=== regfile_port_arbiter ===
Fig. 1: regfile_port_arbiter, register map, names as in the netlist
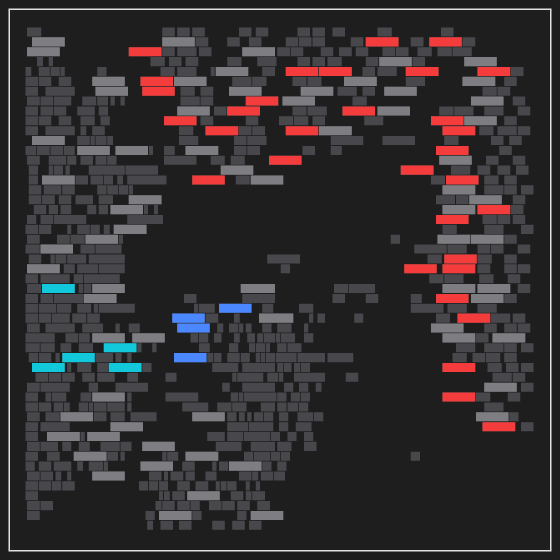
<file path="src/rtl/regfile_pkg.sv">
// Shared constants and state encoding for the register-file port arbiter.
package regfile_pkg;
  localparam int unsigned AW = 5;
  localparam int unsigned DW = 32;

  typedef enum logic [1:0] {
    ST_IDLE = 2'd0,
    ST_OWN0 = 2'd1,
    ST_OWN1 = 2'd2
  } state_e;

  localparam logic REQ0 = 1'b0;
  localparam logic REQ1 = 1'b1;
endpackage

</file>
<file path="src/rtl/regfile_port_arbiter_rr_arb2.sv">
// Two-input round-robin picker; pure combinational, pointer lives in the parent.
module rr_arb2 (
  input  logic [1:0] i_req,
  input  logic       i_rr_ptr,
  output logic [1:0] o_gnt
);
  // The pointer only matters when both requesters contend.
  assign o_gnt[0] = i_req[0] & (~i_req[1] | (i_rr_ptr == 1'b0));
  assign o_gnt[1] = i_req[1] & (~i_req[0] | (i_rr_ptr == 1'b1));
endmodule

</file>
<file path="src/rtl/regfile_port_arbiter.sv">
// Round-robin arbiter with lock/timeout sharing one register-file port.
// Optional macro REGFILE_R0_WP_EN: write-protects register 0 and adds o_wp_hit.
module regfile_port_arbiter #(
  parameter int unsigned AW       = regfile_pkg::AW,
  parameter int unsigned DW       = regfile_pkg::DW,
  parameter int unsigned LOCK_MAX = 4
) (
  input  logic          i_clk,
  input  logic          i_rst_n,
  input  logic          i_req0,
  input  logic          i_req1,
  input  logic          i_we0,
  input  logic          i_we1,
  input  logic          i_lock0,
  input  logic          i_lock1,
  input  logic [AW-1:0] i_addr0,
  input  logic [AW-1:0] i_addr1,
  input  logic [DW-1:0] i_wdata0,
  input  logic [DW-1:0] i_wdata1,
  output logic          o_gnt0,
  output logic          o_gnt1,
  output logic          o_rvalid0,
  output logic          o_rvalid1,
  output logic [DW-1:0] o_rdata0,
  output logic [DW-1:0] o_rdata1,
  output logic [AW-1:0] o_rf_addr,
  output logic          o_rf_we,
  output logic [DW-1:0] o_rf_wdata,
  input  logic [DW-1:0] i_rf_rdata
`ifdef REGFILE_R0_WP_EN
  ,
  output logic          o_wp_hit
`endif
);
  import regfile_pkg::*;

  state_e        r_state, w_state_nxt;
  logic          r_rr_ptr, w_rr_ptr_nxt;
  logic [3:0]    r_lock_cnt, w_lock_cnt_nxt, w_lock_inc;
  logic [1:0]    w_arb_gnt, w_gnt;
  logic          w_any, w_win, w_we, w_lock, w_own_req, w_wp;
  logic [AW-1:0] w_addr, r_rf_addr;
  logic [DW-1:0] w_wdata, r_rf_wdata;

  rr_arb2 u_rr (
    .i_req    ({i_req1, i_req0}),
    .i_rr_ptr (r_rr_ptr),
    .o_gnt    (w_arb_gnt)
  );

  // Reset gates grants so nothing is written while reset is held.
  always_comb begin
    w_gnt = 2'b00;
    case (r_state)
      ST_IDLE: w_gnt = w_arb_gnt;
      ST_OWN0: w_gnt = {1'b0, i_req0};
      ST_OWN1: w_gnt = {i_req1, 1'b0};
      default: w_gnt = 2'b00;
    endcase
    if (!i_rst_n) w_gnt = 2'b00;
  end

  assign w_any   = |w_gnt;
  assign w_win   = w_gnt[1] ? REQ1 : REQ0;
  assign w_addr  = w_win ? i_addr1  : i_addr0;
  assign w_we    = w_win ? i_we1    : i_we0;
  assign w_wdata = w_win ? i_wdata1 : i_wdata0;
  assign w_lock  = w_win ? i_lock1  : i_lock0;

`ifdef REGFILE_R0_WP_EN
  assign w_wp = w_any & w_we & (w_addr == '0);
`else
  assign w_wp = 1'b0;
`endif

  assign o_gnt0     = w_gnt[0];
  assign o_gnt1     = w_gnt[1];
  assign o_rf_we    = w_any & w_we & ~w_wp;
  assign o_rf_addr  = w_any ? w_addr  : r_rf_addr;
  assign o_rf_wdata = w_any ? w_wdata : r_rf_wdata;

  assign w_lock_inc = r_lock_cnt + 4'd1;
  assign w_own_req  = (r_state == ST_OWN1) ? i_req1 : i_req0;

  always_comb begin
    w_state_nxt    = r_state;
    w_rr_ptr_nxt   = r_rr_ptr;
    w_lock_cnt_nxt = r_lock_cnt;
    case (r_state)
      ST_IDLE: begin
        if (w_any) begin
          w_rr_ptr_nxt = ~w_win;
          // LOCK_MAX of 1 means the first locked grant already hits the limit.
          if (w_lock && (LOCK_MAX > 1)) begin
            w_state_nxt    = w_win ? ST_OWN1 : ST_OWN0;
            w_lock_cnt_nxt = 4'd1;
          end
        end
      end
      ST_OWN0, ST_OWN1: begin
        if (!w_own_req || (w_any && (!w_lock || (32'(w_lock_inc) >= LOCK_MAX)))) begin
          w_state_nxt    = ST_IDLE;
          w_lock_cnt_nxt = 4'd0;
          w_rr_ptr_nxt   = (r_state == ST_OWN0) ? REQ1 : REQ0;
        end else if (w_any) begin
          w_lock_cnt_nxt = w_lock_inc;
        end
      end
      default: begin
        w_state_nxt    = ST_IDLE;
        w_lock_cnt_nxt = 4'd0;
      end
    endcase
  end

  always_ff @(posedge i_clk or negedge i_rst_n) begin
    if (!i_rst_n) begin
      r_state    <= ST_IDLE;
      r_rr_ptr   <= REQ0;
      r_lock_cnt <= 4'd0;
      r_rf_addr  <= '0;
      r_rf_wdata <= '0;
      o_rvalid0  <= 1'b0;
      o_rvalid1  <= 1'b0;
      o_rdata0   <= '0;
      o_rdata1   <= '0;
    end else begin
      r_state    <= w_state_nxt;
      r_rr_ptr   <= w_rr_ptr_nxt;
      r_lock_cnt <= w_lock_cnt_nxt;
      if (w_any) begin
        r_rf_addr  <= w_addr;
        r_rf_wdata <= w_wdata;
      end
      o_rvalid0 <= w_gnt[0] & ~i_we0;
      o_rvalid1 <= w_gnt[1] & ~i_we1;
      if (w_gnt[0] && !i_we0) o_rdata0 <= i_rf_rdata;
      if (w_gnt[1] && !i_we1) o_rdata1 <= i_rf_rdata;
    end
  end

`ifdef REGFILE_R0_WP_EN
  always_ff @(posedge i_clk or negedge i_rst_n) begin
    if (!i_rst_n)  o_wp_hit <= 1'b0;
    else if (w_wp) o_wp_hit <= 1'b1;
  end
`endif
endmodule

</file>
<file path="config.mk">
export PLATFORM = sky130hd
export DESIGN_NAME = regfile_port_arbiter
export DESIGN_NICKNAME = d
export VERILOG_FILES = /design/src/rtl/regfile_pkg.sv /design/src/rtl/regfile_port_arbiter_rr_arb2.sv /design/src/rtl/regfile_port_arbiter.sv
export SDC_FILE = /design/constraint.sdc
export NUM_CORES = 1
export LEC_CHECK = 0
export ABC_AREA = 0
export CAP_MARGIN = 0
export CORE_MARGIN = 4
export CORE_UTILIZATION = 25
export CTS_CLUSTER_DIAMETER = 30
export DETAILED_ROUTE_END_ITERATION = 6
export GPL_TIMING_DRIVEN = 1
export SLEW_MARGIN = 0
export SYNTH_ARGS = -nofsm -noshare
export SYNTH_HDL_FRONTEND = slang
export SYNTH_SLANG_ARGS = --single-unit
</file>
<file path="constraint.sdc">
create_clock -name i_clk -period 2.45 [get_ports i_clk]
set_input_delay 0.49 -clock i_clk [delete_from_list [all_inputs] [get_ports i_clk]]
set_output_delay 0.49 -clock i_clk [all_outputs]
set_load 0.02 [all_outputs]
</file>
==> metrics.yaml <==
status:
  run_status: "finished, violations left"
  violations: "negative setup slack"
cts:
  cts_tree: "built"
  clkLatencyLatePin_ns: 0.35
  cts-buffers-inserted: 9
timing:
  setup_viol: 38
  fmax_ghz: 0.359
  fin_ws_ns: -0.337
  period_used_share: 1.14
layout:
  insertedDiodeCount: 0
routing:
  drt_iter0_markers: 115
setup_path:
  r2r-end: "r_rr_ptr"
  cp.required_ns: 1.96
grt:
  gr-total-overflow: 0
  grt_max_degree: 64
placed_design:
  place_congestion: 0.821
  dp_slack_ns: -0.766
floorplanning:
  io_pins: 220
logic_synthesis:
  ys_sh_mux: 0.248
Notes on Fig. 1 above:
r_rf_addr: in cyan, placed flops 5. r_lock_cnt: in blue, placed flops 4. o_rdata1: in red, placed flops 32.
Another 69 sequential cells are not colored.
flop share of the area: 0.316
final design utilization: 0.448

Yosys cell counts (2+ instances only):
cell type / number
dfrtp_1: 110
nor2_1: 40
mux2i_1: 38
a21oi_1: 37
mux2_2: 36
mux2_4: 29
o21ai_0: 10
buf_2: 7
buf_4: 7
nand2_1: 7
ha_1: 5
inv_1: 5
buf_6: 4
o211ai_1: 3
a211oi_2: 2
and2_1: 2
clkbuf_1: 2
nand3b_1: 2
nor3_1: 2
o221ai_1: 2
or2_1: 2
area by class of cell:
class / count / area, µm² / area share
Clock buffer: 9 / 225 / 0.0258
Clock inverter: 7 / 81.3 / 0.00933
Timing Repair Buffer: 284 / 2900 / 0.333
Tap cell: 265 / 332 / 0.0380
Multi-Input combinational cell: 239 / 2400 / 0.276
Inverter: 5 / 18.8 / 0.00215
Sequential cell: 110 / 2760 / 0.316
power by group:
group	leakage (nW)	internal, mW	switching [mW]
Sequential	1.28	2.69	0.430
Clock	0.152	0.811	0.711
Combinational	2.22	3.48	3.05
Total	3.65	6.97	4.19
metal layers:
layer	GRT usage	vias up	share of wire
met5	0	-	0
li1	-	1871	-
met4	0.0407	0	0.014
met3	0.0495	17	0.092
met2	0.235	181	0.49
met1	0.152	1906	0.40

=== clipper_win_ctrl ===
Fig. 2: clipper_win_ctrl, cell area per tile
The die is cut into 15 by 15 equal tiles; black is low, pale yellow is high, 0 to 100% covered.
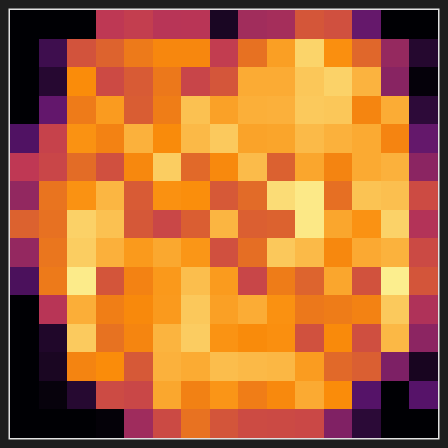
Fig. 3: clipper_win_ctrl, routing congestion map
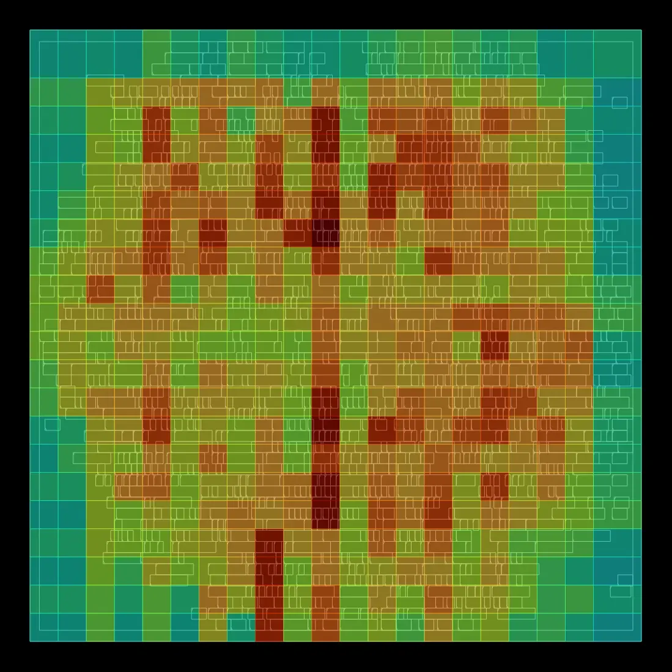
===== src/rtl/clipper_win_ctrl.sv =====
// Clipper window controller: measures frame size, holds one pending window write and
// commits it (clamped/validated) at the start of the next frame. Optional macro: CLIPPER_WIN_CTRL_CENTER_EN.
module clipper_win_ctrl #(
  parameter int DW       = 12,
  parameter bit ERR_HOLD = 1'b0
) (
  input  logic          pclk,
  input  logic          prst_n,
  input  logic          invsync,
  input  logic          inde,
  input  logic          cfg_valid,
  output logic          cfg_ready,
  input  logic [DW-1:0] cfg_top,
  input  logic [DW-1:0] cfg_left,
  input  logic [DW-1:0] cfg_width,
  input  logic [DW-1:0] cfg_height,
`ifdef CLIPPER_WIN_CTRL_CENTER_EN
  input  logic          cfg_center,
`endif
  output logic [DW-1:0] clipper_top,
  output logic [DW-1:0] clipper_left,
  output logic [DW-1:0] clipper_width,
  output logic [DW-1:0] clipper_height,
  output logic [DW-1:0] frame_width,
  output logic [DW-1:0] frame_height,
  output logic          frame_valid,
  output logic          cfg_pending,
  output logic          cfg_err
);

  localparam logic [DW-1:0] ZERO = {DW{1'b0}};
  localparam logic [DW-1:0] ONE  = {{(DW-1){1'b0}}, 1'b1};

  typedef enum logic [1:0] {IDLE = 2'd0, PEND = 2'd1, CHECK = 2'd2, COMMIT = 2'd3} state_t;

  state_t        state_r, state_nxt_s;
  logic          vs_r, vs_d_r, de_r, de_d_r;
  logic          vs_rise_s, de_fall_s;
  logic [DW-1:0] hcnt_r, lcnt_r, line_w_r;
  logic [DW-1:0] frame_width_r, frame_height_r;
  logic          frame_valid_r, cfg_ready_r, cfg_pending_r, cfg_err_r;
  logic [DW-1:0] p_top_r, p_left_r, p_w_r, p_h_r;
  logic          p_center_r, center_s;
  logic [DW-1:0] win_top_r, win_left_r, win_w_r, win_h_r;
  logic          win_err_r;
  logic [DW-1:0] clip_top_r, clip_left_r, clip_w_r, clip_h_r;
  logic          xfer_s, check_s, commit_s;
  logic [DW-1:0] req_w_s, req_h_s, avail_w_s, avail_h_s;
  logic [DW-1:0] c_top_s, c_left_s, c_w_s, c_h_s;
  logic          c_err_s;

  function automatic logic [DW-1:0] sat_inc(input logic [DW-1:0] v);
    sat_inc = (&v) ? v : v + ONE;
  endfunction

  assign vs_rise_s = vs_r & ~vs_d_r;
  assign de_fall_s = ~de_r & de_d_r;

`ifdef CLIPPER_WIN_CTRL_CENTER_EN
  assign center_s = p_center_r;
`else
  assign center_s = 1'b0;
`endif

  // Input sampling and edge history
  always_ff @(posedge pclk or negedge prst_n) begin
    if (!prst_n) begin
      vs_r   <= 1'b0;
      vs_d_r <= 1'b0;
      de_r   <= 1'b0;
      de_d_r <= 1'b0;
    end else begin
      vs_r   <= invsync;
      vs_d_r <= vs_r;
      de_r   <= inde;
      de_d_r <= de_r;
    end
  end

  // Frame geometry measurement; width is taken from the last line before vsync
  always_ff @(posedge pclk or negedge prst_n) begin
    if (!prst_n) begin
      hcnt_r         <= ZERO;
      lcnt_r         <= ZERO;
      line_w_r       <= ZERO;
      frame_width_r  <= ZERO;
      frame_height_r <= ZERO;
      frame_valid_r  <= 1'b0;
    end else begin
      hcnt_r <= de_r ? sat_inc(hcnt_r) : ZERO;
      if (de_fall_s) begin
        line_w_r <= hcnt_r;
      end else begin
        line_w_r <= line_w_r;
      end
      if (vs_rise_s) begin
        frame_width_r  <= line_w_r;
        frame_height_r <= lcnt_r;
        lcnt_r         <= ZERO;
        frame_valid_r  <= frame_valid_r | (lcnt_r != ZERO);
      end else begin
        lcnt_r <= de_fall_s ? sat_inc(lcnt_r) : lcnt_r;
      end
    end
  end

  // FSM state register
  always_ff @(posedge pclk or negedge prst_n) begin
    if (!prst_n) begin
      state_r <= IDLE;
    end else begin
      state_r <= state_nxt_s;
    end
  end

  // FSM next-state logic
  always_comb begin
    state_nxt_s = state_r;
    case (state_r)
      IDLE:    state_nxt_s = xfer_s ? PEND : IDLE;
      PEND:    state_nxt_s = vs_rise_s ? CHECK : PEND;
      CHECK:   state_nxt_s = COMMIT;
      COMMIT:  state_nxt_s = IDLE;
      default: state_nxt_s = IDLE;
    endcase
  end

  // FSM decoded strobes
  always_comb begin
    xfer_s   = 1'b0;
    check_s  = 1'b0;
    commit_s = 1'b0;
    case (state_r)
      IDLE:    xfer_s   = cfg_valid & cfg_ready_r;
      CHECK:   check_s  = 1'b1;
      COMMIT:  commit_s = 1'b1;
      default: xfer_s   = 1'b0;
    endcase
  end

  // Window validation against the frame just measured; left < frame_width is
  // guaranteed before any subtraction result is used
  always_comb begin
    req_w_s   = (p_w_r == ZERO || p_w_r > frame_width_r)  ? frame_width_r  : p_w_r;
    req_h_s   = (p_h_r == ZERO || p_h_r > frame_height_r) ? frame_height_r : p_h_r;
    avail_w_s = (p_left_r < frame_width_r) ? frame_width_r - p_left_r : ZERO;
    avail_h_s = (p_top_r < frame_height_r) ? frame_height_r - p_top_r : ZERO;
    c_top_s   = p_top_r;
    c_left_s  = p_left_r;
    c_w_s     = p_w_r;
    c_h_s     = p_h_r;
    c_err_s   = 1'b0;
    if (frame_valid_r && center_s) begin
      c_w_s    = req_w_s;
      c_h_s    = req_h_s;
      c_left_s = (frame_width_r - req_w_s) >> 1;
      c_top_s  = (frame_height_r - req_h_s) >> 1;
    end else if (frame_valid_r) begin
      c_err_s = (p_left_r >= frame_width_r) || (p_top_r >= frame_height_r);
      c_w_s   = (p_w_r == ZERO || p_w_r > avail_w_s) ? avail_w_s : p_w_r;
      c_h_s   = (p_h_r == ZERO || p_h_r > avail_h_s) ? avail_h_s : p_h_r;
    end else if (center_s) begin
      c_left_s = ZERO;
      c_top_s  = ZERO;
    end else begin
      c_err_s = 1'b0;
    end
  end

  // Pending slot, checked window, committed window and status flags
  always_ff @(posedge pclk or negedge prst_n) begin
    if (!prst_n) begin
      p_top_r <= ZERO;  p_left_r <= ZERO;  p_w_r <= ZERO;  p_h_r <= ZERO;
      p_center_r    <= 1'b0;
      win_top_r <= ZERO; win_left_r <= ZERO; win_w_r <= ZERO; win_h_r <= ZERO;
      win_err_r     <= 1'b0;
      clip_top_r <= ZERO; clip_left_r <= ZERO; clip_w_r <= ZERO; clip_h_r <= ZERO;
      cfg_ready_r   <= 1'b0;
      cfg_pending_r <= 1'b0;
      cfg_err_r     <= 1'b0;
    end else begin
      cfg_ready_r   <= (state_nxt_s == IDLE);
      cfg_pending_r <= (state_nxt_s != IDLE);
      if (xfer_s) begin
        p_top_r  <= cfg_top;
        p_left_r <= cfg_left;
        p_w_r    <= cfg_width;
        p_h_r    <= cfg_height;
`ifdef CLIPPER_WIN_CTRL_CENTER_EN
        p_center_r <= cfg_center;
`else
        p_center_r <= 1'b0;
`endif
      end else begin
        p_center_r <= p_center_r;
      end
      if (check_s) begin
        win_top_r  <= c_top_s;
        win_left_r <= c_left_s;
        win_w_r    <= c_w_s;
        win_h_r    <= c_h_s;
        win_err_r  <= c_err_s;
      end else begin
        win_err_r <= win_err_r;
      end
      if (commit_s && !win_err_r) begin
        clip_top_r  <= win_top_r;
        clip_left_r <= win_left_r;
        clip_w_r    <= win_w_r;
        clip_h_r    <= win_h_r;
      end else begin
        clip_w_r <= clip_w_r;
      end
      // cfg_err is visible during COMMIT; the sticky variant clears on the next write
      if (ERR_HOLD) begin
        if (xfer_s) begin
          cfg_err_r <= 1'b0;
        end else if (check_s && c_err_s) begin
          cfg_err_r <= 1'b1;
        end else begin
          cfg_err_r <= cfg_err_r;
        end
      end else begin
        cfg_err_r <= check_s & c_err_s;
      end
    end
  end

  assign cfg_ready      = cfg_ready_r;
  assign cfg_pending    = cfg_pending_r;
  assign cfg_err        = cfg_err_r;
  assign frame_width    = frame_width_r;
  assign frame_height   = frame_height_r;
  assign frame_valid    = frame_valid_r;
  assign clipper_top    = clip_top_r;
  assign clipper_left   = clip_left_r;
  assign clipper_width  = clip_w_r;
  assign clipper_height = clip_h_r;

endmodule


===== config.mk =====
export PLATFORM = sky130hd
export DESIGN_NAME = clipper_win_ctrl
export DESIGN_NICKNAME = d
export VERILOG_FILES = /design/src/rtl/clipper_win_ctrl.sv
export SDC_FILE = /design/constraint.sdc
export NUM_CORES = 1
export LEC_CHECK = 0
export ABC_AREA = 1
export CAP_MARGIN = 20
export CORE_MARGIN = 2
export CORE_UTILIZATION = 51
export DETAILED_ROUTE_END_ITERATION = 7
export PLACE_DENSITY = 0.81
export SLEW_MARGIN = 20
export SYNTH_ARGS = -nofsm -noshare
export SYNTH_HDL_FRONTEND = slang
export SYNTH_SLANG_ARGS = --single-unit

===== constraint.sdc =====
create_clock -name pclk -period 3.2 [get_ports pclk]
set_input_delay 0.32 -clock pclk [delete_from_list [all_inputs] [get_ports pclk]]
set_output_delay 0.32 -clock pclk [all_outputs]
set_load 0.03 [all_outputs]

==> metrics.yaml <==
placed_design:
  placed_area_um2: 12500
  place_inst: 1685
logic_synthesis:
  yosys.area_share.aoi: 0.0917
  ys_sh_xor: 0.00728
  yosysTopAreaCellShare: 0.497
  ff_type: "dfrtp_1"
cts:
  clock_sinks: 215
  post-cts-setup-buffers: 0
timing:
  slew_headroom: 0.474
status:
  run_status: "completed"
routing:
  routed_wl_um: 27900
  ant_nets: 0
layout:
  final-clk-cell-share: 0.0518
  design_area_um2: 13800
grt:
  grt_pass1_vias: 8771
  use_met2: 0.389
power_and_ir_drop:
  pg_seq_mw: 4.23
floorplanning:
  io_pins: 129
setup_path:
  cp_top_family: "simple AND/OR/NAND/NOR gates"
About Fig. 2:
The emptiest ninth of the die: bottom left. The fullest tile reaches 96%. The mean over all tiles is 60%. 37% of the tiles are over 75% full.

About Fig. 3:
final design utilization: 0.659
met3 Use GR: 0.0360
busiest layer in global routing: met2
met1 Track Usage GR: 0.350
wire length per cell: 16.0 µm

## worst paths after layout
path	slack, ns	startpoint	cells past startpoint	endpoint
setup reg to reg	0.1	frame_height[0]	20	win_h_r[4]
max in group asynchronous	1.97	prst_n	3	lcnt_r[7]
setup / recovery	0.1	frame_height[0]	20	win_h_r[4]
hold reg to reg	0.38	vs_r	0	vs_d_r
min in group asynchronous	0.41	prst_n	2	clipper_width[8]
hold / removal	0.24	invsync	1	vs_r
## worst reg2reg max path, stage by stage, from the launching register on
cell and delay (ns):
dfrtp_1 0.39, inv_1 0.07, ha_1 0.15, inv_2 0.06, fa_2 0.41, nand3_2 0.10, nand3_4 0.11, buf_4 0.15
xor2_1 0.15, nand3_1 0.13, ha_1 0.32, nand4_1 0.10, nor2_2 0.15, nand2_1 0.07, nand3_1 0.07, nand2_2 0.07
nand2_4 0.11, buf_6 0.12, nand3_1 0.09, nand3_2 0.10, nand2_1 0.06
## per-stage QoR
step / power [mW] / setup TNS (ns)
detailed placement: 9.47 / -3.38
floorplan: 7.62 / 0
global route: 13.5 / -1.31
CTS: 12.1 / 0
global placement: 9.31 / -0.0972
finish: 12.6 / 0

=== apb_master_bridge ===
Fig. 4: apb_master_bridge, cell area per tile
The die is cut into 7 by 6 equal tiles; black is low, pale yellow is high, 0 to 100% covered.
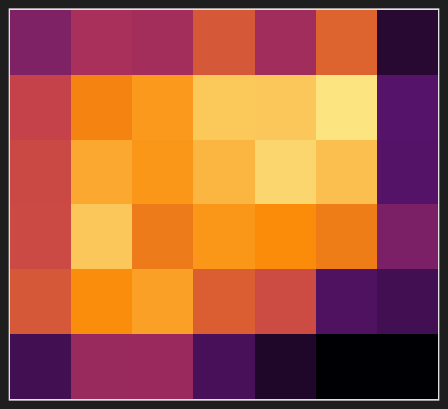
Fig. 5: apb_master_bridge, cells colored by class
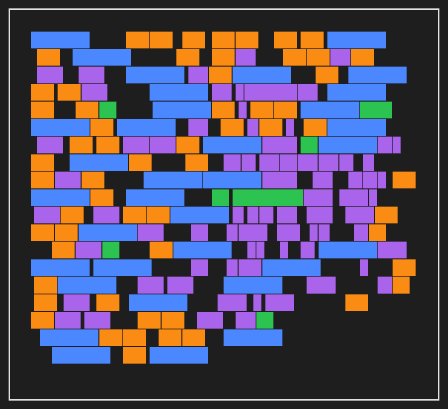
[config.mk]
export PLATFORM = sky130hd
export DESIGN_NAME = apb_master_bridge
export DESIGN_NICKNAME = d
export VERILOG_FILES = /design/src/rtl/apb_pkg.sv /design/src/rtl/apb_wait_timer.sv /design/src/rtl/apb_master_bridge.sv
export SDC_FILE = /design/constraint.sdc
export NUM_CORES = 1
export LEC_CHECK = 0
export CAP_MARGIN = 20
export CORE_ASPECT_RATIO = 0.9
export CORE_MARGIN = 3
export CORE_UTILIZATION = 46
export CTS_BUF_LIST = sky130_fd_sc_hd__clkbuf_4 sky130_fd_sc_hd__clkbuf_8 sky130_fd_sc_hd__clkbuf_16
export DETAILED_ROUTE_END_ITERATION = 8
export PLACE_DENSITY = 0.84
export SETUP_SLACK_MARGIN = 0.02
export SLEW_MARGIN = 20
export SYNTH_ARGS = -nofsm -noshare
export SYNTH_HDL_FRONTEND = slang
export SYNTH_SLANG_ARGS = --single-unit
[constraint.sdc]
create_clock -name clk -period 5 [get_ports clk]
set_clock_uncertainty 0.15 [all_clocks]
set_input_delay 1 -clock clk [delete_from_list [all_inputs] [get_ports clk]]
set_output_delay 1 -clock clk [all_outputs]
set_load 0.1 [all_outputs]
[src/rtl/apb_pkg.sv]
// Shared APB definitions: bus widths used by the master bridge and the
// register slaves, plus the bridge state encoding.
package apb_pkg;

    localparam int unsigned APB_ADDR_W = 8;
    localparam int unsigned APB_DATA_W = 8;

    typedef enum logic [1:0] {
        StIdle,
        StSetup,
        StAccess,
        StRdWait
    } apb_state_e;

endpackage

[src/rtl/apb_wait_timer.sv]
// Bounded wait on pready: counts ACCESS cycles and flags the cycle in which
// the count would reach TIMEOUT. TIMEOUT = 0 never expires.
module apb_wait_timer #(
    parameter int unsigned TIMEOUT = 16
) (
    input  logic clk,
    input  logic reset,
    input  logic clear,
    input  logic enable,
    output logic expired
);

    localparam int unsigned CNT_W = (TIMEOUT > 0) ? $clog2(TIMEOUT + 1) : 1;
    localparam logic [CNT_W-1:0] LIMIT = CNT_W'(TIMEOUT);
    localparam logic [CNT_W-1:0] LAST  = CNT_W'((TIMEOUT > 0) ? TIMEOUT - 1 : 0);

    logic [CNT_W-1:0] count_q;

    // Saturating counter, cleared when a new transfer enters SETUP.
    always_ff @(posedge clk or posedge reset) begin
        if (reset) begin
            count_q <= '0;
        end else if (clear) begin
            count_q <= '0;
        end else if (enable && (count_q != LIMIT)) begin
            count_q <= count_q + 1'b1;
        end
    end

    // Expiry is seen in the cycle whose closing edge brings the count to TIMEOUT.
    always_comb begin
        expired = (TIMEOUT != 0) && enable && (count_q == LAST);
    end

endmodule

[src/rtl/apb_master_bridge.sv]
// Valid/ready command stream to APB master bridge: one outstanding transfer,
// one response pulse per accepted command, optional wait-state timeout.
module apb_master_bridge
    import apb_pkg::*;
#(
    parameter int unsigned ADDR_W  = APB_ADDR_W,
    parameter int unsigned DATA_W  = APB_DATA_W,
    parameter int unsigned TIMEOUT = 16,
    parameter int unsigned RD_LAT  = 1
) (
    input  logic              clk,
    input  logic              reset,
    input  logic              cmd_valid,
    output logic              cmd_ready,
    input  logic              cmd_write,
    input  logic [ADDR_W-1:0] cmd_addr,
    input  logic [DATA_W-1:0] cmd_wdata,
    output logic              rsp_valid,
    output logic [DATA_W-1:0] rsp_rdata,
    output logic              rsp_err,
    output logic              psel,
    output logic              penable,
    output logic              pwrite,
    output logic [ADDR_W-1:0] paddr,
    output logic [DATA_W-1:0] pwdata,
    input  logic [DATA_W-1:0] prdata,
    input  logic              pready
);

    apb_state_e        state_q, state_d;
    logic              rsp_err_d;
    logic [DATA_W-1:0] rsp_rdata_d;
    logic              rsp_valid_d;
    logic              load;
    logic              timer_en;
    logic              timer_expired;

    apb_wait_timer #(
        .TIMEOUT (TIMEOUT)
    ) u_wait_timer (
        .clk     (clk),
        .reset   (reset),
        .clear   (load),
        .enable  (timer_en),
        .expired (timer_expired)
    );

    // APB strobes decode straight from state so reset drops them at once.
    always_comb begin
        psel      = (state_q == StSetup) || (state_q == StAccess);
        penable   = (state_q == StAccess);
        cmd_ready = (state_q == StIdle) && !reset;
    end

    // Next-state logic and response formation.
    always_comb begin
        state_d     = state_q;
        rsp_valid_d = 1'b0;
        rsp_err_d   = rsp_err;
        rsp_rdata_d = rsp_rdata;
        load        = 1'b0;
        timer_en    = 1'b0;
        unique case (state_q)
            StIdle: begin
                if (cmd_valid) begin
                    load    = 1'b1;
                    state_d = StSetup;
                end
            end
            StSetup: begin
                state_d = StAccess;
            end
            StAccess: begin
                timer_en = 1'b1;
                if (pready) begin
                    if (pwrite || (RD_LAT == 0)) begin
                        rsp_valid_d = 1'b1;
                        rsp_err_d   = 1'b0;
                        rsp_rdata_d = pwrite ? '0 : prdata;
                        state_d     = StIdle;
                    end else begin
                        state_d = StRdWait;
                    end
                end else if (timer_expired) begin
                    rsp_valid_d = 1'b1;
                    rsp_err_d   = 1'b1;
                    rsp_rdata_d = '0;
                    state_d     = StIdle;
                end
            end
            StRdWait: begin
                // Registered-prdata slave presents its data during this cycle.
                rsp_valid_d = 1'b1;
                rsp_err_d   = 1'b0;
                rsp_rdata_d = prdata;
                state_d     = StIdle;
            end
            default: begin
                state_d = StIdle;
            end
        endcase
    end

    // State, latched command fields and registered response.
    always_ff @(posedge clk or posedge reset) begin
        if (reset) begin
            state_q   <= StIdle;
            pwrite    <= 1'b0;
            paddr     <= '0;
            pwdata    <= '0;
            rsp_valid <= 1'b0;
            rsp_err   <= 1'b0;
            rsp_rdata <= '0;
        end else begin
            state_q   <= state_d;
            rsp_valid <= rsp_valid_d;
            rsp_err   <= rsp_err_d;
            rsp_rdata <= rsp_rdata_d;
            if (load) begin
                pwrite <= cmd_write;
                paddr  <= cmd_addr;
                pwdata <= cmd_wdata;
            end
        end
    end

endmodule

==> metrics.yaml <==
status:
  run_status: "completed"
min_path:
  min_from: "rsp_rdata[6]"
grt:
  use_met2: 0.291
  gr-usage-met1: 0.222
  grt_max_degree: 35
timing:
  setup_viol: 0
  worst_pin_slew_ns: 0.997
  layout_min_cycle_time_ns: 3.70
  period_used_share: 0.741
  hold_violations: 0
setup_path:
  cp_data_arrival_time_ns: 2.55
  cp.required_ns: 3.85
  reg2regPathDepth: 6
logic_synthesis:
  synth_seq_share: 0.562
  ys_sh_simple: 0.0753
  yosysTopAreaCellShare: 0.562
  fp_nets: 148
  topCellsByArea: "dfrtp_1 (56%), mux2_2 (13%), ha_1 (5.8%), a22o_1 (4.6%), inv_1 (2.0%)"
routing:
  drtPass1Iterations: 4
  via_count: 1149
  met2WireLength_um: 1710
placed_design:
  port_buffers: 58
cts:
  cts_tree: "built"
  cts_hold_buf: 0
  clkLatencyLatePin_ns: 0.33
layout:
  drive_above_1_share: 0.171
  design_area_um2: 2220
  fin_nets: 211
Notes on Fig. 4 above:
31% of the tiles are over 75% full. The emptiest ninth of the die: bottom right. The mean over all tiles is 54%. The fullest tile reaches 94%. The densest ninth of the die: middle. 4.8% of the tiles are nearly empty.
total core area: 3090 µm²
fp util: 0.489

Notes on Fig. 5 above:
combinational and other logic: in purple, cells 75, share of their area 30%. clock drivers and dummy loads: in green, cells 7, share of their area 3.8%. flops: in blue, cells 34, share of their area 39%. other buffers and delay cells: in orange, cells 59, share of their area 27%.

==> cells in the final DEF (no fill, tap or decap), types with 3 or more instances in the layout <==
cell type        netlist  layout
inv_1                  8       8
clkbuf_4               0       5
ha_1                   7       7
a31oi_1                3       3
a22o_1                 8       8
nand2_1                3       3
clkdlybuf4s50_1        0      57
mux2_2                17      17
dfrtp_1               34      34
a21oi_1                3       3
==> state kept, by name (all words and copies together), names as in the netlist <==
signal / flops
u_wait_timer.count_q: 5
pwdata: 8
paddr: 8
pwrite: 1
rsp_rdata: 8
rsp_valid: 1
rsp_err: 1
state_q: 2
==> through the flow <==
stage / hold WS [ns] / util
after floorplan: 0.350 / -
after global placement: 0.334 / 0.691
after detailed placement: 0.331 / 0.691
after CTS: 0.363 / 0.717
after global routing: 0.377 / 0.717
final: 0.356 / 0.717
==> critical path: cells and delay by family, from the launching register on <==
kind | cells | cell delay, ns
DFF | 1 | 0.43
adders and majority gates | 1 | 0.45
buffers and inverters | 2 | 1.34
==> cell type report <==
class                           instances  area share
Sequential cell                        34       0.384
Multi-Input combinational cell         67       0.278
Timing Repair Buffer                   59       0.264
Tap cell                               42      0.0237
Clock buffer                            6      0.0231
Clock inverter                          1      0.0135
Inverter                                8      0.0135

=== mac_seq ===
--- src/rtl/mac_pkg.sv ---
// Shared types and constants for the MAC array sequencer.
package mac_pkg;

  typedef enum logic [2:0] {
    IDLE,
    CLEAR,
    FEED,
    FLUSH,
    DRAIN,
    DONE
  } seq_state_e;

  localparam int unsigned STALL_W = 16;

  // DIM cycles to fill the skew fifos plus 2*(DIM-1) to ripple through the array.
  function automatic int unsigned flush_cyc(input int unsigned dim);
    return 3 * dim - 2;
  endfunction

endpackage

--- src/rtl/mac_seq_timer.sv ---
// Loadable down-counter with a zero flag; used as the flush timer.
module mac_seq_timer #(
  parameter int unsigned W = 5
) (
  input  logic         clk,
  input  logic         rst_n,
  input  logic         load,
  input  logic [W-1:0] load_val,
  input  logic         dec,
  output logic         zero
);

  logic [W-1:0] cnt_q;

  // Load wins over dec; the count parks at zero instead of wrapping.
  always_ff @(posedge clk) begin
    if (!rst_n) begin
      cnt_q <= '0;
    end else if (load) begin
      cnt_q <= load_val;
    end else if (dec && (cnt_q != '0)) begin
      cnt_q <= cnt_q - W'(1);
    end
  end

  assign zero = (cnt_q == '0);

endmodule

--- src/rtl/mac_seq.sv ---
// Control sequencer for the systolic MAC array: clear, feed, flush, drain.
// Define MAC_SEQ_PERF_EN to build the input-stall counter on stall_cnt.
module mac_seq
  import mac_pkg::*;
#(
  parameter int unsigned DIM   = 8,
  parameter int unsigned CNT_W = 8,
  localparam int unsigned ROW_W = (DIM > 1) ? $clog2(DIM) : 1
) (
  input  logic               clk,
  input  logic               rst_n,
  input  logic               start,
  input  logic [CNT_W-1:0]   k_len,
  input  logic               in_valid,
  output logic               in_ready,
  output logic               fifo_en,
  output logic               zero_in,
  output logic               mac_en,
  output logic               mac_clr,
  output logic               out_valid,
  input  logic               out_ready,
  output logic [ROW_W-1:0]   out_row,
  output logic               busy,
  output logic               done,
  output logic [STALL_W-1:0] stall_cnt
);

  localparam int unsigned FLUSH_CYC = flush_cyc(DIM);
  localparam int unsigned TMR_W     = $clog2(FLUSH_CYC + 1);
  localparam logic [TMR_W-1:0] FLUSH_LOAD = TMR_W'(FLUSH_CYC - 1);
  localparam logic [ROW_W-1:0] LAST_ROW   = ROW_W'(DIM - 1);

  seq_state_e       state_q;
  logic [CNT_W-1:0] k_last_q;
  logic [CNT_W-1:0] feed_cnt_q;
  logic [ROW_W-1:0] row_q;
  logic             feed_q;
  logic             flush_q;
  logic             clr_q;
  logic             drain_q;
  logic             busy_q;
  logic             done_q;

  logic             accept;
  logic             last_accept;
  logic             tmr_zero;

  assign accept      = feed_q & in_valid;
  assign last_accept = accept & (feed_cnt_q == k_last_q);

  mac_seq_timer #(
    .W(TMR_W)
  ) u_flush_timer (
    .clk     (clk),
    .rst_n   (rst_n),
    .load    (last_accept),
    .load_val(FLUSH_LOAD),
    .dec     (flush_q),
    .zero    (tmr_zero)
  );

  // Output flags are registered alongside the state so every output is a flop
  // (or a flop ANDed with in_valid).
  always_ff @(posedge clk) begin
    if (!rst_n) begin
      state_q    <= IDLE;
      k_last_q   <= '0;
      feed_cnt_q <= '0;
      row_q      <= '0;
      feed_q     <= 1'b0;
      flush_q    <= 1'b0;
      clr_q      <= 1'b0;
      drain_q    <= 1'b0;
      busy_q     <= 1'b0;
      done_q     <= 1'b0;
    end else begin
      clr_q  <= 1'b0;
      done_q <= 1'b0;
      unique case (state_q)
        IDLE: begin
          if (start) begin
            feed_cnt_q <= '0;
            busy_q     <= 1'b1;
            if (k_len != '0) begin
              k_last_q <= k_len - CNT_W'(1);
              clr_q    <= 1'b1;
              state_q  <= CLEAR;
            end else begin
              done_q  <= 1'b1;
              state_q <= DONE;
            end
          end
        end
        CLEAR: begin
          feed_q  <= 1'b1;
          state_q <= FEED;
        end
        FEED: begin
          if (last_accept) begin
            feed_q  <= 1'b0;
            flush_q <= 1'b1;
            state_q <= FLUSH;
          end else if (accept) begin
            feed_cnt_q <= feed_cnt_q + CNT_W'(1);
          end
        end
        FLUSH: begin
          if (tmr_zero) begin
            flush_q <= 1'b0;
            drain_q <= 1'b1;
            row_q   <= '0;
            state_q <= DRAIN;
          end
        end
        DRAIN: begin
          if (out_ready) begin
            if (row_q == LAST_ROW) begin
              drain_q <= 1'b0;
              done_q  <= 1'b1;
              row_q   <= '0;
              state_q <= DONE;
            end else begin
              row_q <= row_q + ROW_W'(1);
            end
          end
        end
        DONE: begin
          busy_q  <= 1'b0;
          state_q <= IDLE;
        end
        default: begin
          feed_q  <= 1'b0;
          flush_q <= 1'b0;
          drain_q <= 1'b0;
          busy_q  <= 1'b0;
          state_q <= IDLE;
        end
      endcase
    end
  end

  assign in_ready  = feed_q;
  assign fifo_en   = accept | flush_q;
  assign mac_en    = accept | flush_q;
  assign zero_in   = flush_q;
  assign mac_clr   = clr_q;
  assign out_valid = drain_q;
  assign out_row   = row_q;
  assign busy      = busy_q;
  assign done      = done_q;

`ifdef MAC_SEQ_PERF_EN
  logic [STALL_W-1:0] stall_q;

  // Saturating count of FEED bubbles; holds after the job until the next start.
  always_ff @(posedge clk) begin
    if (!rst_n) begin
      stall_q <= '0;
    end else if ((state_q == IDLE) && start) begin
      stall_q <= '0;
    end else if (feed_q && !in_valid && (stall_q != '1)) begin
      stall_q <= stall_q + STALL_W'(1);
    end
  end

  assign stall_cnt = stall_q;
`else
  assign stall_cnt = '0;
`endif

endmodule

--- config.mk ---
export PLATFORM = sky130hd
export DESIGN_NAME = mac_seq
export DESIGN_NICKNAME = d
export VERILOG_FILES = /design/src/rtl/mac_pkg.sv /design/src/rtl/mac_seq_timer.sv /design/src/rtl/mac_seq.sv
export SDC_FILE = /design/constraint.sdc
export NUM_CORES = 1
export LEC_CHECK = 0
export ABC_AREA = 0
export CAP_MARGIN = 5
export CORE_UTILIZATION = 55
export CTS_CLUSTER_SIZE = 30
export DETAILED_ROUTE_END_ITERATION = 6
export PLACE_DENSITY = 0.95
export SLEW_MARGIN = 30
export SYNTH_ARGS = -nofsm -noshare
export SYNTH_HDL_FRONTEND = slang
export SYNTH_SLANG_ARGS = --single-unit
--- constraint.sdc ---
create_clock -name clk -period 2.95 [get_ports clk]
set_clock_uncertainty 0.05 [all_clocks]
set_input_delay 0.295 -clock clk [delete_from_list [all_inputs] [get_ports clk]]
set_output_delay 0.295 -clock clk [all_outputs]
set_load 0.01 [all_outputs]
Fig. 6: mac_seq, routing congestion map
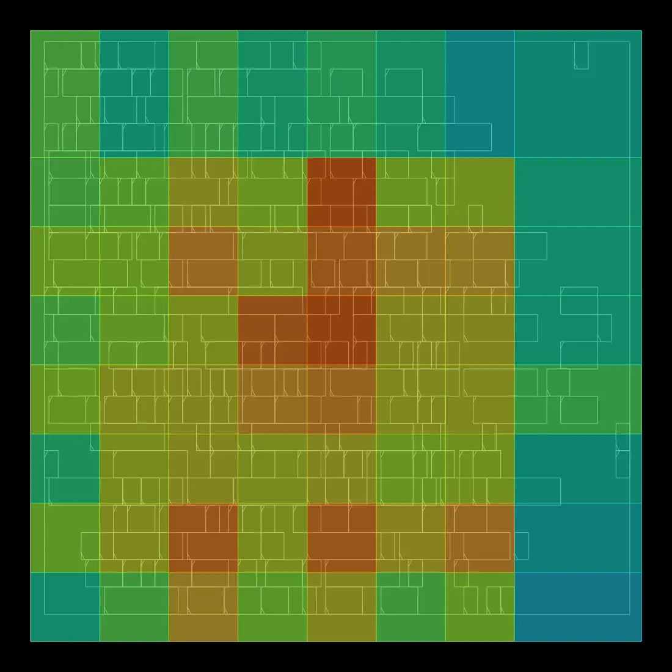
grt met2 use: 0.319
met3 Use GR: 0.0448
final design utilization: 0.641

Fig. 7: mac_seq, cell area per tile
The die is cut into 6 by 6 equal tiles; black is low, pale yellow is high, 0 to 100% covered.
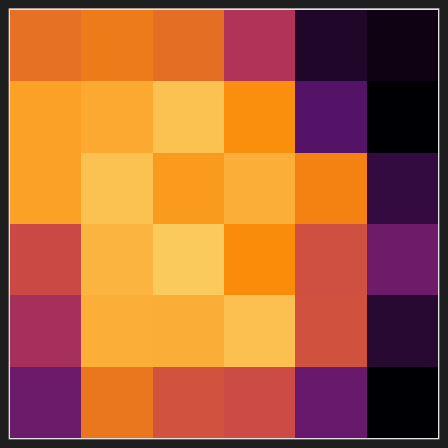
The mean over all tiles is 56%. The fullest tile reaches 89%. The emptiest ninth of the die: top right. 39% of the tiles are over 75% full. 5.6% of the tiles are nearly empty.

==> metrics.yaml <==
routing:
  via_count: 1591
  drc: 0
  met2WireLength_um: 1600
  dr_wl_met3_um: 136
  drtPass1Iterations: 4
cts:
  cts.htree.levels: 2
power_and_ir_drop:
  peakVddDrop_uv: 234
  power_density_nw_per_um2: 475
logic_synthesis:
  syn-cell-area_um2: 1910
  syn_area_per_cell_um2: 8.24
  ys_async_sr_fraction: 0
  yosys.area.top_type: "dfxtp_1"
layout:
  lay_top_cells: "dfxtp_1 (33), nand2_1 (27), clkdlybuf4s50_1 (23), nor2_1 (19), conb_1 (16)"
  reg_top3: "feed_cnt_q x8, k_last_q x8, u_flush_timer.cnt_q x5"
  clkbuf_count: 8
  area_delta_synth_final_pct: 11.8
timing:
  layout_min_cycle_time_ns: 2.13
  slew_headroom: 0.546
placed_design:
  place_congestion: 0.849
setup_path:
  worst_path_max_delay_cell: "nor2b_1"
  crit_fanout: 11
  worstPathCellList: "nor3b_2, nor2b_1, o22a_1, o21ai_1, mux2_2"
status:
  run_status: "completed"
grt:
  busiest_layer: "met2"
  gr-total-overflow: 0
Fig. 8: mac_seq, cells colored by class
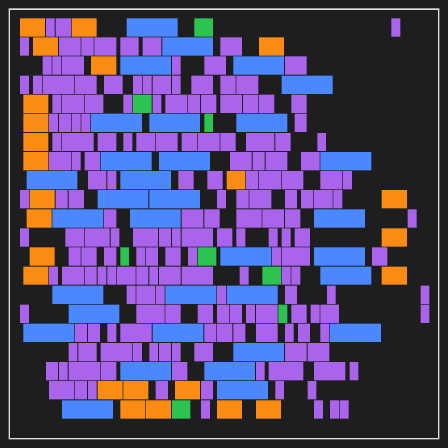
clock drivers and dummy loads: in green, cells 8, share of their area 2.3%. other buffers and delay cells: in orange, cells 24, share of their area 11%. flops: in blue, cells 33, share of their area 32%. combinational and other logic: in purple, cells 186, share of their area 54%.

-- power by group --
group,total (mW),leakage [nW],switching (mW),internal (mW)
sequential,0.521,0.269,0.0392,0.482
clock,0.243,0.0265,0.148,0.0950
combinational,0.251,0.561,0.137,0.114
total,1.02,0.857,0.325,0.691
-- final timing paths --
check	endpoint	depth (start not counted)	from	slack (ns)
setup reg to reg	feed_cnt_q[5]	5	state_q[1]	0.82
hold / removal	busy	2	busy	0.43
hold reg to reg	busy	2	busy	0.43
setup / recovery	feed_cnt_q[5]	5	state_q[1]	0.82
-- per-stage QoR --
step / power [mW] / cells / setup slack (ns) / cell area, µm² / util
2_1_floorplan: 0.721 / 247 / 1.02 / 1970 / -
3_3_place_gp: 0.772 / 289 / 0.752 / 2090 / 0.626
3_5_place_dp: 0.781 / 289 / 0.679 / 2090 / 0.626
4_1_cts: 1.02 / 297 / 0.839 / 2140 / 0.641
5_1_grt: 1.07 / 297 / 0.605 / 2140 / 0.641
6_report: 1.02 / 297 / 0.823 / 2140 / 0.641
-- tightest hold or removal path, cell delays in order, from the launching register on --
cell and delay, ns:
dfxtp_1 0.33, nand2_1 0.06, a21oi_1 0.05

=== serial_xnor_compare_flat ===
==> config.mk <==
export PLATFORM = sky130hd
export DESIGN_NAME = serial_xnor_compare_flat
export DESIGN_NICKNAME = d
export VERILOG_FILES = /design/src/rtl/serial_xnor_compare_if.sv /design/src/rtl/serial_xnor_compare.sv /design/src/flat_wrapper.sv
export SDC_FILE = /design/constraint.sdc
export NUM_CORES = 1
export LEC_CHECK = 0
export ABC_AREA = 0
export ABC_CLOCK_PERIOD_IN_PS = 3490
export CORE_MARGIN = 2
export CORE_UTILIZATION = 30
export CTS_CLUSTER_SIZE = 30
export DETAILED_ROUTE_END_ITERATION = 6
export SLEW_MARGIN = 20
export SYNTH_ARGS = -nofsm -noshare
export SYNTH_HDL_FRONTEND = slang
export SYNTH_SLANG_ARGS = --single-unit
==> constraint.sdc <==
create_clock -name clk -period 3.49 [get_ports clk]
set_clock_uncertainty 0.15 [all_clocks]
set_input_delay 0.349 -clock clk [delete_from_list [all_inputs] [get_ports clk]]
set_output_delay 0.349 -clock clk [all_outputs]
set_load 0.1 [all_outputs]
==> src/rtl/serial_xnor_compare_if.sv <==
// Request/result bundle between a requesting unit and the bit-serial equality checker.
// The master drives the request side; the slave returns the handshake and the result.
interface serial_xnor_compare_if #(
    parameter int WIDTH = 8
);
    localparam int IW = $clog2(WIDTH);

    logic             start;
    logic [WIDTH-1:0] a;
    logic [WIDTH-1:0] b;
    logic             busy;
    logic             done;
    logic             equal;
    logic [IW-1:0]    mism_idx;

    modport master (
        output start, a, b,
        input  busy, done, equal, mism_idx
    );

    modport slave (
        input  start, a, b,
        output busy, done, equal, mism_idx
    );
endinterface

==> src/rtl/serial_xnor_compare.sv <==
// Compares two WIDTH-bit operands LSB-first through a single XNOR bit cell,
// stopping at the first differing bit and reporting equal / lowest mismatch index.
module serial_xnor_compare #(
    parameter int WIDTH = 8
) (
    input  logic                  clk,
    input  logic                  reset,
    serial_xnor_compare_if.slave  bus
);
    localparam int IW = $clog2(WIDTH);
    localparam logic [IW-1:0] LAST_IDX = IW'(WIDTH - 1);

    typedef enum logic [1:0] {
        IDLE  = 2'd0,
        SHIFT = 2'd1,
        DONE  = 2'd2
    } state_t;

    state_t           state_reg, state_next;
    logic [WIDTH-1:0] sa_reg, sa_next;
    logic [WIDTH-1:0] sb_reg, sb_next;
    logic [IW-1:0]    count_reg, count_next;
    logic [IW-1:0]    mism_idx_reg, mism_idx_next;
    logic             equal_reg, equal_next;
    logic             busy_reg, busy_next;
    logic             done_reg, done_next;

    logic [WIDTH-1:0] sa_shift;
    logic [WIDTH-1:0] sb_shift;
    logic             bit_eq;

    // The single shared equality cell: only bit 0 of each shift register is ever compared.
    assign bit_eq = ~(sa_reg[0] ^ sb_reg[0]);

    generate
        for (genvar gi = 0; gi < WIDTH; gi++) begin : g_shift
            if (gi == WIDTH - 1) begin : g_top
                assign sa_shift[gi] = 1'b0;
                assign sb_shift[gi] = 1'b0;
            end else begin : g_body
                assign sa_shift[gi] = sa_reg[gi+1];
                assign sb_shift[gi] = sb_reg[gi+1];
            end
        end
    endgenerate

    always_comb begin
        state_next    = state_reg;
        sa_next       = sa_reg;
        sb_next       = sb_reg;
        count_next    = count_reg;
        mism_idx_next = mism_idx_reg;
        equal_next    = equal_reg;

        case (state_reg)
            IDLE: begin
                if (bus.start) begin
                    sa_next       = bus.a;
                    sb_next       = bus.b;
                    count_next    = '0;
                    equal_next    = 1'b0;
                    mism_idx_next = '0;
                    state_next    = SHIFT;
                end
            end
            SHIFT: begin
                if (!bit_eq) begin
                    equal_next    = 1'b0;
                    mism_idx_next = count_reg;
                    state_next    = DONE;
                end else if (count_reg == LAST_IDX) begin
                    // Terminal check comes before the increment, so count never wraps.
                    equal_next    = 1'b1;
                    mism_idx_next = '0;
                    state_next    = DONE;
                end else begin
                    sa_next    = sa_shift;
                    sb_next    = sb_shift;
                    count_next = count_reg + 1'b1;
                end
            end
            DONE: begin
                state_next = IDLE;
            end
            default: begin
                state_next = IDLE;
            end
        endcase

        // Handshake flags are registered from the next state so they line up with it.
        busy_next = (state_next != IDLE);
        done_next = (state_next == DONE);
    end

    always_ff @(posedge clk or posedge reset) begin
        if (reset) begin
            state_reg    <= IDLE;
            sa_reg       <= '0;
            sb_reg       <= '0;
            count_reg    <= '0;
            mism_idx_reg <= '0;
            equal_reg    <= 1'b0;
            busy_reg     <= 1'b0;
            done_reg     <= 1'b0;
        end else begin
            state_reg    <= state_next;
            sa_reg       <= sa_next;
            sb_reg       <= sb_next;
            count_reg    <= count_next;
            mism_idx_reg <= mism_idx_next;
            equal_reg    <= equal_next;
            busy_reg     <= busy_next;
            done_reg     <= done_next;
        end
    end

    assign bus.busy     = busy_reg;
    assign bus.done     = done_reg;
    assign bus.equal    = equal_reg;
    assign bus.mism_idx = mism_idx_reg;
endmodule

==> src/flat_wrapper.sv <==
// flat-port wrapper written by rule: the top's interface ports become plain ports
module serial_xnor_compare_flat 
#(
    parameter int WIDTH = 8
)
  (clk, reset, bus_start, bus_a, bus_b, bus_busy, bus_done, bus_equal, bus_mism_idx);
  serial_xnor_compare_if #(.WIDTH(WIDTH)) bus_i ();
  input  logic clk;
  input  logic reset;
  input wire logic [$bits(bus_i.start)-1:0] bus_start;
  input wire logic [$bits(bus_i.a)-1:0] bus_a;
  input wire logic [$bits(bus_i.b)-1:0] bus_b;
  output wire logic [$bits(bus_i.busy)-1:0] bus_busy;
  output wire logic [$bits(bus_i.done)-1:0] bus_done;
  output wire logic [$bits(bus_i.equal)-1:0] bus_equal;
  output wire logic [$bits(bus_i.mism_idx)-1:0] bus_mism_idx;
  assign bus_i.start = bus_start;
  assign bus_i.a = bus_a;
  assign bus_i.b = bus_b;
  assign bus_busy = bus_i.busy;
  assign bus_done = bus_i.done;
  assign bus_equal = bus_i.equal;
  assign bus_mism_idx = bus_i.mism_idx;
  serial_xnor_compare #(.WIDTH(WIDTH)) u_core (.clk(clk), .reset(reset), .bus(bus_i));
endmodule
Fig. 9: serial_xnor_compare_flat, cell area per tile
The die is cut into 7 by 7 equal tiles; black is low, pale yellow is high, 0 to 100% covered.
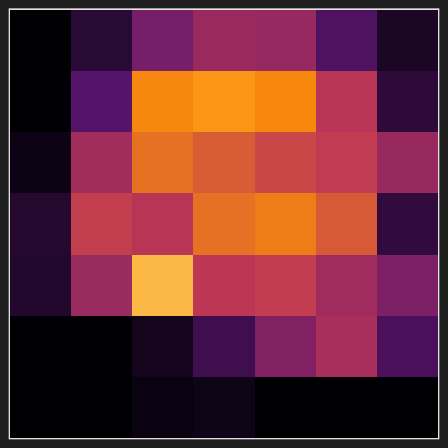
The mean over all tiles is 32%. The fullest tile reaches 85%. 18% of the tiles are nearly empty. 4.1% of the tiles are over 75% full. The emptiest ninth of the die: bottom left.
total core area: 4350 µm²
final design utilization: 0.383

==> metrics.yaml <==
status:
  run_status: "completed"
setup_path:
  r2r-end: "u_core.sb_reg[6]"
  cp-end-kind: "output port"
logic_synthesis:
  synth_seq_share: 0.499
  synthAdderAreaFrac: 0.0185
  ys_sh_mux: 0.322
  ys_sh_xor: 0.0120
  ys_warn_count: 0
  syn_area_per_cell_um2: 14.6
  ys_types: 19
  ys_sh_simple: 0.0388
layout:
  comb_cells: 56
  clkbuf_count: 3
  area_delta_synth_final_pct: 23.1
  seq_cells: 27
  seq_area_frac: 0.405
placed_design:
  dp_slack_ns: 1.00
routing:
  drt_iter0_markers: 33
  routed_wl_um: 2410
cts:
  cts_resized: 0
floorplanning:
  die_h_um: 71.2
power_and_ir_drop:
  totalPowerFinal_mw: 1.57
timing:
  hold_violations: 0
Fig. 10: serial_xnor_compare_flat, routing congestion map
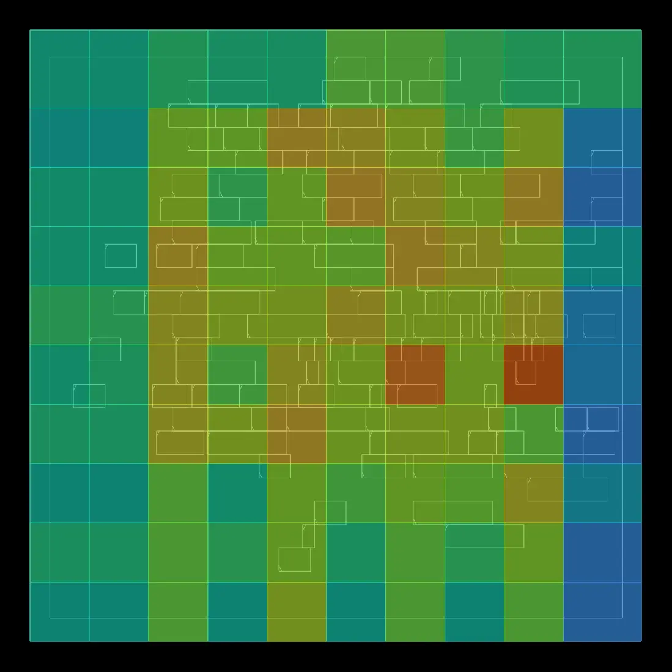
Total GRT Usage: 0.104
met3 Use GR: 0.0185
busiest layer in global routing: met2

## routing by layer
| layer | global-route usage | share of wire | vias to the layer above |
|---|---|---|---|
| met5 | 0 | 0 | - |
| met4 | 0.0503 | 0.020 | 0 |
| met3 | 0.0185 | 0.025 | 4 |
| met2 | 0.166 | 0.48 | 17 |
| met1 | 0.137 | 0.47 | 398 |
| li1 | - | - | 375 |
## synth_stat cells (all sizes together)
master and number:
nor2 4, dfrtp 27, o22ai 1, a311o 1, buf 4, xnor2 1, inv 6, and3 2
a22o 3, a41o 1, nor3b 1, nand2 3, ha 2, mux2 31, nand2b 1, a21oi 3
o21ai 2
## worst max path at each step
| stage | from | end | slack (ns) | cells past startpoint |
|---|---|---|---|---|
| 2_1_floorplan | u_core.count_reg[0] | u_core.count_reg[0] | 1.68 | 6 |
| 3_3_place_gp | bus_start | u_core.sb_reg[6] | 1.03 | 5 |
| 3_5_place_dp | bus_start | u_core.sb_reg[4] | 1.00 | 5 |
| 4_1_cts | u_core.count_reg[0] | u_core.sb_reg[6] | 1.17 | 6 |
| 5_1_grt | u_core.count_reg[0] | u_core.sb_reg[6] | 1.04 | 6 |
| 6_report | u_core.bus.equal | bus_equal | 1.19 | 1 |

=== reg_file_sb ===
Fig. 11: reg_file_sb, routing congestion map
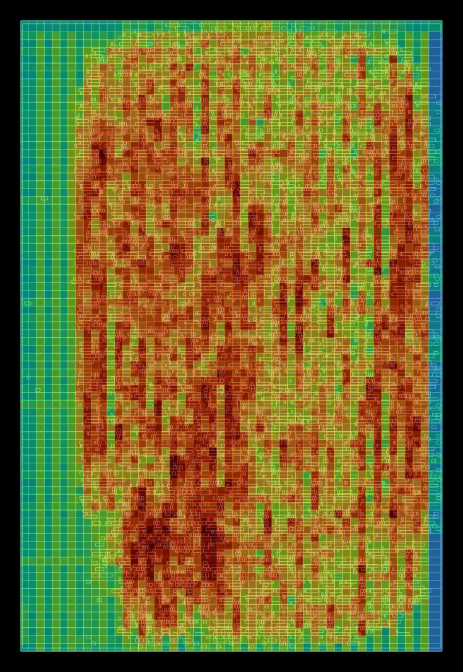
Fig. 12: reg_file_sb, cells colored by class
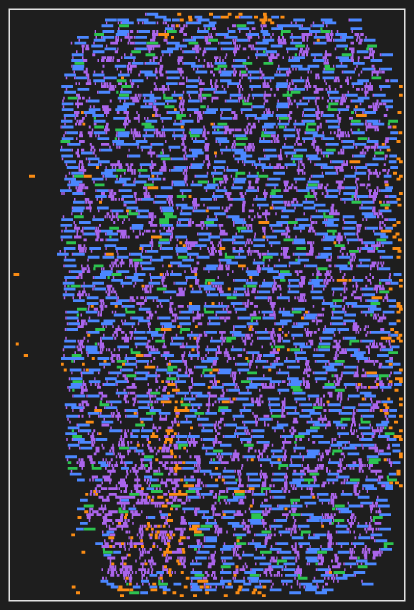
==> config.mk <==
export PLATFORM = sky130hd
export DESIGN_NAME = reg_file_sb
export DESIGN_NICKNAME = d
export VERILOG_FILES = /design/src/rtl/reg_file_sb.sv
export SDC_FILE = /design/constraint.sdc
export NUM_CORES = 2
export LEC_CHECK = 0
export ABC_AREA = 1
export CAP_MARGIN = 20
export CORE_ASPECT_RATIO = 1.5
export CORE_UTILIZATION = 29
export CTS_CLUSTER_DIAMETER = 40
export CTS_CLUSTER_SIZE = 8
export DETAILED_ROUTE_END_ITERATION = 8
export GPL_ROUTABILITY_DRIVEN = 0
export PLACE_DENSITY = 0.39
export SYNTH_ARGS = -nofsm -noshare
export SYNTH_HDL_FRONTEND = slang
export SYNTH_SLANG_ARGS = --single-unit
==> constraint.sdc <==
create_clock -name CLOCK -period 7.4 [get_ports CLOCK]
set_clock_uncertainty 0.1 [all_clocks]
set_input_delay 1.48 -clock CLOCK [delete_from_list [all_inputs] [get_ports CLOCK]]
set_output_delay 1.48 -clock CLOCK [all_outputs]
set_load 0.03 [all_outputs]
==> src/rtl/reg_file_sb.sv <==
// reg_file_sb: parametrised register file with write-first read bypass,
// optional hardwired-zero register 0, and a per-register busy scoreboard
// used by ID to detect RAW hazards against in-flight producers.
//
// Ports:
//   CLOCK          rising-edge clock
//   RESET          synchronous active-high reset
//   WRITE          write-back enable
//   INADDRESS      write-back address
//   IN             write-back data
//   ISSUE          mark ISSUE_ADDRESS as pending
//   ISSUE_ADDRESS  destination of the issuing instruction
//   OUTADDRESS     packed read addresses, port i at [i*ADDR_WIDTH +: ADDR_WIDTH]
//   OUT            registered read data, port i at [i*DATA_WIDTH +: DATA_WIDTH]
//   OUT_BUSY       registered busy flag per read port
//   BUSY_COUNT     registered number of busy registers
module reg_file_sb #(
  parameter int DATA_WIDTH = 32,
  parameter int ADDR_WIDTH = 5,
  parameter int NUM_READ   = 2,
  parameter int ZERO_REG   = 1
) (
  input  logic                           CLOCK,
  input  logic                           RESET,
  input  logic                           WRITE,
  input  logic [ADDR_WIDTH-1:0]          INADDRESS,
  input  logic [DATA_WIDTH-1:0]          IN,
  input  logic                           ISSUE,
  input  logic [ADDR_WIDTH-1:0]          ISSUE_ADDRESS,
  input  logic [NUM_READ*ADDR_WIDTH-1:0] OUTADDRESS,
  output logic [NUM_READ*DATA_WIDTH-1:0] OUT,
  output logic [NUM_READ-1:0]            OUT_BUSY,
  output logic [ADDR_WIDTH:0]            BUSY_COUNT
);

  localparam int DEPTH = 1 << ADDR_WIDTH;
  localparam bit ZR    = (ZERO_REG != 0);

  logic [DATA_WIDTH-1:0] r_mem [DEPTH];
  logic [DEPTH-1:0]      r_busy;

  logic                  w_wr_en;
  logic                  w_iss_en;
  logic [DEPTH-1:0]      w_busy_nxt;
  logic [ADDR_WIDTH:0]   w_busy_cnt;
  logic [NUM_READ*DATA_WIDTH-1:0] w_rd_data;
  logic [NUM_READ-1:0]   w_rd_busy;

  // Register 0 swallows writes and issues when it is hardwired to zero.
  assign w_wr_en  = WRITE && !(ZR && (INADDRESS == '0));
  assign w_iss_en = ISSUE && !(ZR && (ISSUE_ADDRESS == '0));

  // Clear first, then set, so a same-edge issue supersedes the write-back.
  always_comb begin
    w_busy_nxt = r_busy;
    if (w_wr_en)  w_busy_nxt[INADDRESS]     = 1'b0;
    if (w_iss_en) w_busy_nxt[ISSUE_ADDRESS] = 1'b1;
  end

  // Population count cannot overflow: at most DEPTH bits, ADDR_WIDTH+1 wide.
  always_comb begin
    w_busy_cnt = '0;
    for (int k = 0; k < DEPTH; k++) begin
      w_busy_cnt = w_busy_cnt + (ADDR_WIDTH+1)'(w_busy_nxt[k]);
    end
  end

  always_comb begin
    w_rd_data = '0;
    w_rd_busy = '0;
    for (int p = 0; p < NUM_READ; p++) begin
      logic [ADDR_WIDTH-1:0] w_a;
      w_a = OUTADDRESS[p*ADDR_WIDTH +: ADDR_WIDTH];
      if (ZR && (w_a == '0))
        w_rd_data[p*DATA_WIDTH +: DATA_WIDTH] = '0;
      else if (WRITE && (INADDRESS == w_a))
        w_rd_data[p*DATA_WIDTH +: DATA_WIDTH] = IN;
      else
        w_rd_data[p*DATA_WIDTH +: DATA_WIDTH] = r_mem[w_a];
      w_rd_busy[p] = w_busy_nxt[w_a];
    end
  end

  always_ff @(posedge CLOCK) begin
    if (RESET) begin
      for (int i = 0; i < DEPTH; i++) r_mem[i] <= '0;
      r_busy     <= '0;
      OUT        <= '0;
      OUT_BUSY   <= '0;
      BUSY_COUNT <= '0;
    end else begin
      if (w_wr_en) r_mem[INADDRESS] <= IN;
      r_busy     <= w_busy_nxt;
      OUT        <= w_rd_data;
      OUT_BUSY   <= w_rd_busy;
      BUSY_COUNT <= w_busy_cnt;
    end
  end

endmodule

==> metrics.yaml <==
placed_design:
  placed_area_um2: 63400
layout:
  comb_cells: 4462
  mostFrequentLayoutCell: "nor2_1"
  final-clk-cell-share: 0.0822
setup_path:
  cp-end-kind: "flip-flop"
  cp_data_arrival_time_ns: 7.48
  worstPathCellList: "clkdlybuf4s50_1, buf_4, inv_1, nand4_1, o21ai_0, and2_1, fa_1, fa_1, fa_1, inv_1, fa_1, fa_1, fa_1, ha_1, fa_1, a21oi_1, o21ba_2, o21ai_0, a21oi_1"
power_and_ir_drop:
  pg_seq_mw: 7.49
  intPower_mw: 13.0
  top_power_group: "clock"
logic_synthesis:
  topCellsByArea: "edfxtp_1 (52%), nor2_1 (8.9%), o21ai_0 (6.9%), a21oi_1 (4.6%), nand2_1 (3.9%)"
  ys_sh_mux: 0
min_path:
  min_from: "r_busy[28]"
timing:
  drv_slew: 0
  hold_slack_ns: 0.391
routing:
  drt_iter0_markers: 6781
  vias_per_cell: 5.80
status:
  run_status: "completed"
grt:
  grt_first_pass_wirelength_um: 422000
About Fig. 11:
met3 Use GR: 0.0397
wire length per cell: 33.4 µm

About Fig. 12:
clock drivers and dummy loads: in green, cells 319, share of their area 8.6%. other buffers and delay cells: in orange, cells 350, share of their area 5.4%. combinational and other logic: in purple, cells 4903, share of their area 36%. flops: in blue, cells 1128, share of their area 50%.

-- worst max-delay path by stage --
stage                    endpoint  slack [ns]         start
floorplan           BUSY_COUNT[4]        0.87  INADDRESS[1]
global placement    BUSY_COUNT[4]       -0.08  INADDRESS[3]
detailed placement  BUSY_COUNT[4]       -0.15  INADDRESS[3]
CTS                 BUSY_COUNT[4]        0.63  INADDRESS[3]
global route        BUSY_COUNT[4]        0.40  INADDRESS[3]
finish              BUSY_COUNT[4]        0.54  INADDRESS[3]
-- sequential cells by signal, indices dropped and copies added (netlist names) --
| register | count |
|---|---|
| r_mem | 1024 |
| OUT | 64 |
| r_busy | 32 |
| BUSY_COUNT | 6 |
| OUT_BUSY | 2 |
-- metal layers --
layer  part of all wire  routed length, µm  GRT usage  up-vias
li1                   -                  -          -    23100
met1               0.38             118000      0.357    27200
met2               0.48             150000      0.496     3112
met3              0.074              23000     0.0397      897
met4              0.067              20800      0.176        6
met5            0.00013                 39          0        -
-- worst max-delay path: cells and delay by family --
| kind | cells | cell delay, ns |
|---|---|---|
| adders and majority gates | 8 | 3.77 |
| buffers and inverters | 4 | 0.92 |
| and+or+nand+nor | 2 | 0.41 |
| AOI/OAI and AO/OA | 5 | 0.90 |

=== mem_arbiter ===
Fig. 13: mem_arbiter, routing congestion map
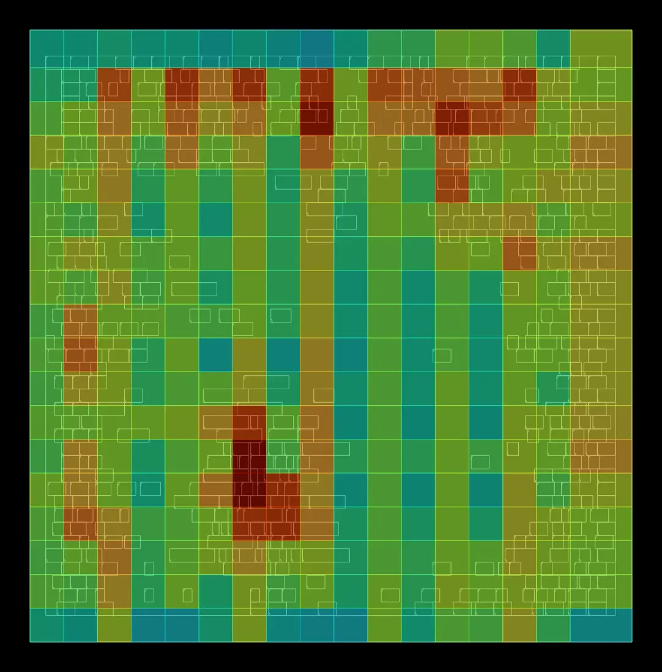
$ cat config.mk
export PLATFORM = sky130hd
export DESIGN_NAME = mem_arbiter
export DESIGN_NICKNAME = d
export VERILOG_FILES = /design/src/rtl/mem_arbiter.sv
export SDC_FILE = /design/constraint.sdc
export NUM_CORES = 1
export LEC_CHECK = 0
export CORE_AREA = 3 3 120 122
export DETAILED_ROUTE_END_ITERATION = 10
export DIE_AREA = 0 0 123 125
export GPL_ROUTABILITY_DRIVEN = 0
export GPL_TIMING_DRIVEN = 0
export PLACE_DENSITY = 0.65
export SYNTH_ARGS = -nofsm -noshare
export SYNTH_HDL_FRONTEND = slang
export SYNTH_SLANG_ARGS = --single-unit
$ cat constraint.sdc
create_clock -name CLK -period 1.85 [get_ports CLK]
set_input_delay 0.185 -clock CLK [delete_from_list [all_inputs] [get_ports CLK]]
set_output_delay 0.185 -clock CLK [all_outputs]
set_load 0.01 [all_outputs]
$ cat src/rtl/mem_arbiter.sv
// mem_arbiter: two-port arbiter in front of a single-port RAM with a
// registered read path.
//
// M0 (CPU) and M1 (loader/debug) compete for the RAM. A conflict goes round
// robin: the port opposite the last owner wins from IDLE, and the current
// owner keeps the RAM for at most MAX_BURST consecutive grants while the other
// port is waiting. A lone requester is granted every cycle.
//
// Optional feature: define ARB_FIXED_PRIO_EN to make M0 win every conflict.
// In that build MAX_BURST and last_owner do not affect arbitration, and M1 may
// starve.
//
// Read data returns one cycle after the grant. rvalid is registered from the
// grant. rdata is a qualified view of RAM_RDATA and reads as zero when rvalid
// is low.
module mem_arbiter #(
  parameter int MAX_BURST = 4  // legal range 1..15
) (
  input  logic        CLK,
  input  logic        RESET_N,
  input  logic        M0_REQ,
  input  logic [31:0] M0_ADDR,
  input  logic [31:0] M0_WDATA,
  input  logic [4:0]  M0_WMASK,
  input  logic        M1_REQ,
  input  logic [31:0] M1_ADDR,
  input  logic [31:0] M1_WDATA,
  input  logic [4:0]  M1_WMASK,
  output logic        m0_gnt,
  output logic        m1_gnt,
  output logic        m0_rvalid,
  output logic        m1_rvalid,
  output logic [31:0] m0_rdata,
  output logic [31:0] m1_rdata,
  output logic [31:0] ram_addr,
  output logic [31:0] ram_wdata,
  output logic [4:0]  ram_wmask,
  input  logic [31:0] RAM_RDATA
);

  typedef enum logic [1:0] {
    IDLE = 2'd0,
    OWN0 = 2'd1,
    OWN1 = 2'd2
  } state_t;

  localparam logic [3:0] BURST_MAX = 4'(MAX_BURST);

  state_t     state, state_next;
  logic [3:0] burst_cnt, burst_next, burst_inc;
  logic       last_owner, last_owner_next;

  // Burst counter value for a repeat grant; it saturates at the burst limit.
  assign burst_inc = (burst_cnt < BURST_MAX) ? burst_cnt + 4'd1 : burst_cnt;

  // Winner selection, RAM mux, and next arbitration state.
  always_comb begin
    // NOTE: every signal gets a default first, so no path through this block can infer a latch.
    m0_gnt          = 1'b0;
    m1_gnt          = 1'b0;
    ram_addr        = '0;
    ram_wdata       = '0;
    ram_wmask       = '0;
    state_next      = IDLE;
    burst_next      = '0;
    last_owner_next = last_owner;

    // Grants are gated by RESET_N so that nothing reaches the RAM while reset is asserted.
    if (RESET_N) begin
      if (M0_REQ && M1_REQ) begin
`ifdef ARB_FIXED_PRIO_EN
        m0_gnt = 1'b1;
`else
        unique case (state)
          OWN0: if (burst_cnt < BURST_MAX) m0_gnt = 1'b1; else m1_gnt = 1'b1;
          OWN1: if (burst_cnt < BURST_MAX) m1_gnt = 1'b1; else m0_gnt = 1'b1;
          default: if (last_owner) m0_gnt = 1'b1; else m1_gnt = 1'b1;
        endcase
`endif
      end else begin
        m0_gnt = M0_REQ;
        m1_gnt = M1_REQ;
      end
    end

    if (m0_gnt) begin
      ram_addr        = M0_ADDR;
      ram_wdata       = M0_WDATA;
      ram_wmask       = M0_WMASK;
      state_next      = OWN0;
      last_owner_next = 1'b0;
      burst_next      = (state == OWN0) ? burst_inc : 4'd1;
    end else if (m1_gnt) begin
      ram_addr        = M1_ADDR;
      ram_wdata       = M1_WDATA;
      ram_wmask       = M1_WMASK;
      state_next      = OWN1;
      last_owner_next = 1'b1;
      burst_next      = (state == OWN1) ? burst_inc : 4'd1;
    end
  end

  // Arbitration state register; reset makes M0 the winner of the first tie.
  always_ff @(posedge CLK or negedge RESET_N) begin
    if (!RESET_N) begin
      state      <= IDLE;
      burst_cnt  <= '0;
      last_owner <= 1'b1;
    end else begin
      // NOTE: non-blocking assignments let every register sample pre-edge values, which matches the hardware.
      state      <= state_next;
      burst_cnt  <= burst_next;
      last_owner <= last_owner_next;
    end
  end

  // Read-return tracking: a granted read produces rvalid on the following cycle.
  always_ff @(posedge CLK or negedge RESET_N) begin
    if (!RESET_N) begin
      m0_rvalid <= 1'b0;
      m1_rvalid <= 1'b0;
    end else begin
      m0_rvalid <= m0_gnt && !M0_WMASK[0];
      m1_rvalid <= m1_gnt && !M1_WMASK[0];
    end
  end

  assign m0_rdata = m0_rvalid ? RAM_RDATA : '0;
  assign m1_rdata = m1_rvalid ? RAM_RDATA : '0;

endmodule
==> metrics.yaml <==
logic_synthesis:
  synth_cells: 205
  yosys_cells: 205
  yosys.area.top_type: "a22o_1"
  syn_area_per_cell_um2: 8.20
  ff_type: "dfrtp_1"
  ys_types: 30
cts:
  clk_pin_slew_ns: 0.04
timing:
  fin_ws_ns: -0.489
  setup_viol: 72
floorplanning:
  dieArea_um2: 15400
  fp_util: 0.126
placed_design:
  placed_area_um2: 5000
routing:
  met2WireLength_um: 7200
  wl_met1_um: 4730
status:
  violations: "negative setup slack"
  run_status: "finished, violations left"
setup_path:
  startpoint_type: "flip-flop"
  worst_path_max_delay_cell: "dfrtp_1"
  worstSetupPathType: "reg2out"
  regToRegStartpoint: "state[0]"
  max_stage_delay_ns: 0.39
power_and_ir_drop:
  power_density_nw_per_um2: 471
  share_comb_of_total_power: 0.737
layout:
  fin_cells: 712
About Fig. 13:
met3 Use GR: 0.0443
busiest layer in global routing: met2
wire length per cell: 19.1 µm

-- worst max-delay path by stage --
stage          startpoint            end  cells past startpoint
3_5_place_dp      RESET_N   ram_wdata[0]                      7
5_1_grt          state[0]   ram_addr[17]                      9
4_1_cts          state[0]  ram_wdata[25]                      9
3_3_place_gp      RESET_N   ram_wdata[0]                      7
6_report         state[0]  ram_wdata[11]                      9
2_1_floorplan    state[1]    ram_addr[0]                      8
-- sequential cells by signal, summed over array words and instances, names as in the netlist --
| register | cells |
|---|---|
| burst_cnt | 4 |
| last_owner | 1 |
| state | 2 |
| m0_rvalid | 1 |
| m1_rvalid | 1 |
-- area by class of cell --
class | instances | area (µm²) | share of cell area
Sequential cell | 9 | 229 | 0.0441
Tap cell | 176 | 220 | 0.0424
Clock buffer | 4 | 78.8 | 0.0152
Multi-Input combinational cell | 168 | 1310 | 0.253
Inverter | 6 | 25.0 | 0.00482
Buffer | 18 | 201 | 0.0388
Timing Repair Buffer | 331 | 3130 | 0.602
-- through the flow --
stage          setup slack [ns]   util
3_3_place_gp              -1.02  0.376
2_1_floorplan            0.0356      -
5_1_grt                  -0.565  0.391
3_5_place_dp              -1.11  0.376
4_1_cts                  -0.545  0.381
6_report                 -0.489  0.391

=== rv64g_l2_alloc_ctrl ===
$ cat src/rtl/rv64g_l2_pkg.sv
// Shared L2 geometry and allocation-sequencer state encoding.
// Geometry is fixed to match the 16-way PLRU.
package rv64g_l2_pkg;

    localparam int NUM_SETS = 256;
    localparam int NUM_WAYS = 16;
    localparam int TAG_W    = 42;
    localparam int SET_W    = $clog2(NUM_SETS);
    localparam int WAY_W    = $clog2(NUM_WAYS);
    localparam int ADDR_W   = TAG_W + SET_W;

    typedef enum logic [2:0] {
        S_IDLE,
        S_RD_TAG,
        S_PICK,
        S_WB_REQ,
        S_WB_WAIT,
        S_FILL_REQ,
        S_FILL_WAIT,
        S_COMMIT
    } alloc_state_e;

endpackage

$ cat src/rtl/rv64g_l2_alloc_ctrl.sv
// L2 miss-allocation sequencer: read tags, pick PLRU victim,
// write back dirty victim, refill, commit tag and touch PLRU.
module rv64g_l2_alloc_ctrl
    import rv64g_l2_pkg::*;
(
    input  logic                      clk_i,
    input  logic                      rst_i,
    input  logic                      req_valid_i,
    output logic                      req_ready_o,
    input  logic [SET_W-1:0]          req_set_i,
    input  logic [TAG_W-1:0]          req_tag_i,
    output logic                      tag_rd_en_o,
    output logic [SET_W-1:0]          tag_rd_set_o,
    input  logic [NUM_WAYS-1:0]       tag_valid_i,
    input  logic [NUM_WAYS-1:0]       tag_dirty_i,
    input  logic [NUM_WAYS*TAG_W-1:0] tag_tags_i,
    output logic [SET_W-1:0]          plru_set_o,
    output logic [NUM_WAYS-1:0]       plru_valid_o,
    input  logic [WAY_W-1:0]          plru_victim_i,
    output logic                      plru_access_o,
    output logic [WAY_W-1:0]          plru_used_way_o,
    output logic                      wb_valid_o,
    input  logic                      wb_ready_i,
    output logic [ADDR_W-1:0]         wb_addr_o,
    output logic [WAY_W-1:0]          wb_way_o,
    input  logic                      wb_done_i,
    output logic                      fill_valid_o,
    input  logic                      fill_ready_i,
    output logic [ADDR_W-1:0]         fill_addr_o,
    output logic [WAY_W-1:0]          fill_way_o,
    input  logic                      fill_done_i,
    output logic                      tag_we_o,
    output logic [SET_W-1:0]          tag_wr_set_o,
    output logic [WAY_W-1:0]          tag_wr_way_o,
    output logic [TAG_W-1:0]          tag_wr_tag_o,
    output logic                      done_o,
    output logic [WAY_W-1:0]          done_way_o
);

    alloc_state_e state_q, state_d;

    logic [SET_W-1:0]          set_q;
    logic [TAG_W-1:0]          tag_q;
    logic [NUM_WAYS-1:0]       valid_q;
    logic [NUM_WAYS-1:0]       dirty_q;
    logic [NUM_WAYS*TAG_W-1:0] tags_q;
    logic [WAY_W-1:0]          vway_q;
    logic [TAG_W-1:0]          vtag_q;
    logic                      accept;
    logic                      commit;

    assign accept = (state_q == S_IDLE) && req_valid_i;
    assign commit = (state_q == S_COMMIT);

    always_ff @(posedge clk_i) begin
        if (rst_i) begin
            state_q <= S_IDLE;
        end else begin
            state_q <= state_d;
        end
    end

    always_comb begin
        state_d = state_q;
        unique case (state_q)
            S_IDLE:      if (req_valid_i) state_d = S_RD_TAG;
            S_RD_TAG:    state_d = S_PICK;
            S_PICK: begin
                // only a line that is both valid and dirty needs draining
                if (valid_q[plru_victim_i] && dirty_q[plru_victim_i])
                    state_d = S_WB_REQ;
                else
                    state_d = S_FILL_REQ;
            end
            S_WB_REQ:    if (wb_ready_i) state_d = S_WB_WAIT;
            S_WB_WAIT:   if (wb_done_i) state_d = S_FILL_REQ;
            S_FILL_REQ:  if (fill_ready_i) state_d = S_FILL_WAIT;
            S_FILL_WAIT: if (fill_done_i) state_d = S_COMMIT;
            S_COMMIT:    state_d = S_IDLE;
            default:     state_d = S_IDLE;
        endcase
    end

    always_ff @(posedge clk_i) begin
        if (rst_i) begin
            set_q   <= '0;
            tag_q   <= '0;
            valid_q <= '0;
            dirty_q <= '0;
            tags_q  <= '0;
            vway_q  <= '0;
            vtag_q  <= '0;
        end else begin
            if (accept) begin
                set_q <= req_set_i;
                tag_q <= req_tag_i;
            end
            if (state_q == S_RD_TAG) begin
                valid_q <= tag_valid_i;
                dirty_q <= tag_dirty_i;
                tags_q  <= tag_tags_i;
            end
            if (state_q == S_PICK) begin
                vway_q <= plru_victim_i;
                vtag_q <= tags_q[plru_victim_i*TAG_W +: TAG_W];
            end
        end
    end

    // tag read is issued in the accept cycle, before set_q is loaded
    assign req_ready_o     = (state_q == S_IDLE);
    assign tag_rd_en_o     = accept;
    assign tag_rd_set_o    = accept ? req_set_i : set_q;

    assign plru_set_o      = set_q;
    assign plru_valid_o    = valid_q;
    assign plru_access_o   = commit;
    assign plru_used_way_o = vway_q;

    assign wb_valid_o      = (state_q == S_WB_REQ);
    assign wb_addr_o       = {vtag_q, set_q};
    assign wb_way_o        = vway_q;

    assign fill_valid_o    = (state_q == S_FILL_REQ);
    assign fill_addr_o     = {tag_q, set_q};
    assign fill_way_o      = vway_q;

    assign tag_we_o        = commit;
    assign tag_wr_set_o    = set_q;
    assign tag_wr_way_o    = vway_q;
    assign tag_wr_tag_o    = tag_q;
    assign done_o          = commit;
    assign done_way_o      = vway_q;

endmodule

$ cat config.mk
export PLATFORM = sky130hd
export DESIGN_NAME = rv64g_l2_alloc_ctrl
export DESIGN_NICKNAME = d
export VERILOG_FILES = /design/src/rtl/rv64g_l2_pkg.sv /design/src/rtl/rv64g_l2_alloc_ctrl.sv
export SDC_FILE = /design/constraint.sdc
export NUM_CORES = 2
export LEC_CHECK = 0
export CORE_AREA = 2 2 379 381
export DETAILED_ROUTE_END_ITERATION = 7
export DIE_AREA = 0 0 381 383
export SLEW_MARGIN = 20
export SYNTH_ARGS = -nofsm -noshare
export SYNTH_HDL_FRONTEND = slang
export SYNTH_SLANG_ARGS = --single-unit
$ cat constraint.sdc
create_clock -name clk_i -period 2.9 [get_ports clk_i]
set_input_delay 0.87 -clock clk_i [delete_from_list [all_inputs] [get_ports clk_i]]
set_output_delay 0.87 -clock clk_i [all_outputs]
set_load 0.01 [all_outputs]
Fig. 14: rv64g_l2_alloc_ctrl, register map, names as in the netlist
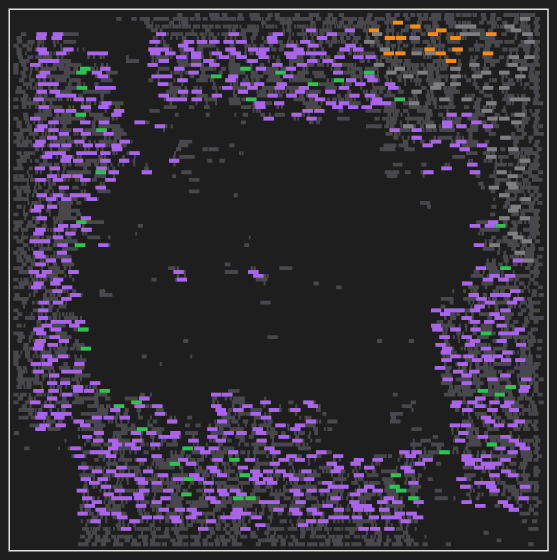
plru_valid_o: in orange, placed flops 16, where top right. tags_q: in purple, placed flops 672, where widely spread. vtag_q: in green, placed flops 42, where widely spread.
Another 73 sequential cells are not colored.
flop share of the area: 0.334
sequential power: 12.6 mW
final design utilization: 0.338
register area: 16100 µm²

==> metrics.yaml <==
status:
  run_status: "completed"
routing:
  drt_iter0_markers: 2225
logic_synthesis:
  syn-cell-area_um2: 33100
  ys_ff: 803
  most_common_cell: "nand2_1"
  ys_types: 35
placed_design:
  place_inst: 6420
  place_congestion: 0.929
floorplanning:
  dieArea_um2: 146000
  taps: 1903
  die_h_um: 383
layout:
  insertedDiodeCount: 29
  comb_cells: 2607
setup_path:
  cp.required_ns: 2.03
  cp_top_family: "buffers and inverters"
  endpoint: "req_ready_o"
flow_run:
  openroad.warnings: 56
cts:
  clkLatencyLatePin_ns: 0.69
power_and_ir_drop:
  total_leakage_power_nw: 17.0
grt:
  antenna_found_initial: 54
timing:
  grt_setup_unrepaired: "no"
[registers in the layout, summed over array words and instances, names as in the netlist]
name and flops:
tags_q 672, dirty_q 16, plru_set_o 8, plru_valid_o 16, vtag_q 42, state_q 3
tag_wr_tag_o 42, done_way_o 4
[metal layers]
metal / vias up / part of all wire / global-route usage
met1: 14700 / 0.39 / 0.226
met2: 1220 / 0.49 / 0.333
met4: 24 / 0.039 / 0.0747
met3: 275 / 0.074 / 0.0508
li1: 14400 / - / -
met5: - / 0.0011 / 0
[worst min path at each step]
stage                start          end  slack (ns)  depth (start not counted)
6_report       tags_q[616]  tags_q[616]        0.45                          2
5_1_grt        tags_q[141]  tags_q[141]        0.47                          2
4_1_cts        tags_q[616]  tags_q[616]        0.45                          2
3_5_place_dp   tags_q[616]  tags_q[616]        0.44                          2
3_3_place_gp   tags_q[253]  tags_q[253]        0.44                          2
2_1_floorplan  tags_q[100]  tags_q[100]        0.43                          2
[timing repair]
| item | in CTS | in global routing |
|---|---|---|
| endpoints found under the setup margin | 17 | 7 |
| gates cloned | 0 | 0 |
| setup buffers | 2 | 5 |
| resized | 43 | 8 |
| pin swaps | 2 | 2 |

=== pci_cycle_decode ===
## config.mk

```make
export PLATFORM = sky130hd
export DESIGN_NAME = pci_cycle_decode
export DESIGN_NICKNAME = d
export VERILOG_FILES = /design/src/rtl/pci_cycle_decode.sv
export SDC_FILE = /design/constraint.sdc
export NUM_CORES = 1
export LEC_CHECK = 0
export CAP_MARGIN = 25
export CORE_UTILIZATION = 43
export CTS_CLUSTER_SIZE = 10
export DETAILED_ROUTE_END_ITERATION = 10
export GPL_ROUTABILITY_DRIVEN = 1
export PLACE_DENSITY = 0.75
export SLEW_MARGIN = 20
export SYNTH_ARGS = -nofsm -noshare
export SYNTH_HDL_FRONTEND = slang
export SYNTH_SLANG_ARGS = --single-unit
```

## constraint.sdc

```tcl
create_clock -name CLK40 -period 4 [get_ports CLK40]
set_clock_uncertainty 0.2 [all_clocks]
set_input_delay 1 -clock CLK40 [delete_from_list [all_inputs] [get_ports CLK40]]
set_output_delay 1 -clock CLK40 [all_outputs]
set_load 0.1 [all_outputs]
```

## src/rtl/pci_cycle_decode.sv

```systemverilog
// Registered bridge-cycle decoder: captures the CPU address once per cycle, classifies the PCI
// space, generates type-0 IDSEL, flags rejected accesses and retires hung cycles on timeout.
module pci_cycle_decode #(
  parameter int unsigned          BASE_W         = 3,
  parameter logic [BASE_W-1:0]    BRIDGE_BASE    = 3'b100,
  parameter int unsigned          NUM_SLOTS      = 4,
  parameter int unsigned          TIMEOUT_CYCLES = 255
) (
  input  logic                 CLK40,
  input  logic                 RESETn,
  input  logic                 TSn,
  input  logic [31:11]         A,
  input  logic                 MEM_EN,
  input  logic                 IO_EN,
  input  logic                 CYCLE_DONE,
  output logic                 BRIDGE_ENn,
  output logic                 BRIDGE_REG_SPACE,
  output logic [1:0]           PCIAT,
  output logic [NUM_SLOTS-1:0] IDSEL,
  output logic                 DEC_ERR,
  output logic                 TIMEOUT,
  output logic                 BUSY
);

  localparam int unsigned     CntW    = $clog2(TIMEOUT_CYCLES + 1);
  localparam logic [CntW-1:0] CntLast = CntW'(TIMEOUT_CYCLES - 1);

  typedef enum logic [1:0] {StIdle, StDecode, StActive, StRetire} state_e;

  state_e                 state_q, state_d;
  logic [31:11]           addr_q, addr_d;
  logic [CntW-1:0]        cnt_q, cnt_d;
  logic                   en_n_q, en_n_d;
  logic                   reg_sp_q, reg_sp_d;
  logic [1:0]             pciat_q, pciat_d;
  logic [NUM_SLOTS-1:0]   idsel_q, idsel_d;
  logic                   dec_err_q, dec_err_d;
  logic                   timeout_q, timeout_d;
  logic                   busy_q, busy_d;

  logic                   win_hit, is_conf0, is_conf1, is_io;
  logic                   dec_err, dec_reg;
  logic [1:0]             dec_pciat;
  logic [4:0]             dev;
  logic [NUM_SLOTS-1:0]   dec_idsel;

  assign win_hit  = (A[31:32-BASE_W] == BRIDGE_BASE);
  assign is_conf0 = (addr_q[28:20] == 9'h1FC);
  assign is_conf1 = (addr_q[28:20] == 9'h1FD);
  assign is_io    = (addr_q[28:21] == 8'hFF);
  assign dev      = addr_q[15:11];

  // Space decode works only on the captured address; window enables are sampled live in DECODE.
  always_comb begin
    dec_pciat = 2'b10;
    dec_err   = 1'b0;
    dec_reg   = 1'b0;
    dec_idsel = '0;
    if (is_conf0) begin
      dec_pciat = 2'b00;
      if (addr_q[19:16] != 4'h0) begin
        dec_err = 1'b1;
      end else if (addr_q[15]) begin
        dec_reg = 1'b1;
      end else if (32'(dev) < NUM_SLOTS) begin
        for (int i = 0; i < NUM_SLOTS; i++) begin
          dec_idsel[i] = (dev == 5'(i));
        end
      end else begin
        dec_err = 1'b1;
      end
    end else if (is_conf1) begin
      dec_pciat = 2'b01;
    end else if (is_io) begin
      dec_pciat = 2'b11;
      dec_err   = !IO_EN;
    end else begin
      dec_err   = !MEM_EN;
    end
  end

  always_ff @(posedge CLK40) begin
    if (!RESETn) begin
      state_q   <= StIdle;
      addr_q    <= '0;
      cnt_q     <= '0;
      en_n_q    <= 1'b1;
      reg_sp_q  <= 1'b0;
      pciat_q   <= 2'b00;
      idsel_q   <= '0;
      dec_err_q <= 1'b0;
      timeout_q <= 1'b0;
      busy_q    <= 1'b0;
    end else begin
      state_q   <= state_d;
      addr_q    <= addr_d;
      cnt_q     <= cnt_d;
      en_n_q    <= en_n_d;
      reg_sp_q  <= reg_sp_d;
      pciat_q   <= pciat_d;
      idsel_q   <= idsel_d;
      dec_err_q <= dec_err_d;
      timeout_q <= timeout_d;
      busy_q    <= busy_d;
    end
  end

  always_comb begin
    state_d = state_q;
    unique case (state_q)
      StIdle:   if (!TSn && win_hit) state_d = StDecode;
      StDecode: state_d = dec_err ? StRetire : StActive;
      StActive: if (CYCLE_DONE || (cnt_q == CntLast)) state_d = StRetire;
      StRetire: state_d = StIdle;
      default:  state_d = StIdle;
    endcase
  end

  always_comb begin
    addr_d    = addr_q;
    cnt_d     = cnt_q;
    en_n_d    = en_n_q;
    reg_sp_d  = reg_sp_q;
    pciat_d   = pciat_q;
    idsel_d   = idsel_q;
    dec_err_d = 1'b0;
    timeout_d = 1'b0;
    busy_d    = (state_d != StIdle);
    unique case (state_q)
      StIdle: begin
        if (state_d == StDecode) addr_d = A;
      end
      StDecode: begin
        pciat_d = dec_pciat;
        if (dec_err) begin
          dec_err_d = 1'b1;
        end else begin
          en_n_d   = 1'b0;
          idsel_d  = dec_idsel;
          reg_sp_d = dec_reg;
          cnt_d    = '0;
        end
      end
      StActive: begin
        if (state_d == StRetire) begin
          // CYCLE_DONE has priority over an expiring counter
          timeout_d = !CYCLE_DONE;
          en_n_d    = 1'b1;
          idsel_d   = '0;
          reg_sp_d  = 1'b0;
        end else begin
          cnt_d = cnt_q + CntW'(1);
        end
      end
      default: ;
    endcase
  end

  assign BRIDGE_ENn       = en_n_q;
  assign BRIDGE_REG_SPACE = reg_sp_q;
  assign PCIAT            = pciat_q;
  assign IDSEL            = idsel_q;
  assign DEC_ERR          = dec_err_q;
  assign TIMEOUT          = timeout_q;
  assign BUSY             = busy_q;

endmodule

```

Fig. 15: pci_cycle_decode, routing congestion map
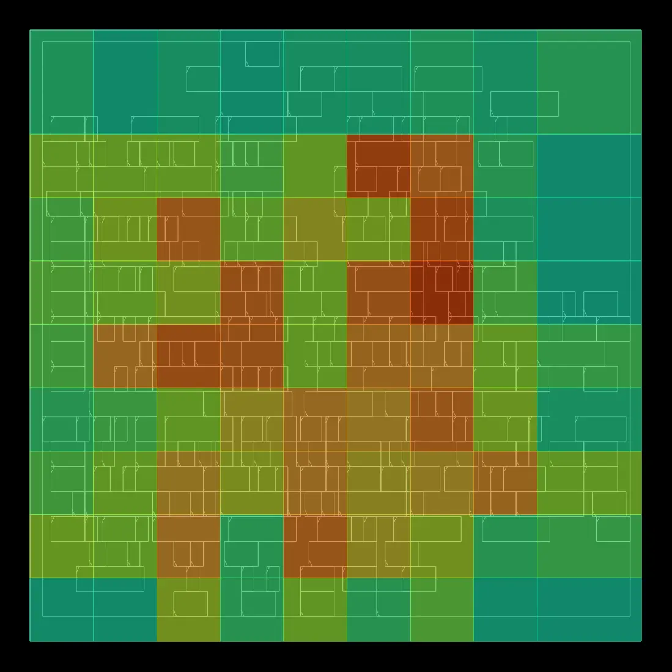
wire length per cell: 11.6 µm
met1 Track Usage GR: 0.222
busiest layer in global routing: met2
final design utilization: 0.574
grt met2 use: 0.333

Fig. 16: pci_cycle_decode, cell area per tile
The die is cut into 7 by 7 equal tiles; black is low, pale yellow is high, 0 to 100% covered.
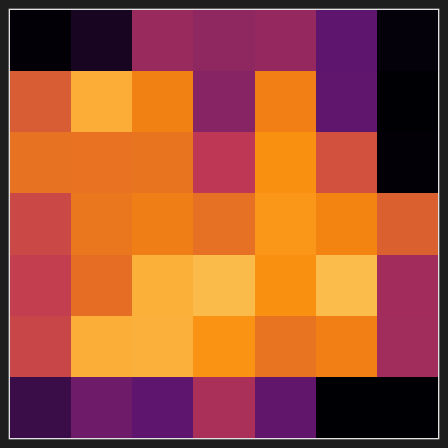
12% of the tiles are nearly empty. The emptiest ninth of the die: top right. The fullest tile reaches 86%. 20% of the tiles are over 75% full. The densest ninth of the die: middle.

Fig. 17: pci_cycle_decode, cells colored by class
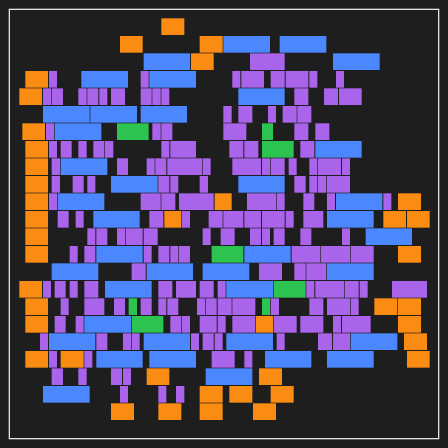
combinational and other logic: in purple, cells 168, share of their area 44%. flops: in blue, cells 39, share of their area 35%. clock drivers and dummy loads: in green, cells 8, share of their area 3.6%. other buffers and delay cells: in orange, cells 40, share of their area 18%.
total core area: 4000 µm²
flop share of the area: 0.340
Post-Layout Inst Area: 2300 µm²
floorplan row count: 23

state kept, by name (all words and copies together) (netlist names):
signal,count
cnt_q,8
addr_q,18
TIMEOUT,1
IDSEL,4
PCIAT,2
state_q,2
BRIDGE_ENn,1
BRIDGE_REG_SPACE,1
DEC_ERR,1
BUSY,1
layout by cell type (no fill, tap or decap), drive strengths merged:
cell type      Yosys  routed
nor3               3       3
clkbuf             4       7
o22ai              1       1
a211o              1       1
nand4              7       7
ha                 5       5
a22oi              1       1
nor2              10      10
o221ai             1       1
and3               3       3
nand2b             7       7
or2                1       1
or3                2       2
and4b              1       1
inv                9       9
o21bai             1       1
nor2b              1       1
o21ai              4       4
a21oi             22      22
nand2             55      55
o21a               1       1
buf                3       3
nand3b             2       2
a221o              1       1
and2               2       2
nor4               2       2
nor4b              3       3
mux2i             12      12
nand3              6       6
a221oi             2       2
o311a              1       1
clkdlybuf4s50      0      37
clkinv             0       1
and4               1       1
dfxtp             39      39
layer usage:
layer | wire length (µm) | share of wire
met1 | 1560 | 0.44
met2 | 1740 | 0.49
met3 | 172 | 0.049
met4 | 51 | 0.014
met5 | 0 | 0
==> metrics.yaml <==
status:
  run_status: "completed"
cts:
  post-cts-setup-buffers: 0
  root_buffer: "clkbuf_8"
logic_synthesis:
  top_logic_kind: "simple AND/OR/NAND/NOR gates"
  syn_area_per_cell_um2: 8.37
  yosys_cells: 214
  most_common_cell: "nand2_1"
power_and_ir_drop:
  seq_power_share: 0.400
  swShare: 0.399
  totalPowerFinal_mw: 1.27
  pg_comb_uw: 512
setup_path:
  worstSetupPathType: "reg2out"
  critical_path.startpoint: "BRIDGE_REG_SPACE"
grt:
  grt_max_degree: 21
layout:
  clkbuf_count: 7
  ff_latch_area_um2: 781
flow_run:
  openroad.warnings: 29
routing:
  drt_iter0_markers: 64
timing:
  period_used_share: 0.742
  worst_pin_slew_ns: 0.971

=== int_req_ctrl ===
Fig. 18: int_req_ctrl, routing congestion map
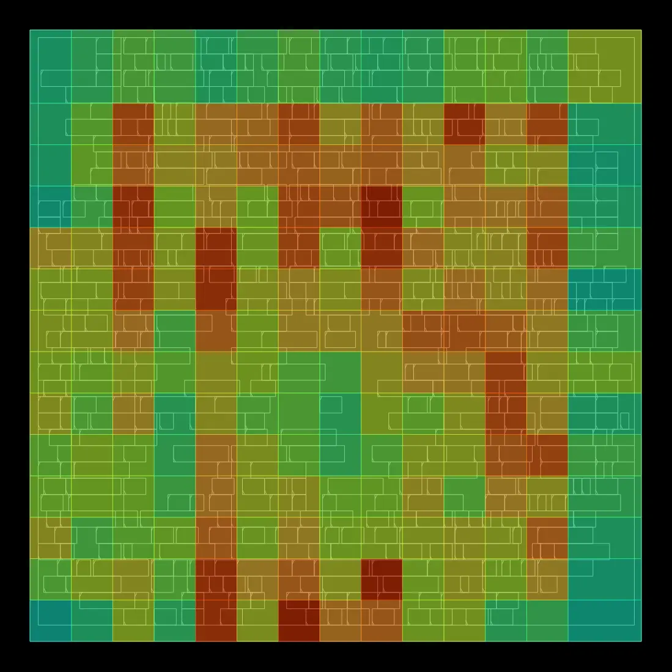
==> src/rtl/int_req_ctrl_pkg.sv <==
// ---------------------------------------------------------------------------
// int_pkg : shared definitions for the interrupt request controller.
//   - state_t          : controller FSM encoding (3 bits)
//   - CP0_REG_*        : coprocessor-0 register indices touched by the block
//   - DEF_CAUSE_BASE   : default cause code reported for interrupt line 0
//   - DEF_ISR_BASE     : default handler entry address
// ---------------------------------------------------------------------------
package int_pkg;

    typedef enum logic [2:0] {
        IDLE    = 3'd0,
        SAVE    = 3'd1,
        VECTOR  = 3'd2,
        ISR     = 3'd3,
        RESTORE = 3'd4
    } state_t;

    // CP0 register indices: enable, status, cause, EPC
    localparam int unsigned CP0_REG_IEN    = 11;
    localparam int unsigned CP0_REG_STATUS = 12;
    localparam int unsigned CP0_REG_CAUSE  = 13;
    localparam int unsigned CP0_REG_EPC    = 14;

    localparam logic [4:0]  DEF_CAUSE_BASE = 5'd16;
    localparam logic [31:0] DEF_ISR_BASE   = 32'h0000_0004;

endpackage

==> src/rtl/irq_prio_enc.sv <==
// ---------------------------------------------------------------------------
// irq_prio_enc : fixed-priority encoder, lowest index wins.
//   req   in  NUM_IRQ  request vector
//   idx   out IW       index of the lowest set bit (0 when none set)
//   valid out 1        at least one request bit set
// ---------------------------------------------------------------------------
module irq_prio_enc #(
    parameter int NUM_IRQ = 8,
    localparam int IW = (NUM_IRQ > 1) ? $clog2(NUM_IRQ) : 1
) (
    input  logic [NUM_IRQ-1:0] req,
    output logic [IW-1:0]      idx,
    output logic               valid
);

    always_comb begin
        idx   = '0;
        valid = |req;
        // Scan downwards so the lowest set index is the last one written.
        for (int i = NUM_IRQ - 1; i >= 0; i--) begin
            if (req[i]) begin
                idx = IW'(i);
            end
        end
    end

endmodule

==> src/rtl/int_req_ctrl.sv <==
// ---------------------------------------------------------------------------
// int_req_ctrl : interrupt request controller, CP0 write initiator.
//   Latches rising edges of device interrupt lines, takes the lowest pending
//   line at an instruction boundary when enabled, writes EPC/Cause/enable to
//   CP0, redirects the PC to the handler, and on eret restores the enable and
//   returns to the EPC.
//
// Ports:
//   clk, rst (async, active low)
//   irq[NUM_IRQ]       level device requests (edge captured)
//   int_en             global enable from CP0
//   instr_boundary     CPU commit point; pc_i valid with it
//   epc_i              current CP0 EPC
//   eret               one-cycle eret pulse
//   WriteEPC/pc_save, WriteCause/InTcause, WriteIen/Int_en : CP0 writes
//   pc_redirect/redirect_pc : one-cycle PC override
//   irq_ack            one-hot acknowledge of the serviced line
//   busy               controller not idle
//
// Build option: IRQ_SYNC_EN adds a two-flop synchronizer on each irq bit.
// ---------------------------------------------------------------------------
module int_req_ctrl
    import int_pkg::*;
#(
    parameter int          NUM_IRQ    = 8,
    parameter logic [4:0]  CAUSE_BASE = DEF_CAUSE_BASE,
    parameter logic [31:0] ISR_BASE   = DEF_ISR_BASE
) (
    input  logic               clk,
    input  logic               rst,
    input  logic [NUM_IRQ-1:0] irq,
    input  logic               int_en,
    input  logic               instr_boundary,
    input  logic [31:0]        pc_i,
    input  logic [31:0]        epc_i,
    input  logic               eret,
    output logic               WriteEPC,
    output logic [31:0]        pc_save,
    output logic               WriteCause,
    output logic [4:0]         InTcause,
    output logic               WriteIen,
    output logic               Int_en,
    output logic               pc_redirect,
    output logic [31:0]        redirect_pc,
    output logic [NUM_IRQ-1:0] irq_ack,
    output logic               busy
);

    localparam int IW = (NUM_IRQ > 1) ? $clog2(NUM_IRQ) : 1;

    // ---------------- irq sampling and edge capture ----------------
    logic [NUM_IRQ-1:0] irq_s;

`ifdef IRQ_SYNC_EN
    logic [NUM_IRQ-1:0] sync1_reg, sync2_reg;
    for (genvar gi = 0; gi < NUM_IRQ; gi++) begin : g_sync
        always_ff @(posedge clk or negedge rst) begin
            if (!rst) begin
                sync1_reg[gi] <= 1'b0;
                sync2_reg[gi] <= 1'b0;
            end else begin
                sync1_reg[gi] <= irq[gi];
                sync2_reg[gi] <= sync1_reg[gi];
            end
        end
    end
    assign irq_s = sync2_reg;
`else
    assign irq_s = irq;
`endif

    logic [NUM_IRQ-1:0] irq_q_reg, pending_reg, pending_next;
    logic [NUM_IRQ-1:0] irq_ack_reg, irq_ack_next;

    // A new edge in the acknowledge cycle wins over the clear.
    assign pending_next = (pending_reg & ~irq_ack_reg) | (irq_s & ~irq_q_reg);

    logic [IW-1:0] enc_idx;
    logic          enc_valid;

    irq_prio_enc #(.NUM_IRQ(NUM_IRQ)) u_prio (
        .req   (pending_reg),
        .idx   (enc_idx),
        .valid (enc_valid)
    );

    // ---------------- FSM ----------------
    state_t        state_reg, state_next;
    logic [IW-1:0] win_idx_reg, win_idx_next;
    logic [31:0]   pc_hold_reg, pc_hold_next;
    logic [31:0]   epc_hold_reg, epc_hold_next;
    logic          eret_sticky_reg, eret_sticky_next;
    logic [31:0]   restore_pc;

    logic          write_epc_reg, write_epc_next;
    logic [31:0]   pc_save_reg, pc_save_next;
    logic          write_cause_reg, write_cause_next;
    logic [4:0]    cause_reg, cause_next;
    logic          write_ien_reg, write_ien_next;
    logic          ien_val_reg, ien_val_next;
    logic          redirect_reg, redirect_next;
    logic [31:0]   redirect_pc_reg, redirect_pc_next;
    logic          busy_reg, busy_next;

    always_comb begin
        state_next       = state_reg;
        win_idx_next     = win_idx_reg;
        pc_hold_next     = pc_hold_reg;
        epc_hold_next    = epc_hold_reg;
        eret_sticky_next = eret_sticky_reg;
        restore_pc       = '0;

        case (state_reg)
            IDLE: begin
                if (int_en && enc_valid && instr_boundary) begin
                    state_next   = SAVE;
                    win_idx_next = enc_idx;
                    pc_hold_next = pc_i;
                end
            end
            SAVE, VECTOR: begin
                // An early eret is remembered along with the EPC seen with it.
                if (eret) begin
                    eret_sticky_next = 1'b1;
                    epc_hold_next    = epc_i;
                end
                state_next = (state_reg == SAVE) ? VECTOR : ISR;
            end
            ISR: begin
                if (eret) begin
                    state_next       = RESTORE;
                    restore_pc       = epc_i;
                    eret_sticky_next = 1'b0;
                end else if (eret_sticky_reg) begin
                    state_next       = RESTORE;
                    restore_pc       = epc_hold_reg;
                    eret_sticky_next = 1'b0;
                end
            end
            RESTORE: state_next = IDLE;
            default: state_next = IDLE;
        endcase

        // Outputs are decoded from the next state and registered, so they
        // line up exactly with the state they belong to.
        write_epc_next   = 1'b0;
        pc_save_next     = '0;
        write_cause_next = 1'b0;
        cause_next       = '0;
        write_ien_next   = 1'b0;
        ien_val_next     = 1'b0;
        redirect_next    = 1'b0;
        redirect_pc_next = '0;
        irq_ack_next     = '0;
        busy_next        = (state_next != IDLE);

        case (state_next)
            SAVE: begin
                write_epc_next   = 1'b1;
                pc_save_next     = pc_hold_next;
                write_cause_next = 1'b1;
                cause_next       = CAUSE_BASE + 5'(win_idx_next);
                write_ien_next   = 1'b1;
                irq_ack_next     = NUM_IRQ'(1) << win_idx_next;
            end
            VECTOR: begin
                redirect_next    = 1'b1;
                redirect_pc_next = ISR_BASE;
            end
            RESTORE: begin
                write_ien_next   = 1'b1;
                ien_val_next     = 1'b1;
                redirect_next    = 1'b1;
                redirect_pc_next = restore_pc;
            end
            default: ;
        endcase
    end

    always_ff @(posedge clk or negedge rst) begin
        if (!rst) begin
            irq_q_reg       <= '0;
            pending_reg     <= '0;
            state_reg       <= IDLE;
            win_idx_reg     <= '0;
            pc_hold_reg     <= '0;
            epc_hold_reg    <= '0;
            eret_sticky_reg <= 1'b0;
            write_epc_reg   <= 1'b0;
            pc_save_reg     <= '0;
            write_cause_reg <= 1'b0;
            cause_reg       <= '0;
            write_ien_reg   <= 1'b0;
            ien_val_reg     <= 1'b0;
            redirect_reg    <= 1'b0;
            redirect_pc_reg <= '0;
            irq_ack_reg     <= '0;
            busy_reg        <= 1'b0;
        end else begin
            irq_q_reg       <= irq_s;
            pending_reg     <= pending_next;
            state_reg       <= state_next;
            win_idx_reg     <= win_idx_next;
            pc_hold_reg     <= pc_hold_next;
            epc_hold_reg    <= epc_hold_next;
            eret_sticky_reg <= eret_sticky_next;
            write_epc_reg   <= write_epc_next;
            pc_save_reg     <= pc_save_next;
            write_cause_reg <= write_cause_next;
            cause_reg       <= cause_next;
            write_ien_reg   <= write_ien_next;
            ien_val_reg     <= ien_val_next;
            redirect_reg    <= redirect_next;
            redirect_pc_reg <= redirect_pc_next;
            irq_ack_reg     <= irq_ack_next;
            busy_reg        <= busy_next;
        end
    end

    assign WriteEPC    = write_epc_reg;
    assign pc_save     = pc_save_reg;
    assign WriteCause  = write_cause_reg;
    assign InTcause    = cause_reg;
    assign WriteIen    = write_ien_reg;
    assign Int_en      = ien_val_reg;
    assign pc_redirect = redirect_reg;
    assign redirect_pc = redirect_pc_reg;
    assign irq_ack     = irq_ack_reg;
    assign busy        = busy_reg;

endmodule

==> config.mk <==
export PLATFORM = sky130hd
export DESIGN_NAME = int_req_ctrl
export DESIGN_NICKNAME = d
export VERILOG_FILES = /design/src/rtl/int_req_ctrl_pkg.sv /design/src/rtl/irq_prio_enc.sv /design/src/rtl/int_req_ctrl.sv
export SDC_FILE = /design/constraint.sdc
export NUM_CORES = 1
export LEC_CHECK = 0
export ABC_AREA = 0
export CAP_MARGIN = 20
export CORE_UTILIZATION = 48
export CTS_BUF_LIST = sky130_fd_sc_hd__clkbuf_4 sky130_fd_sc_hd__clkbuf_8 sky130_fd_sc_hd__clkbuf_16
export CTS_CLUSTER_SIZE = 40
export DETAILED_ROUTE_END_ITERATION = 6
export PLACE_DENSITY = 0.86
export SYNTH_ARGS = -nofsm -noshare
export SYNTH_HDL_FRONTEND = slang
export SYNTH_SLANG_ARGS = --single-unit
export TNS_END_PERCENT = 5
==> constraint.sdc <==
create_clock -name clk -period 3.6 [get_ports clk]
set_clock_uncertainty 0.15 [all_clocks]
set_input_delay 1.08 -clock clk [delete_from_list [all_inputs] [get_ports clk]]
set_output_delay 1.08 -clock clk [all_outputs]
set_load 0.005 [all_outputs]
==> metrics.yaml <==
status:
  run_status: "completed"
logic_synthesis:
  yosys.area_share.aoi: 0.0812
  ys_ff: 132
  yosys_cells: 352
  syn_area_per_cell_um2: 13.6
  ys_warn_count: 0
timing:
  grt_setup_unrepaired: "no"
  worst_pin_slew_ns: 0.738
setup_path:
  cp_data_arrival_time_ns: 2.97
  cp-end-kind: "flip-flop"
  regToRegStartpoint: "pending_reg[5]"
  cp_top_family: "buffers and inverters"
  cp.depth: 5
  cp.required_ns: 3.88
min_path:
  min_from: "irq_q_reg[4]"
routing:
  ant_nets: 0
  drtPass1Iterations: 4
layout:
  area_delta_synth_final_pct: 47.7
  nFillCells: 658
  lay_top_cells: "clkdlybuf4s50_1 (157), dfrtp_1 (132), nor2_1 (34)"
  buffers: 166
  final-clk-cell-share: 0.0804
cts:
  cts_hold_buf: 0
grt:
  antenna_found_initial: 0
  grt_pass1_vias: 3484
floorplanning:
  dieArea_um2: 10400
power_and_ir_drop:
  pg_seq_mw: 2.00
  pwr-share-clk: 0.342
About Fig. 18:
wire length per cell: 16.5 µm
Total GRT Usage: 0.220
met1 Track Usage GR: 0.256
final design utilization: 0.727
grt met2 use: 0.377

## metrics by stage
stage | cell area, µm² | utilization
finish | 7080 | 0.727
floorplan | 4790 | -
detailed placement | 6510 | 0.669
global route | 7080 | 0.727
global placement | 6480 | 0.666
CTS | 7080 | 0.727
## synth_stat cells
cell,number,share of area
a21oi_1,5,0.0052
clkbuf_1,15,0.012
o22ai_1,8,0.010
buf_2,4,0.0042
xnor2_1,1,0.0018
buf_4,3,0.0047
dfrtp_1,132,0.69
o21ai_0,1,0.0010
o211ai_1,2,0.0031
a211oi_4,1,0.0042
or3_1,1,0.0013
a22oi_1,32,0.050
nor2_1,34,0.027
and3_1,1,0.0013
and3b_2,1,0.0021
o211ai_2,1,0.0026
and3b_1,2,0.0037
conb_1,1,0.00078
nor3b_1,2,0.0031
nor2_2,1,0.0013
or4_4,2,0.0047
nand2_1,5,0.0039
nor4b_2,1,0.0031
nor3_1,1,0.0010
nor4_1,1,0.0013
buf_12,1,0.0042
o22a_1,1,0.0018
buf_6,1,0.0023
mux2_2,32,0.075
nor3b_2,3,0.0078
nand2b_1,1,0.0013
inv_1,19,0.015
and2_1,32,0.042
nor4_2,1,0.0026
nor2b_1,2,0.0026
a211oi_2,1,0.0026

=== traffic_light_ctrl_flat ===
==> src/rtl/traffic_light_ctrl_if.sv <==
// Lamp-controller bus: tick/demand/emergency inputs toward the controller,
// lamp pattern and phase status back to the lamp driver.
interface traffic_light_ctrl_if #(
  parameter int N_DIR = 4,
  parameter int DIR_W = 3
);
  logic                 tick;
  logic [N_DIR-1:0]     demand;
  logic                 emerg_req;
  logic [DIR_W-1:0]     emerg_dir;
  logic [3*N_DIR-1:0]   lights;
  logic [DIR_W-1:0]     active_dir;
  logic [1:0]           phase;

  modport master (
    output tick, demand, emerg_req, emerg_dir,
    input  lights, active_dir, phase
  );

  modport slave (
    input  tick, demand, emerg_req, emerg_dir,
    output lights, active_dir, phase
  );
endinterface

==> src/rtl/traffic_light_ctrl.sv <==
// N-direction demand-driven traffic light controller, tick-timed phases.
// Optional emergency preemption is compiled in with `define EMERG_EN.
module traffic_light_ctrl #(
  parameter int N_DIR    = 4,
  parameter int DIR_W    = 3,
  parameter int GREEN_T  = 6,
  parameter int YELLOW_T = 1,
  parameter int ALLRED_T = 1,
  parameter int CNT_W    = 4
) (
  input  logic                 clk,
  input  logic                 rst_n,
  traffic_light_ctrl_if.slave  bus
);

  typedef enum logic [1:0] {
    GREEN   = 2'b00,
    YELLOW  = 2'b01,
    ALL_RED = 2'b10,
    EMERG   = 2'b11
  } phase_t;

  localparam logic [CNT_W-1:0] G_LAST = CNT_W'(GREEN_T - 1);
  localparam logic [CNT_W-1:0] Y_LAST = CNT_W'(YELLOW_T - 1);
  localparam logic [CNT_W-1:0] R_LAST = CNT_W'(ALLRED_T - 1);

  phase_t             state;
  logic [CNT_W-1:0]   cnt;
  logic [DIR_W-1:0]   dir;
  logic               other_dem;
  logic               em_go;
  logic [DIR_W-1:0]   em_tgt;

  // Round-robin search starting after cur; falls back to cur+1 when idle.
  function automatic logic [DIR_W-1:0] next_dir(input logic [DIR_W-1:0] cur,
                                                input logic [N_DIR-1:0] dem);
    logic [DIR_W-1:0] pick;
    logic             found;
    int               idx;
    pick  = DIR_W'((int'(cur) + 1) % N_DIR);
    found = 1'b0;
    for (int k = 1; k <= N_DIR; k++) begin
      idx = (int'(cur) + k) % N_DIR;
      if (!found && dem[idx]) begin
        pick  = DIR_W'(idx);
        found = 1'b1;
      end
    end
    return pick;
  endfunction

  assign other_dem = |(bus.demand & ~(N_DIR'(1) << dir));

`ifdef EMERG_EN
  logic             em_pend;
  logic [DIR_W-1:0] em_dir;
  logic             em_acc;

  // A new request is only latched while none is outstanding, so emerg_dir
  // is frozen from acceptance until the emergency phase is released.
  assign em_acc = !em_pend && bus.emerg_req && (int'(bus.emerg_dir) < N_DIR);
  assign em_go  = em_pend || em_acc;
  assign em_tgt = em_pend ? em_dir : bus.emerg_dir;
`else
  assign em_go  = 1'b0;
  assign em_tgt = '0;
`endif

  always_ff @(posedge clk or negedge rst_n) begin
    if (!rst_n) begin
      state <= GREEN;
      cnt   <= '0;
      dir   <= '0;
`ifdef EMERG_EN
      em_pend <= 1'b0;
      em_dir  <= '0;
`endif
    end else begin
`ifdef EMERG_EN
      if (em_acc) begin
        em_pend <= 1'b1;
        em_dir  <= bus.emerg_dir;
      end
`endif
      case (state)
        GREEN: begin
          if (em_go && em_tgt == dir) begin
            state <= EMERG;
          end else if (em_go) begin
            state <= YELLOW;
            cnt   <= '0;
          end else if (bus.tick) begin
            if (cnt == G_LAST) begin
              // Green extension: hold at expiry until someone else waits.
              if (other_dem) begin
                state <= YELLOW;
                cnt   <= '0;
              end
            end else begin
              cnt <= cnt + 1'b1;
            end
          end
        end
        YELLOW: begin
          if (bus.tick) begin
            if (cnt == Y_LAST) begin
              state <= ALL_RED;
              cnt   <= '0;
            end else begin
              cnt <= cnt + 1'b1;
            end
          end
        end
        ALL_RED: begin
          if (bus.tick) begin
            if (cnt == R_LAST) begin
              cnt <= '0;
              if (em_go) begin
                dir   <= em_tgt;
                state <= EMERG;
              end else begin
                dir   <= next_dir(dir, bus.demand);
                state <= GREEN;
              end
            end else begin
              cnt <= cnt + 1'b1;
            end
          end
        end
        default: begin
`ifdef EMERG_EN
          if (!bus.emerg_req) begin
            state   <= YELLOW;
            cnt     <= '0;
            em_pend <= 1'b0;
          end
`else
          state <= GREEN;
          cnt   <= '0;
          dir   <= '0;
`endif
        end
      endcase
    end
  end

  always_comb begin
    bus.lights = '0;
    for (int i = 0; i < N_DIR; i++) begin
      bus.lights[3*i +: 3] = 3'b001;
      if (DIR_W'(i) == dir) begin
        case (state)
          GREEN, EMERG: bus.lights[3*i +: 3] = 3'b100;
          YELLOW:       bus.lights[3*i +: 3] = 3'b010;
          default:      bus.lights[3*i +: 3] = 3'b001;
        endcase
      end
    end
  end

  assign bus.active_dir = dir;
  assign bus.phase      = state;

endmodule
==> src/flat_wrapper.sv <==
// flat-port wrapper written by rule: the top's interface ports become plain ports
module traffic_light_ctrl_flat 
#(
  parameter int N_DIR    = 4,
  parameter int DIR_W    = 3,
  parameter int GREEN_T  = 6,
  parameter int YELLOW_T = 1,
  parameter int ALLRED_T = 1,
  parameter int CNT_W    = 4
)
  (clk, rst_n, bus_tick, bus_demand, bus_emerg_req, bus_emerg_dir, bus_lights, bus_active_dir, bus_phase);
  traffic_light_ctrl_if #(.N_DIR(N_DIR), .DIR_W(DIR_W)) bus_i ();
  input  logic clk;
  input  logic rst_n;
  input wire logic [$bits(bus_i.tick)-1:0] bus_tick;
  input wire logic [$bits(bus_i.demand)-1:0] bus_demand;
  input wire logic [$bits(bus_i.emerg_req)-1:0] bus_emerg_req;
  input wire logic [$bits(bus_i.emerg_dir)-1:0] bus_emerg_dir;
  output wire logic [$bits(bus_i.lights)-1:0] bus_lights;
  output wire logic [$bits(bus_i.active_dir)-1:0] bus_active_dir;
  output wire logic [$bits(bus_i.phase)-1:0] bus_phase;
  assign bus_i.tick = bus_tick;
  assign bus_i.demand = bus_demand;
  assign bus_i.emerg_req = bus_emerg_req;
  assign bus_i.emerg_dir = bus_emerg_dir;
  assign bus_lights = bus_i.lights;
  assign bus_active_dir = bus_i.active_dir;
  assign bus_phase = bus_i.phase;
  traffic_light_ctrl #(.N_DIR(N_DIR), .DIR_W(DIR_W), .GREEN_T(GREEN_T), .YELLOW_T(YELLOW_T), .ALLRED_T(ALLRED_T), .CNT_W(CNT_W)) u_core (.clk(clk), .rst_n(rst_n), .bus(bus_i));
endmodule
==> config.mk <==
export PLATFORM = sky130hd
export DESIGN_NAME = traffic_light_ctrl_flat
export DESIGN_NICKNAME = d
export VERILOG_FILES = /design/src/rtl/traffic_light_ctrl_if.sv /design/src/rtl/traffic_light_ctrl.sv /design/src/flat_wrapper.sv
export SDC_FILE = /design/constraint.sdc
export NUM_CORES = 1
export LEC_CHECK = 0
export CORE_UTILIZATION = 50
export DETAILED_ROUTE_END_ITERATION = 16
export HOLD_SLACK_MARGIN = 0.1
export PLACE_DENSITY = 0.83
export SLEW_MARGIN = 20
export SYNTH_ARGS = -nofsm -noshare
export SYNTH_HDL_FRONTEND = slang
export SYNTH_SLANG_ARGS = --single-unit
==> constraint.sdc <==
create_clock -name clk -period 4.8 [get_ports clk]
set_input_delay 0.96 -clock clk [delete_from_list [all_inputs] [get_ports clk]]
set_output_delay 0.96 -clock clk [all_outputs]
set_load 0.01 [all_outputs]
Fig. 19: traffic_light_ctrl_flat, sizing map
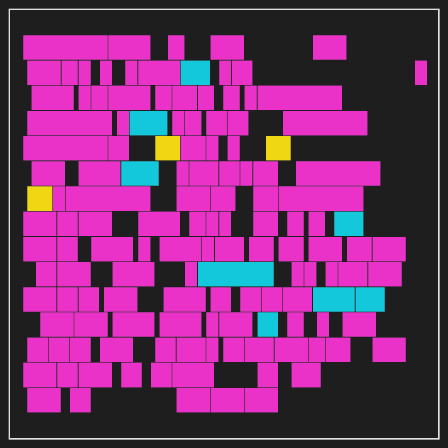
_2 cells: in cyan, cells 8, share 5.9%. _0 and _1 cells: in magenta, cells 125, share 92%. _3 and _4 cells: in yellow, cells 3, share 2.2%.
number of signal-net buffers in the layout: 22
worst setup margin: 1.83 ns
Post-Layout Inst Area: 1210 µm²

Fig. 20: traffic_light_ctrl_flat, routing congestion map
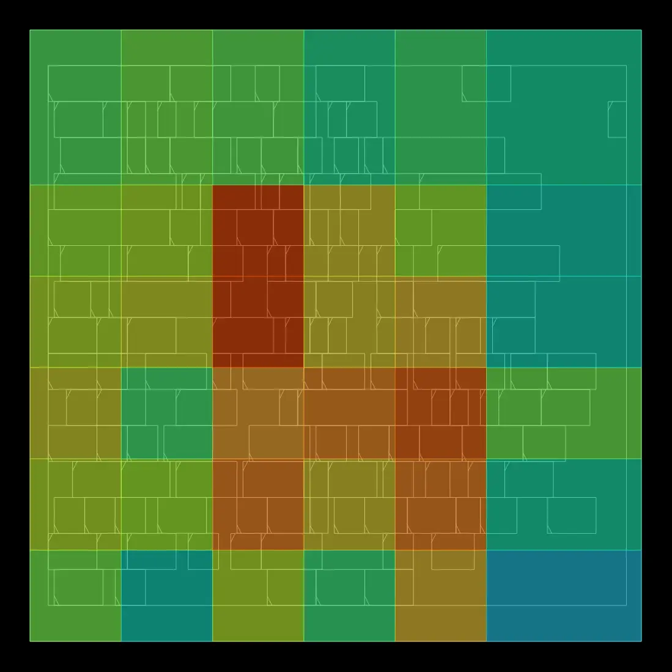
wire length per cell: 12.7 µm
Total GRT Usage: 0.229

==> cells in the mapped netlist (2+ instances only) <==
master and number:
ha_1 13, inv_1 11, dfrtp_1 8, nand2b_1 8, o21ai_0 8, nand2_1 7, nor2_1 6, nor2b_1 6
and2_1 5, a2111oi_0 4, mux2i_1 3, or3b_2 3, a21oi_1 2, buf_6 2, mux2_2 2, nand3b_1 2
o211ai_1 2, o22ai_1 2, or4_1 2
==> layout by cell type, fill, tap and decap left out, types with 2 or more instances in the layout <==
cell type,synthesis,final
nand2_1,7,7
or3b_2,3,3
mux2i_1,3,3
o211ai_1,2,2
a2111oi_0,4,4
mux2_2,2,2
a21oi_1,2,2
and2_1,5,5
inv_1,11,11
clkbuf_4,0,3
or4_1,2,2
nor2_1,6,6
nand2b_1,8,8
nor2b_1,6,6
o21ai_0,8,8
ha_1,13,13
nand3b_1,2,2
dfrtp_1,8,8
o22ai_1,2,2
clkdlybuf4s50_1,0,22
==> registers in the layout, summed over array words and instances, names as in the netlist <==
| signal | cells |
|---|---|
| u_core.bus.active_dir | 2 |
| u_core.bus.phase | 2 |
| u_core.cnt | 4 |
==> metrics.yaml <==
setup_path:
  worstPathCellList: "inv_1, ha_1, and2_1, clkdlybuf4s50_1"
  cp_data_arrival_time_ns: 2.01
  cp.required_ns: 3.84
  worst_path_max_delay_cell: "dfrtp_1"
routing:
  ant_nets: 0
  drt_iter0_markers: 21
status:
  run_status: "completed"
flow_run:
  drv_cap: 0
power_and_ir_drop:
  clock_power_uw: 48.1
  p_sw_uw: 312
timing:
  final.setup_skew_ns: 0.000676
  layout_min_cycle_time_ns: 2.97
logic_synthesis:
  top_logic_kind: "simple AND/OR/NAND/NOR gates"
  edf_count: 0
  ys_sh_simple: 0.275
  ys_sh_mux: 0.0768
  yosysTopAreaCellShare: 0.205
layout:
  ff_latch_area_um2: 200
cts:
  clk_pin_slew_ns: 0.05
placed_design:
  dp_slack_ns: 1.84


## Gallery

Register map, names as in the netlist.
picture 1
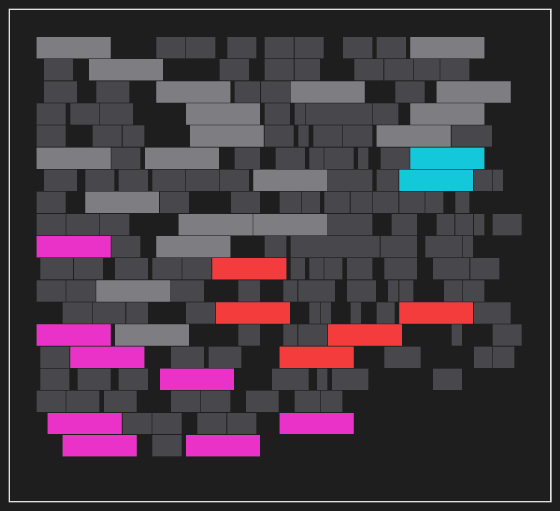
picture 2
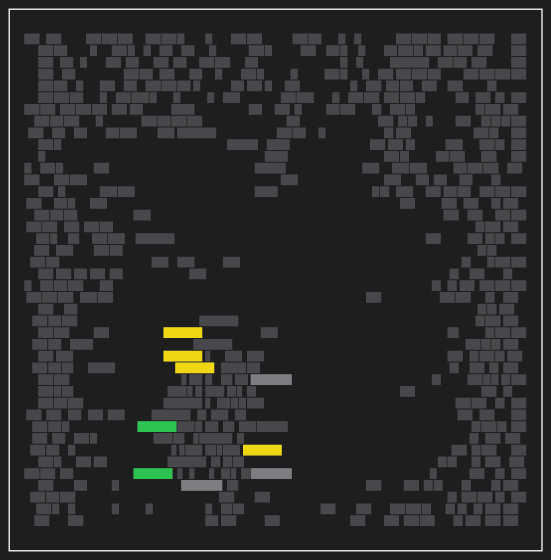
picture 3
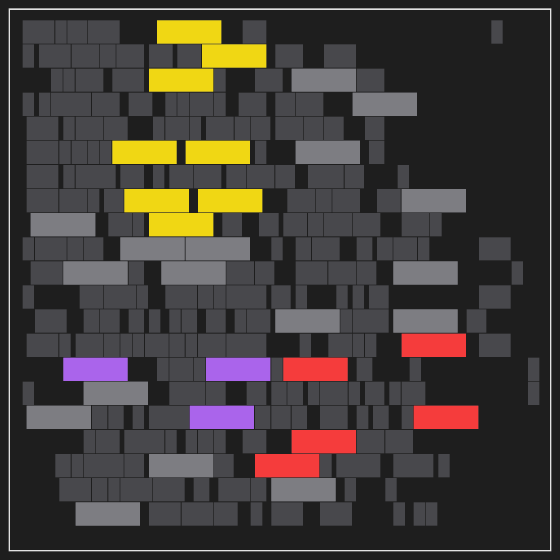
picture 4
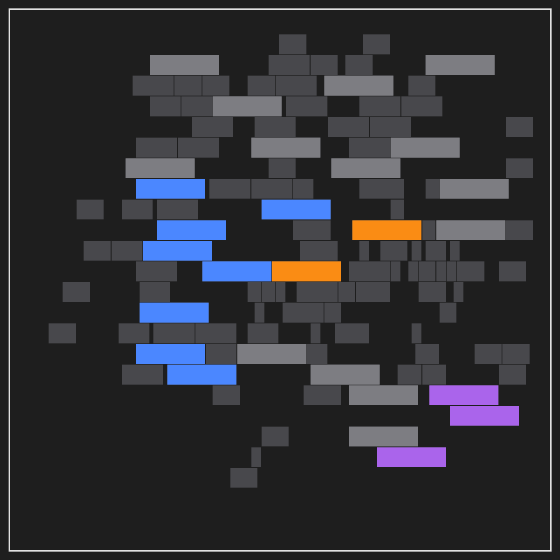
picture 5
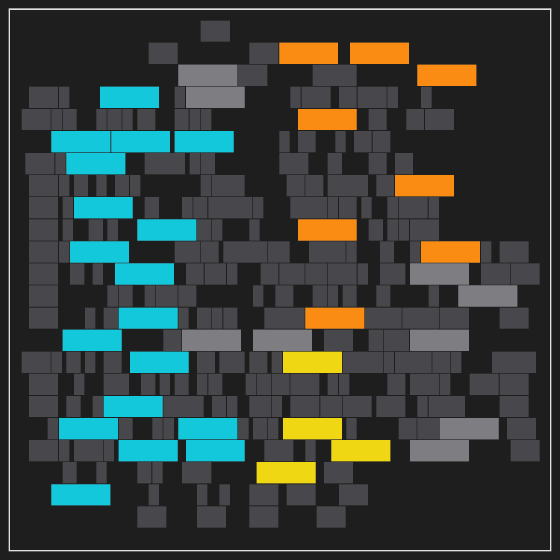
picture 6
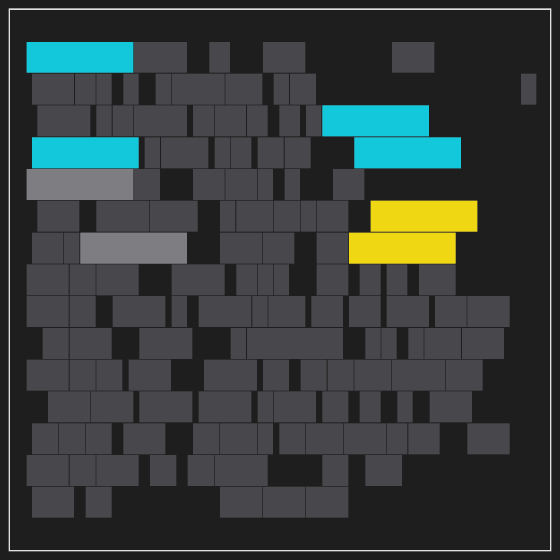
picture 2 -> mem_arbiter
picture 3 -> mac_seq
picture 5 -> pci_cycle_decode
picture 1 -> apb_master_bridge
picture 6 -> traffic_light_ctrl_flat
picture 4 -> serial_xnor_compare_flat
The one with the most cells is picture 2.

Key to picture 2:
burst_cnt: in yellow, placed flops 4. state: in green, placed flops 2.
Another 3 sequential cells are not colored.


==> notes/layouts.md <==
Pictures saved along the way, in no particular order.

Routing congestion map.
panel A
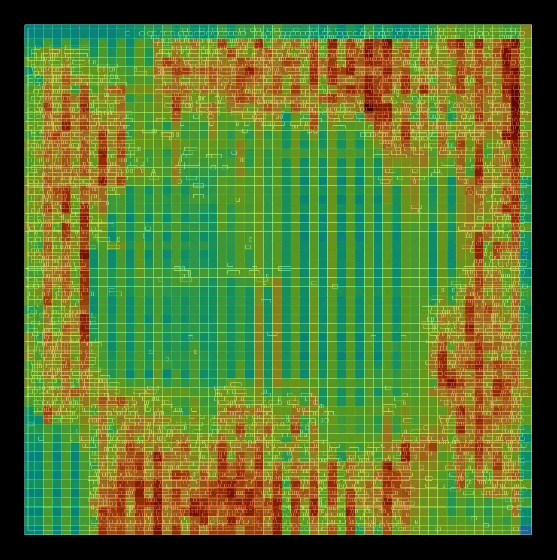
panel B
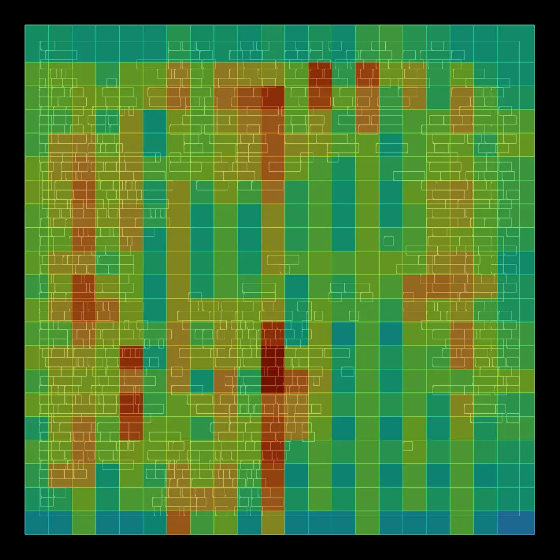
panel C
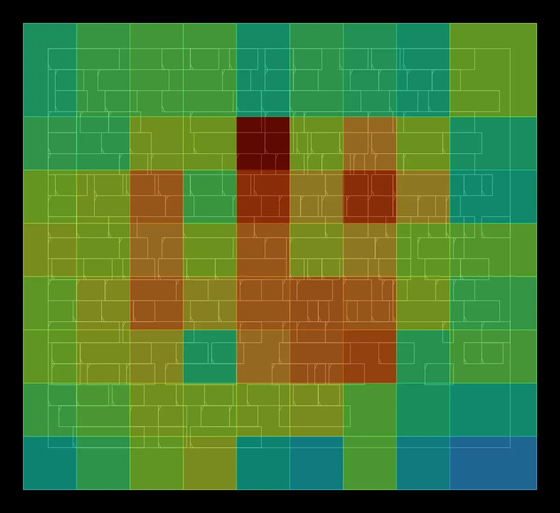
panel B -> regfile_port_arbiter
panel C -> apb_master_bridge
panel A -> rv64g_l2_alloc_ctrl

Power and IR drop assume default switching activity.
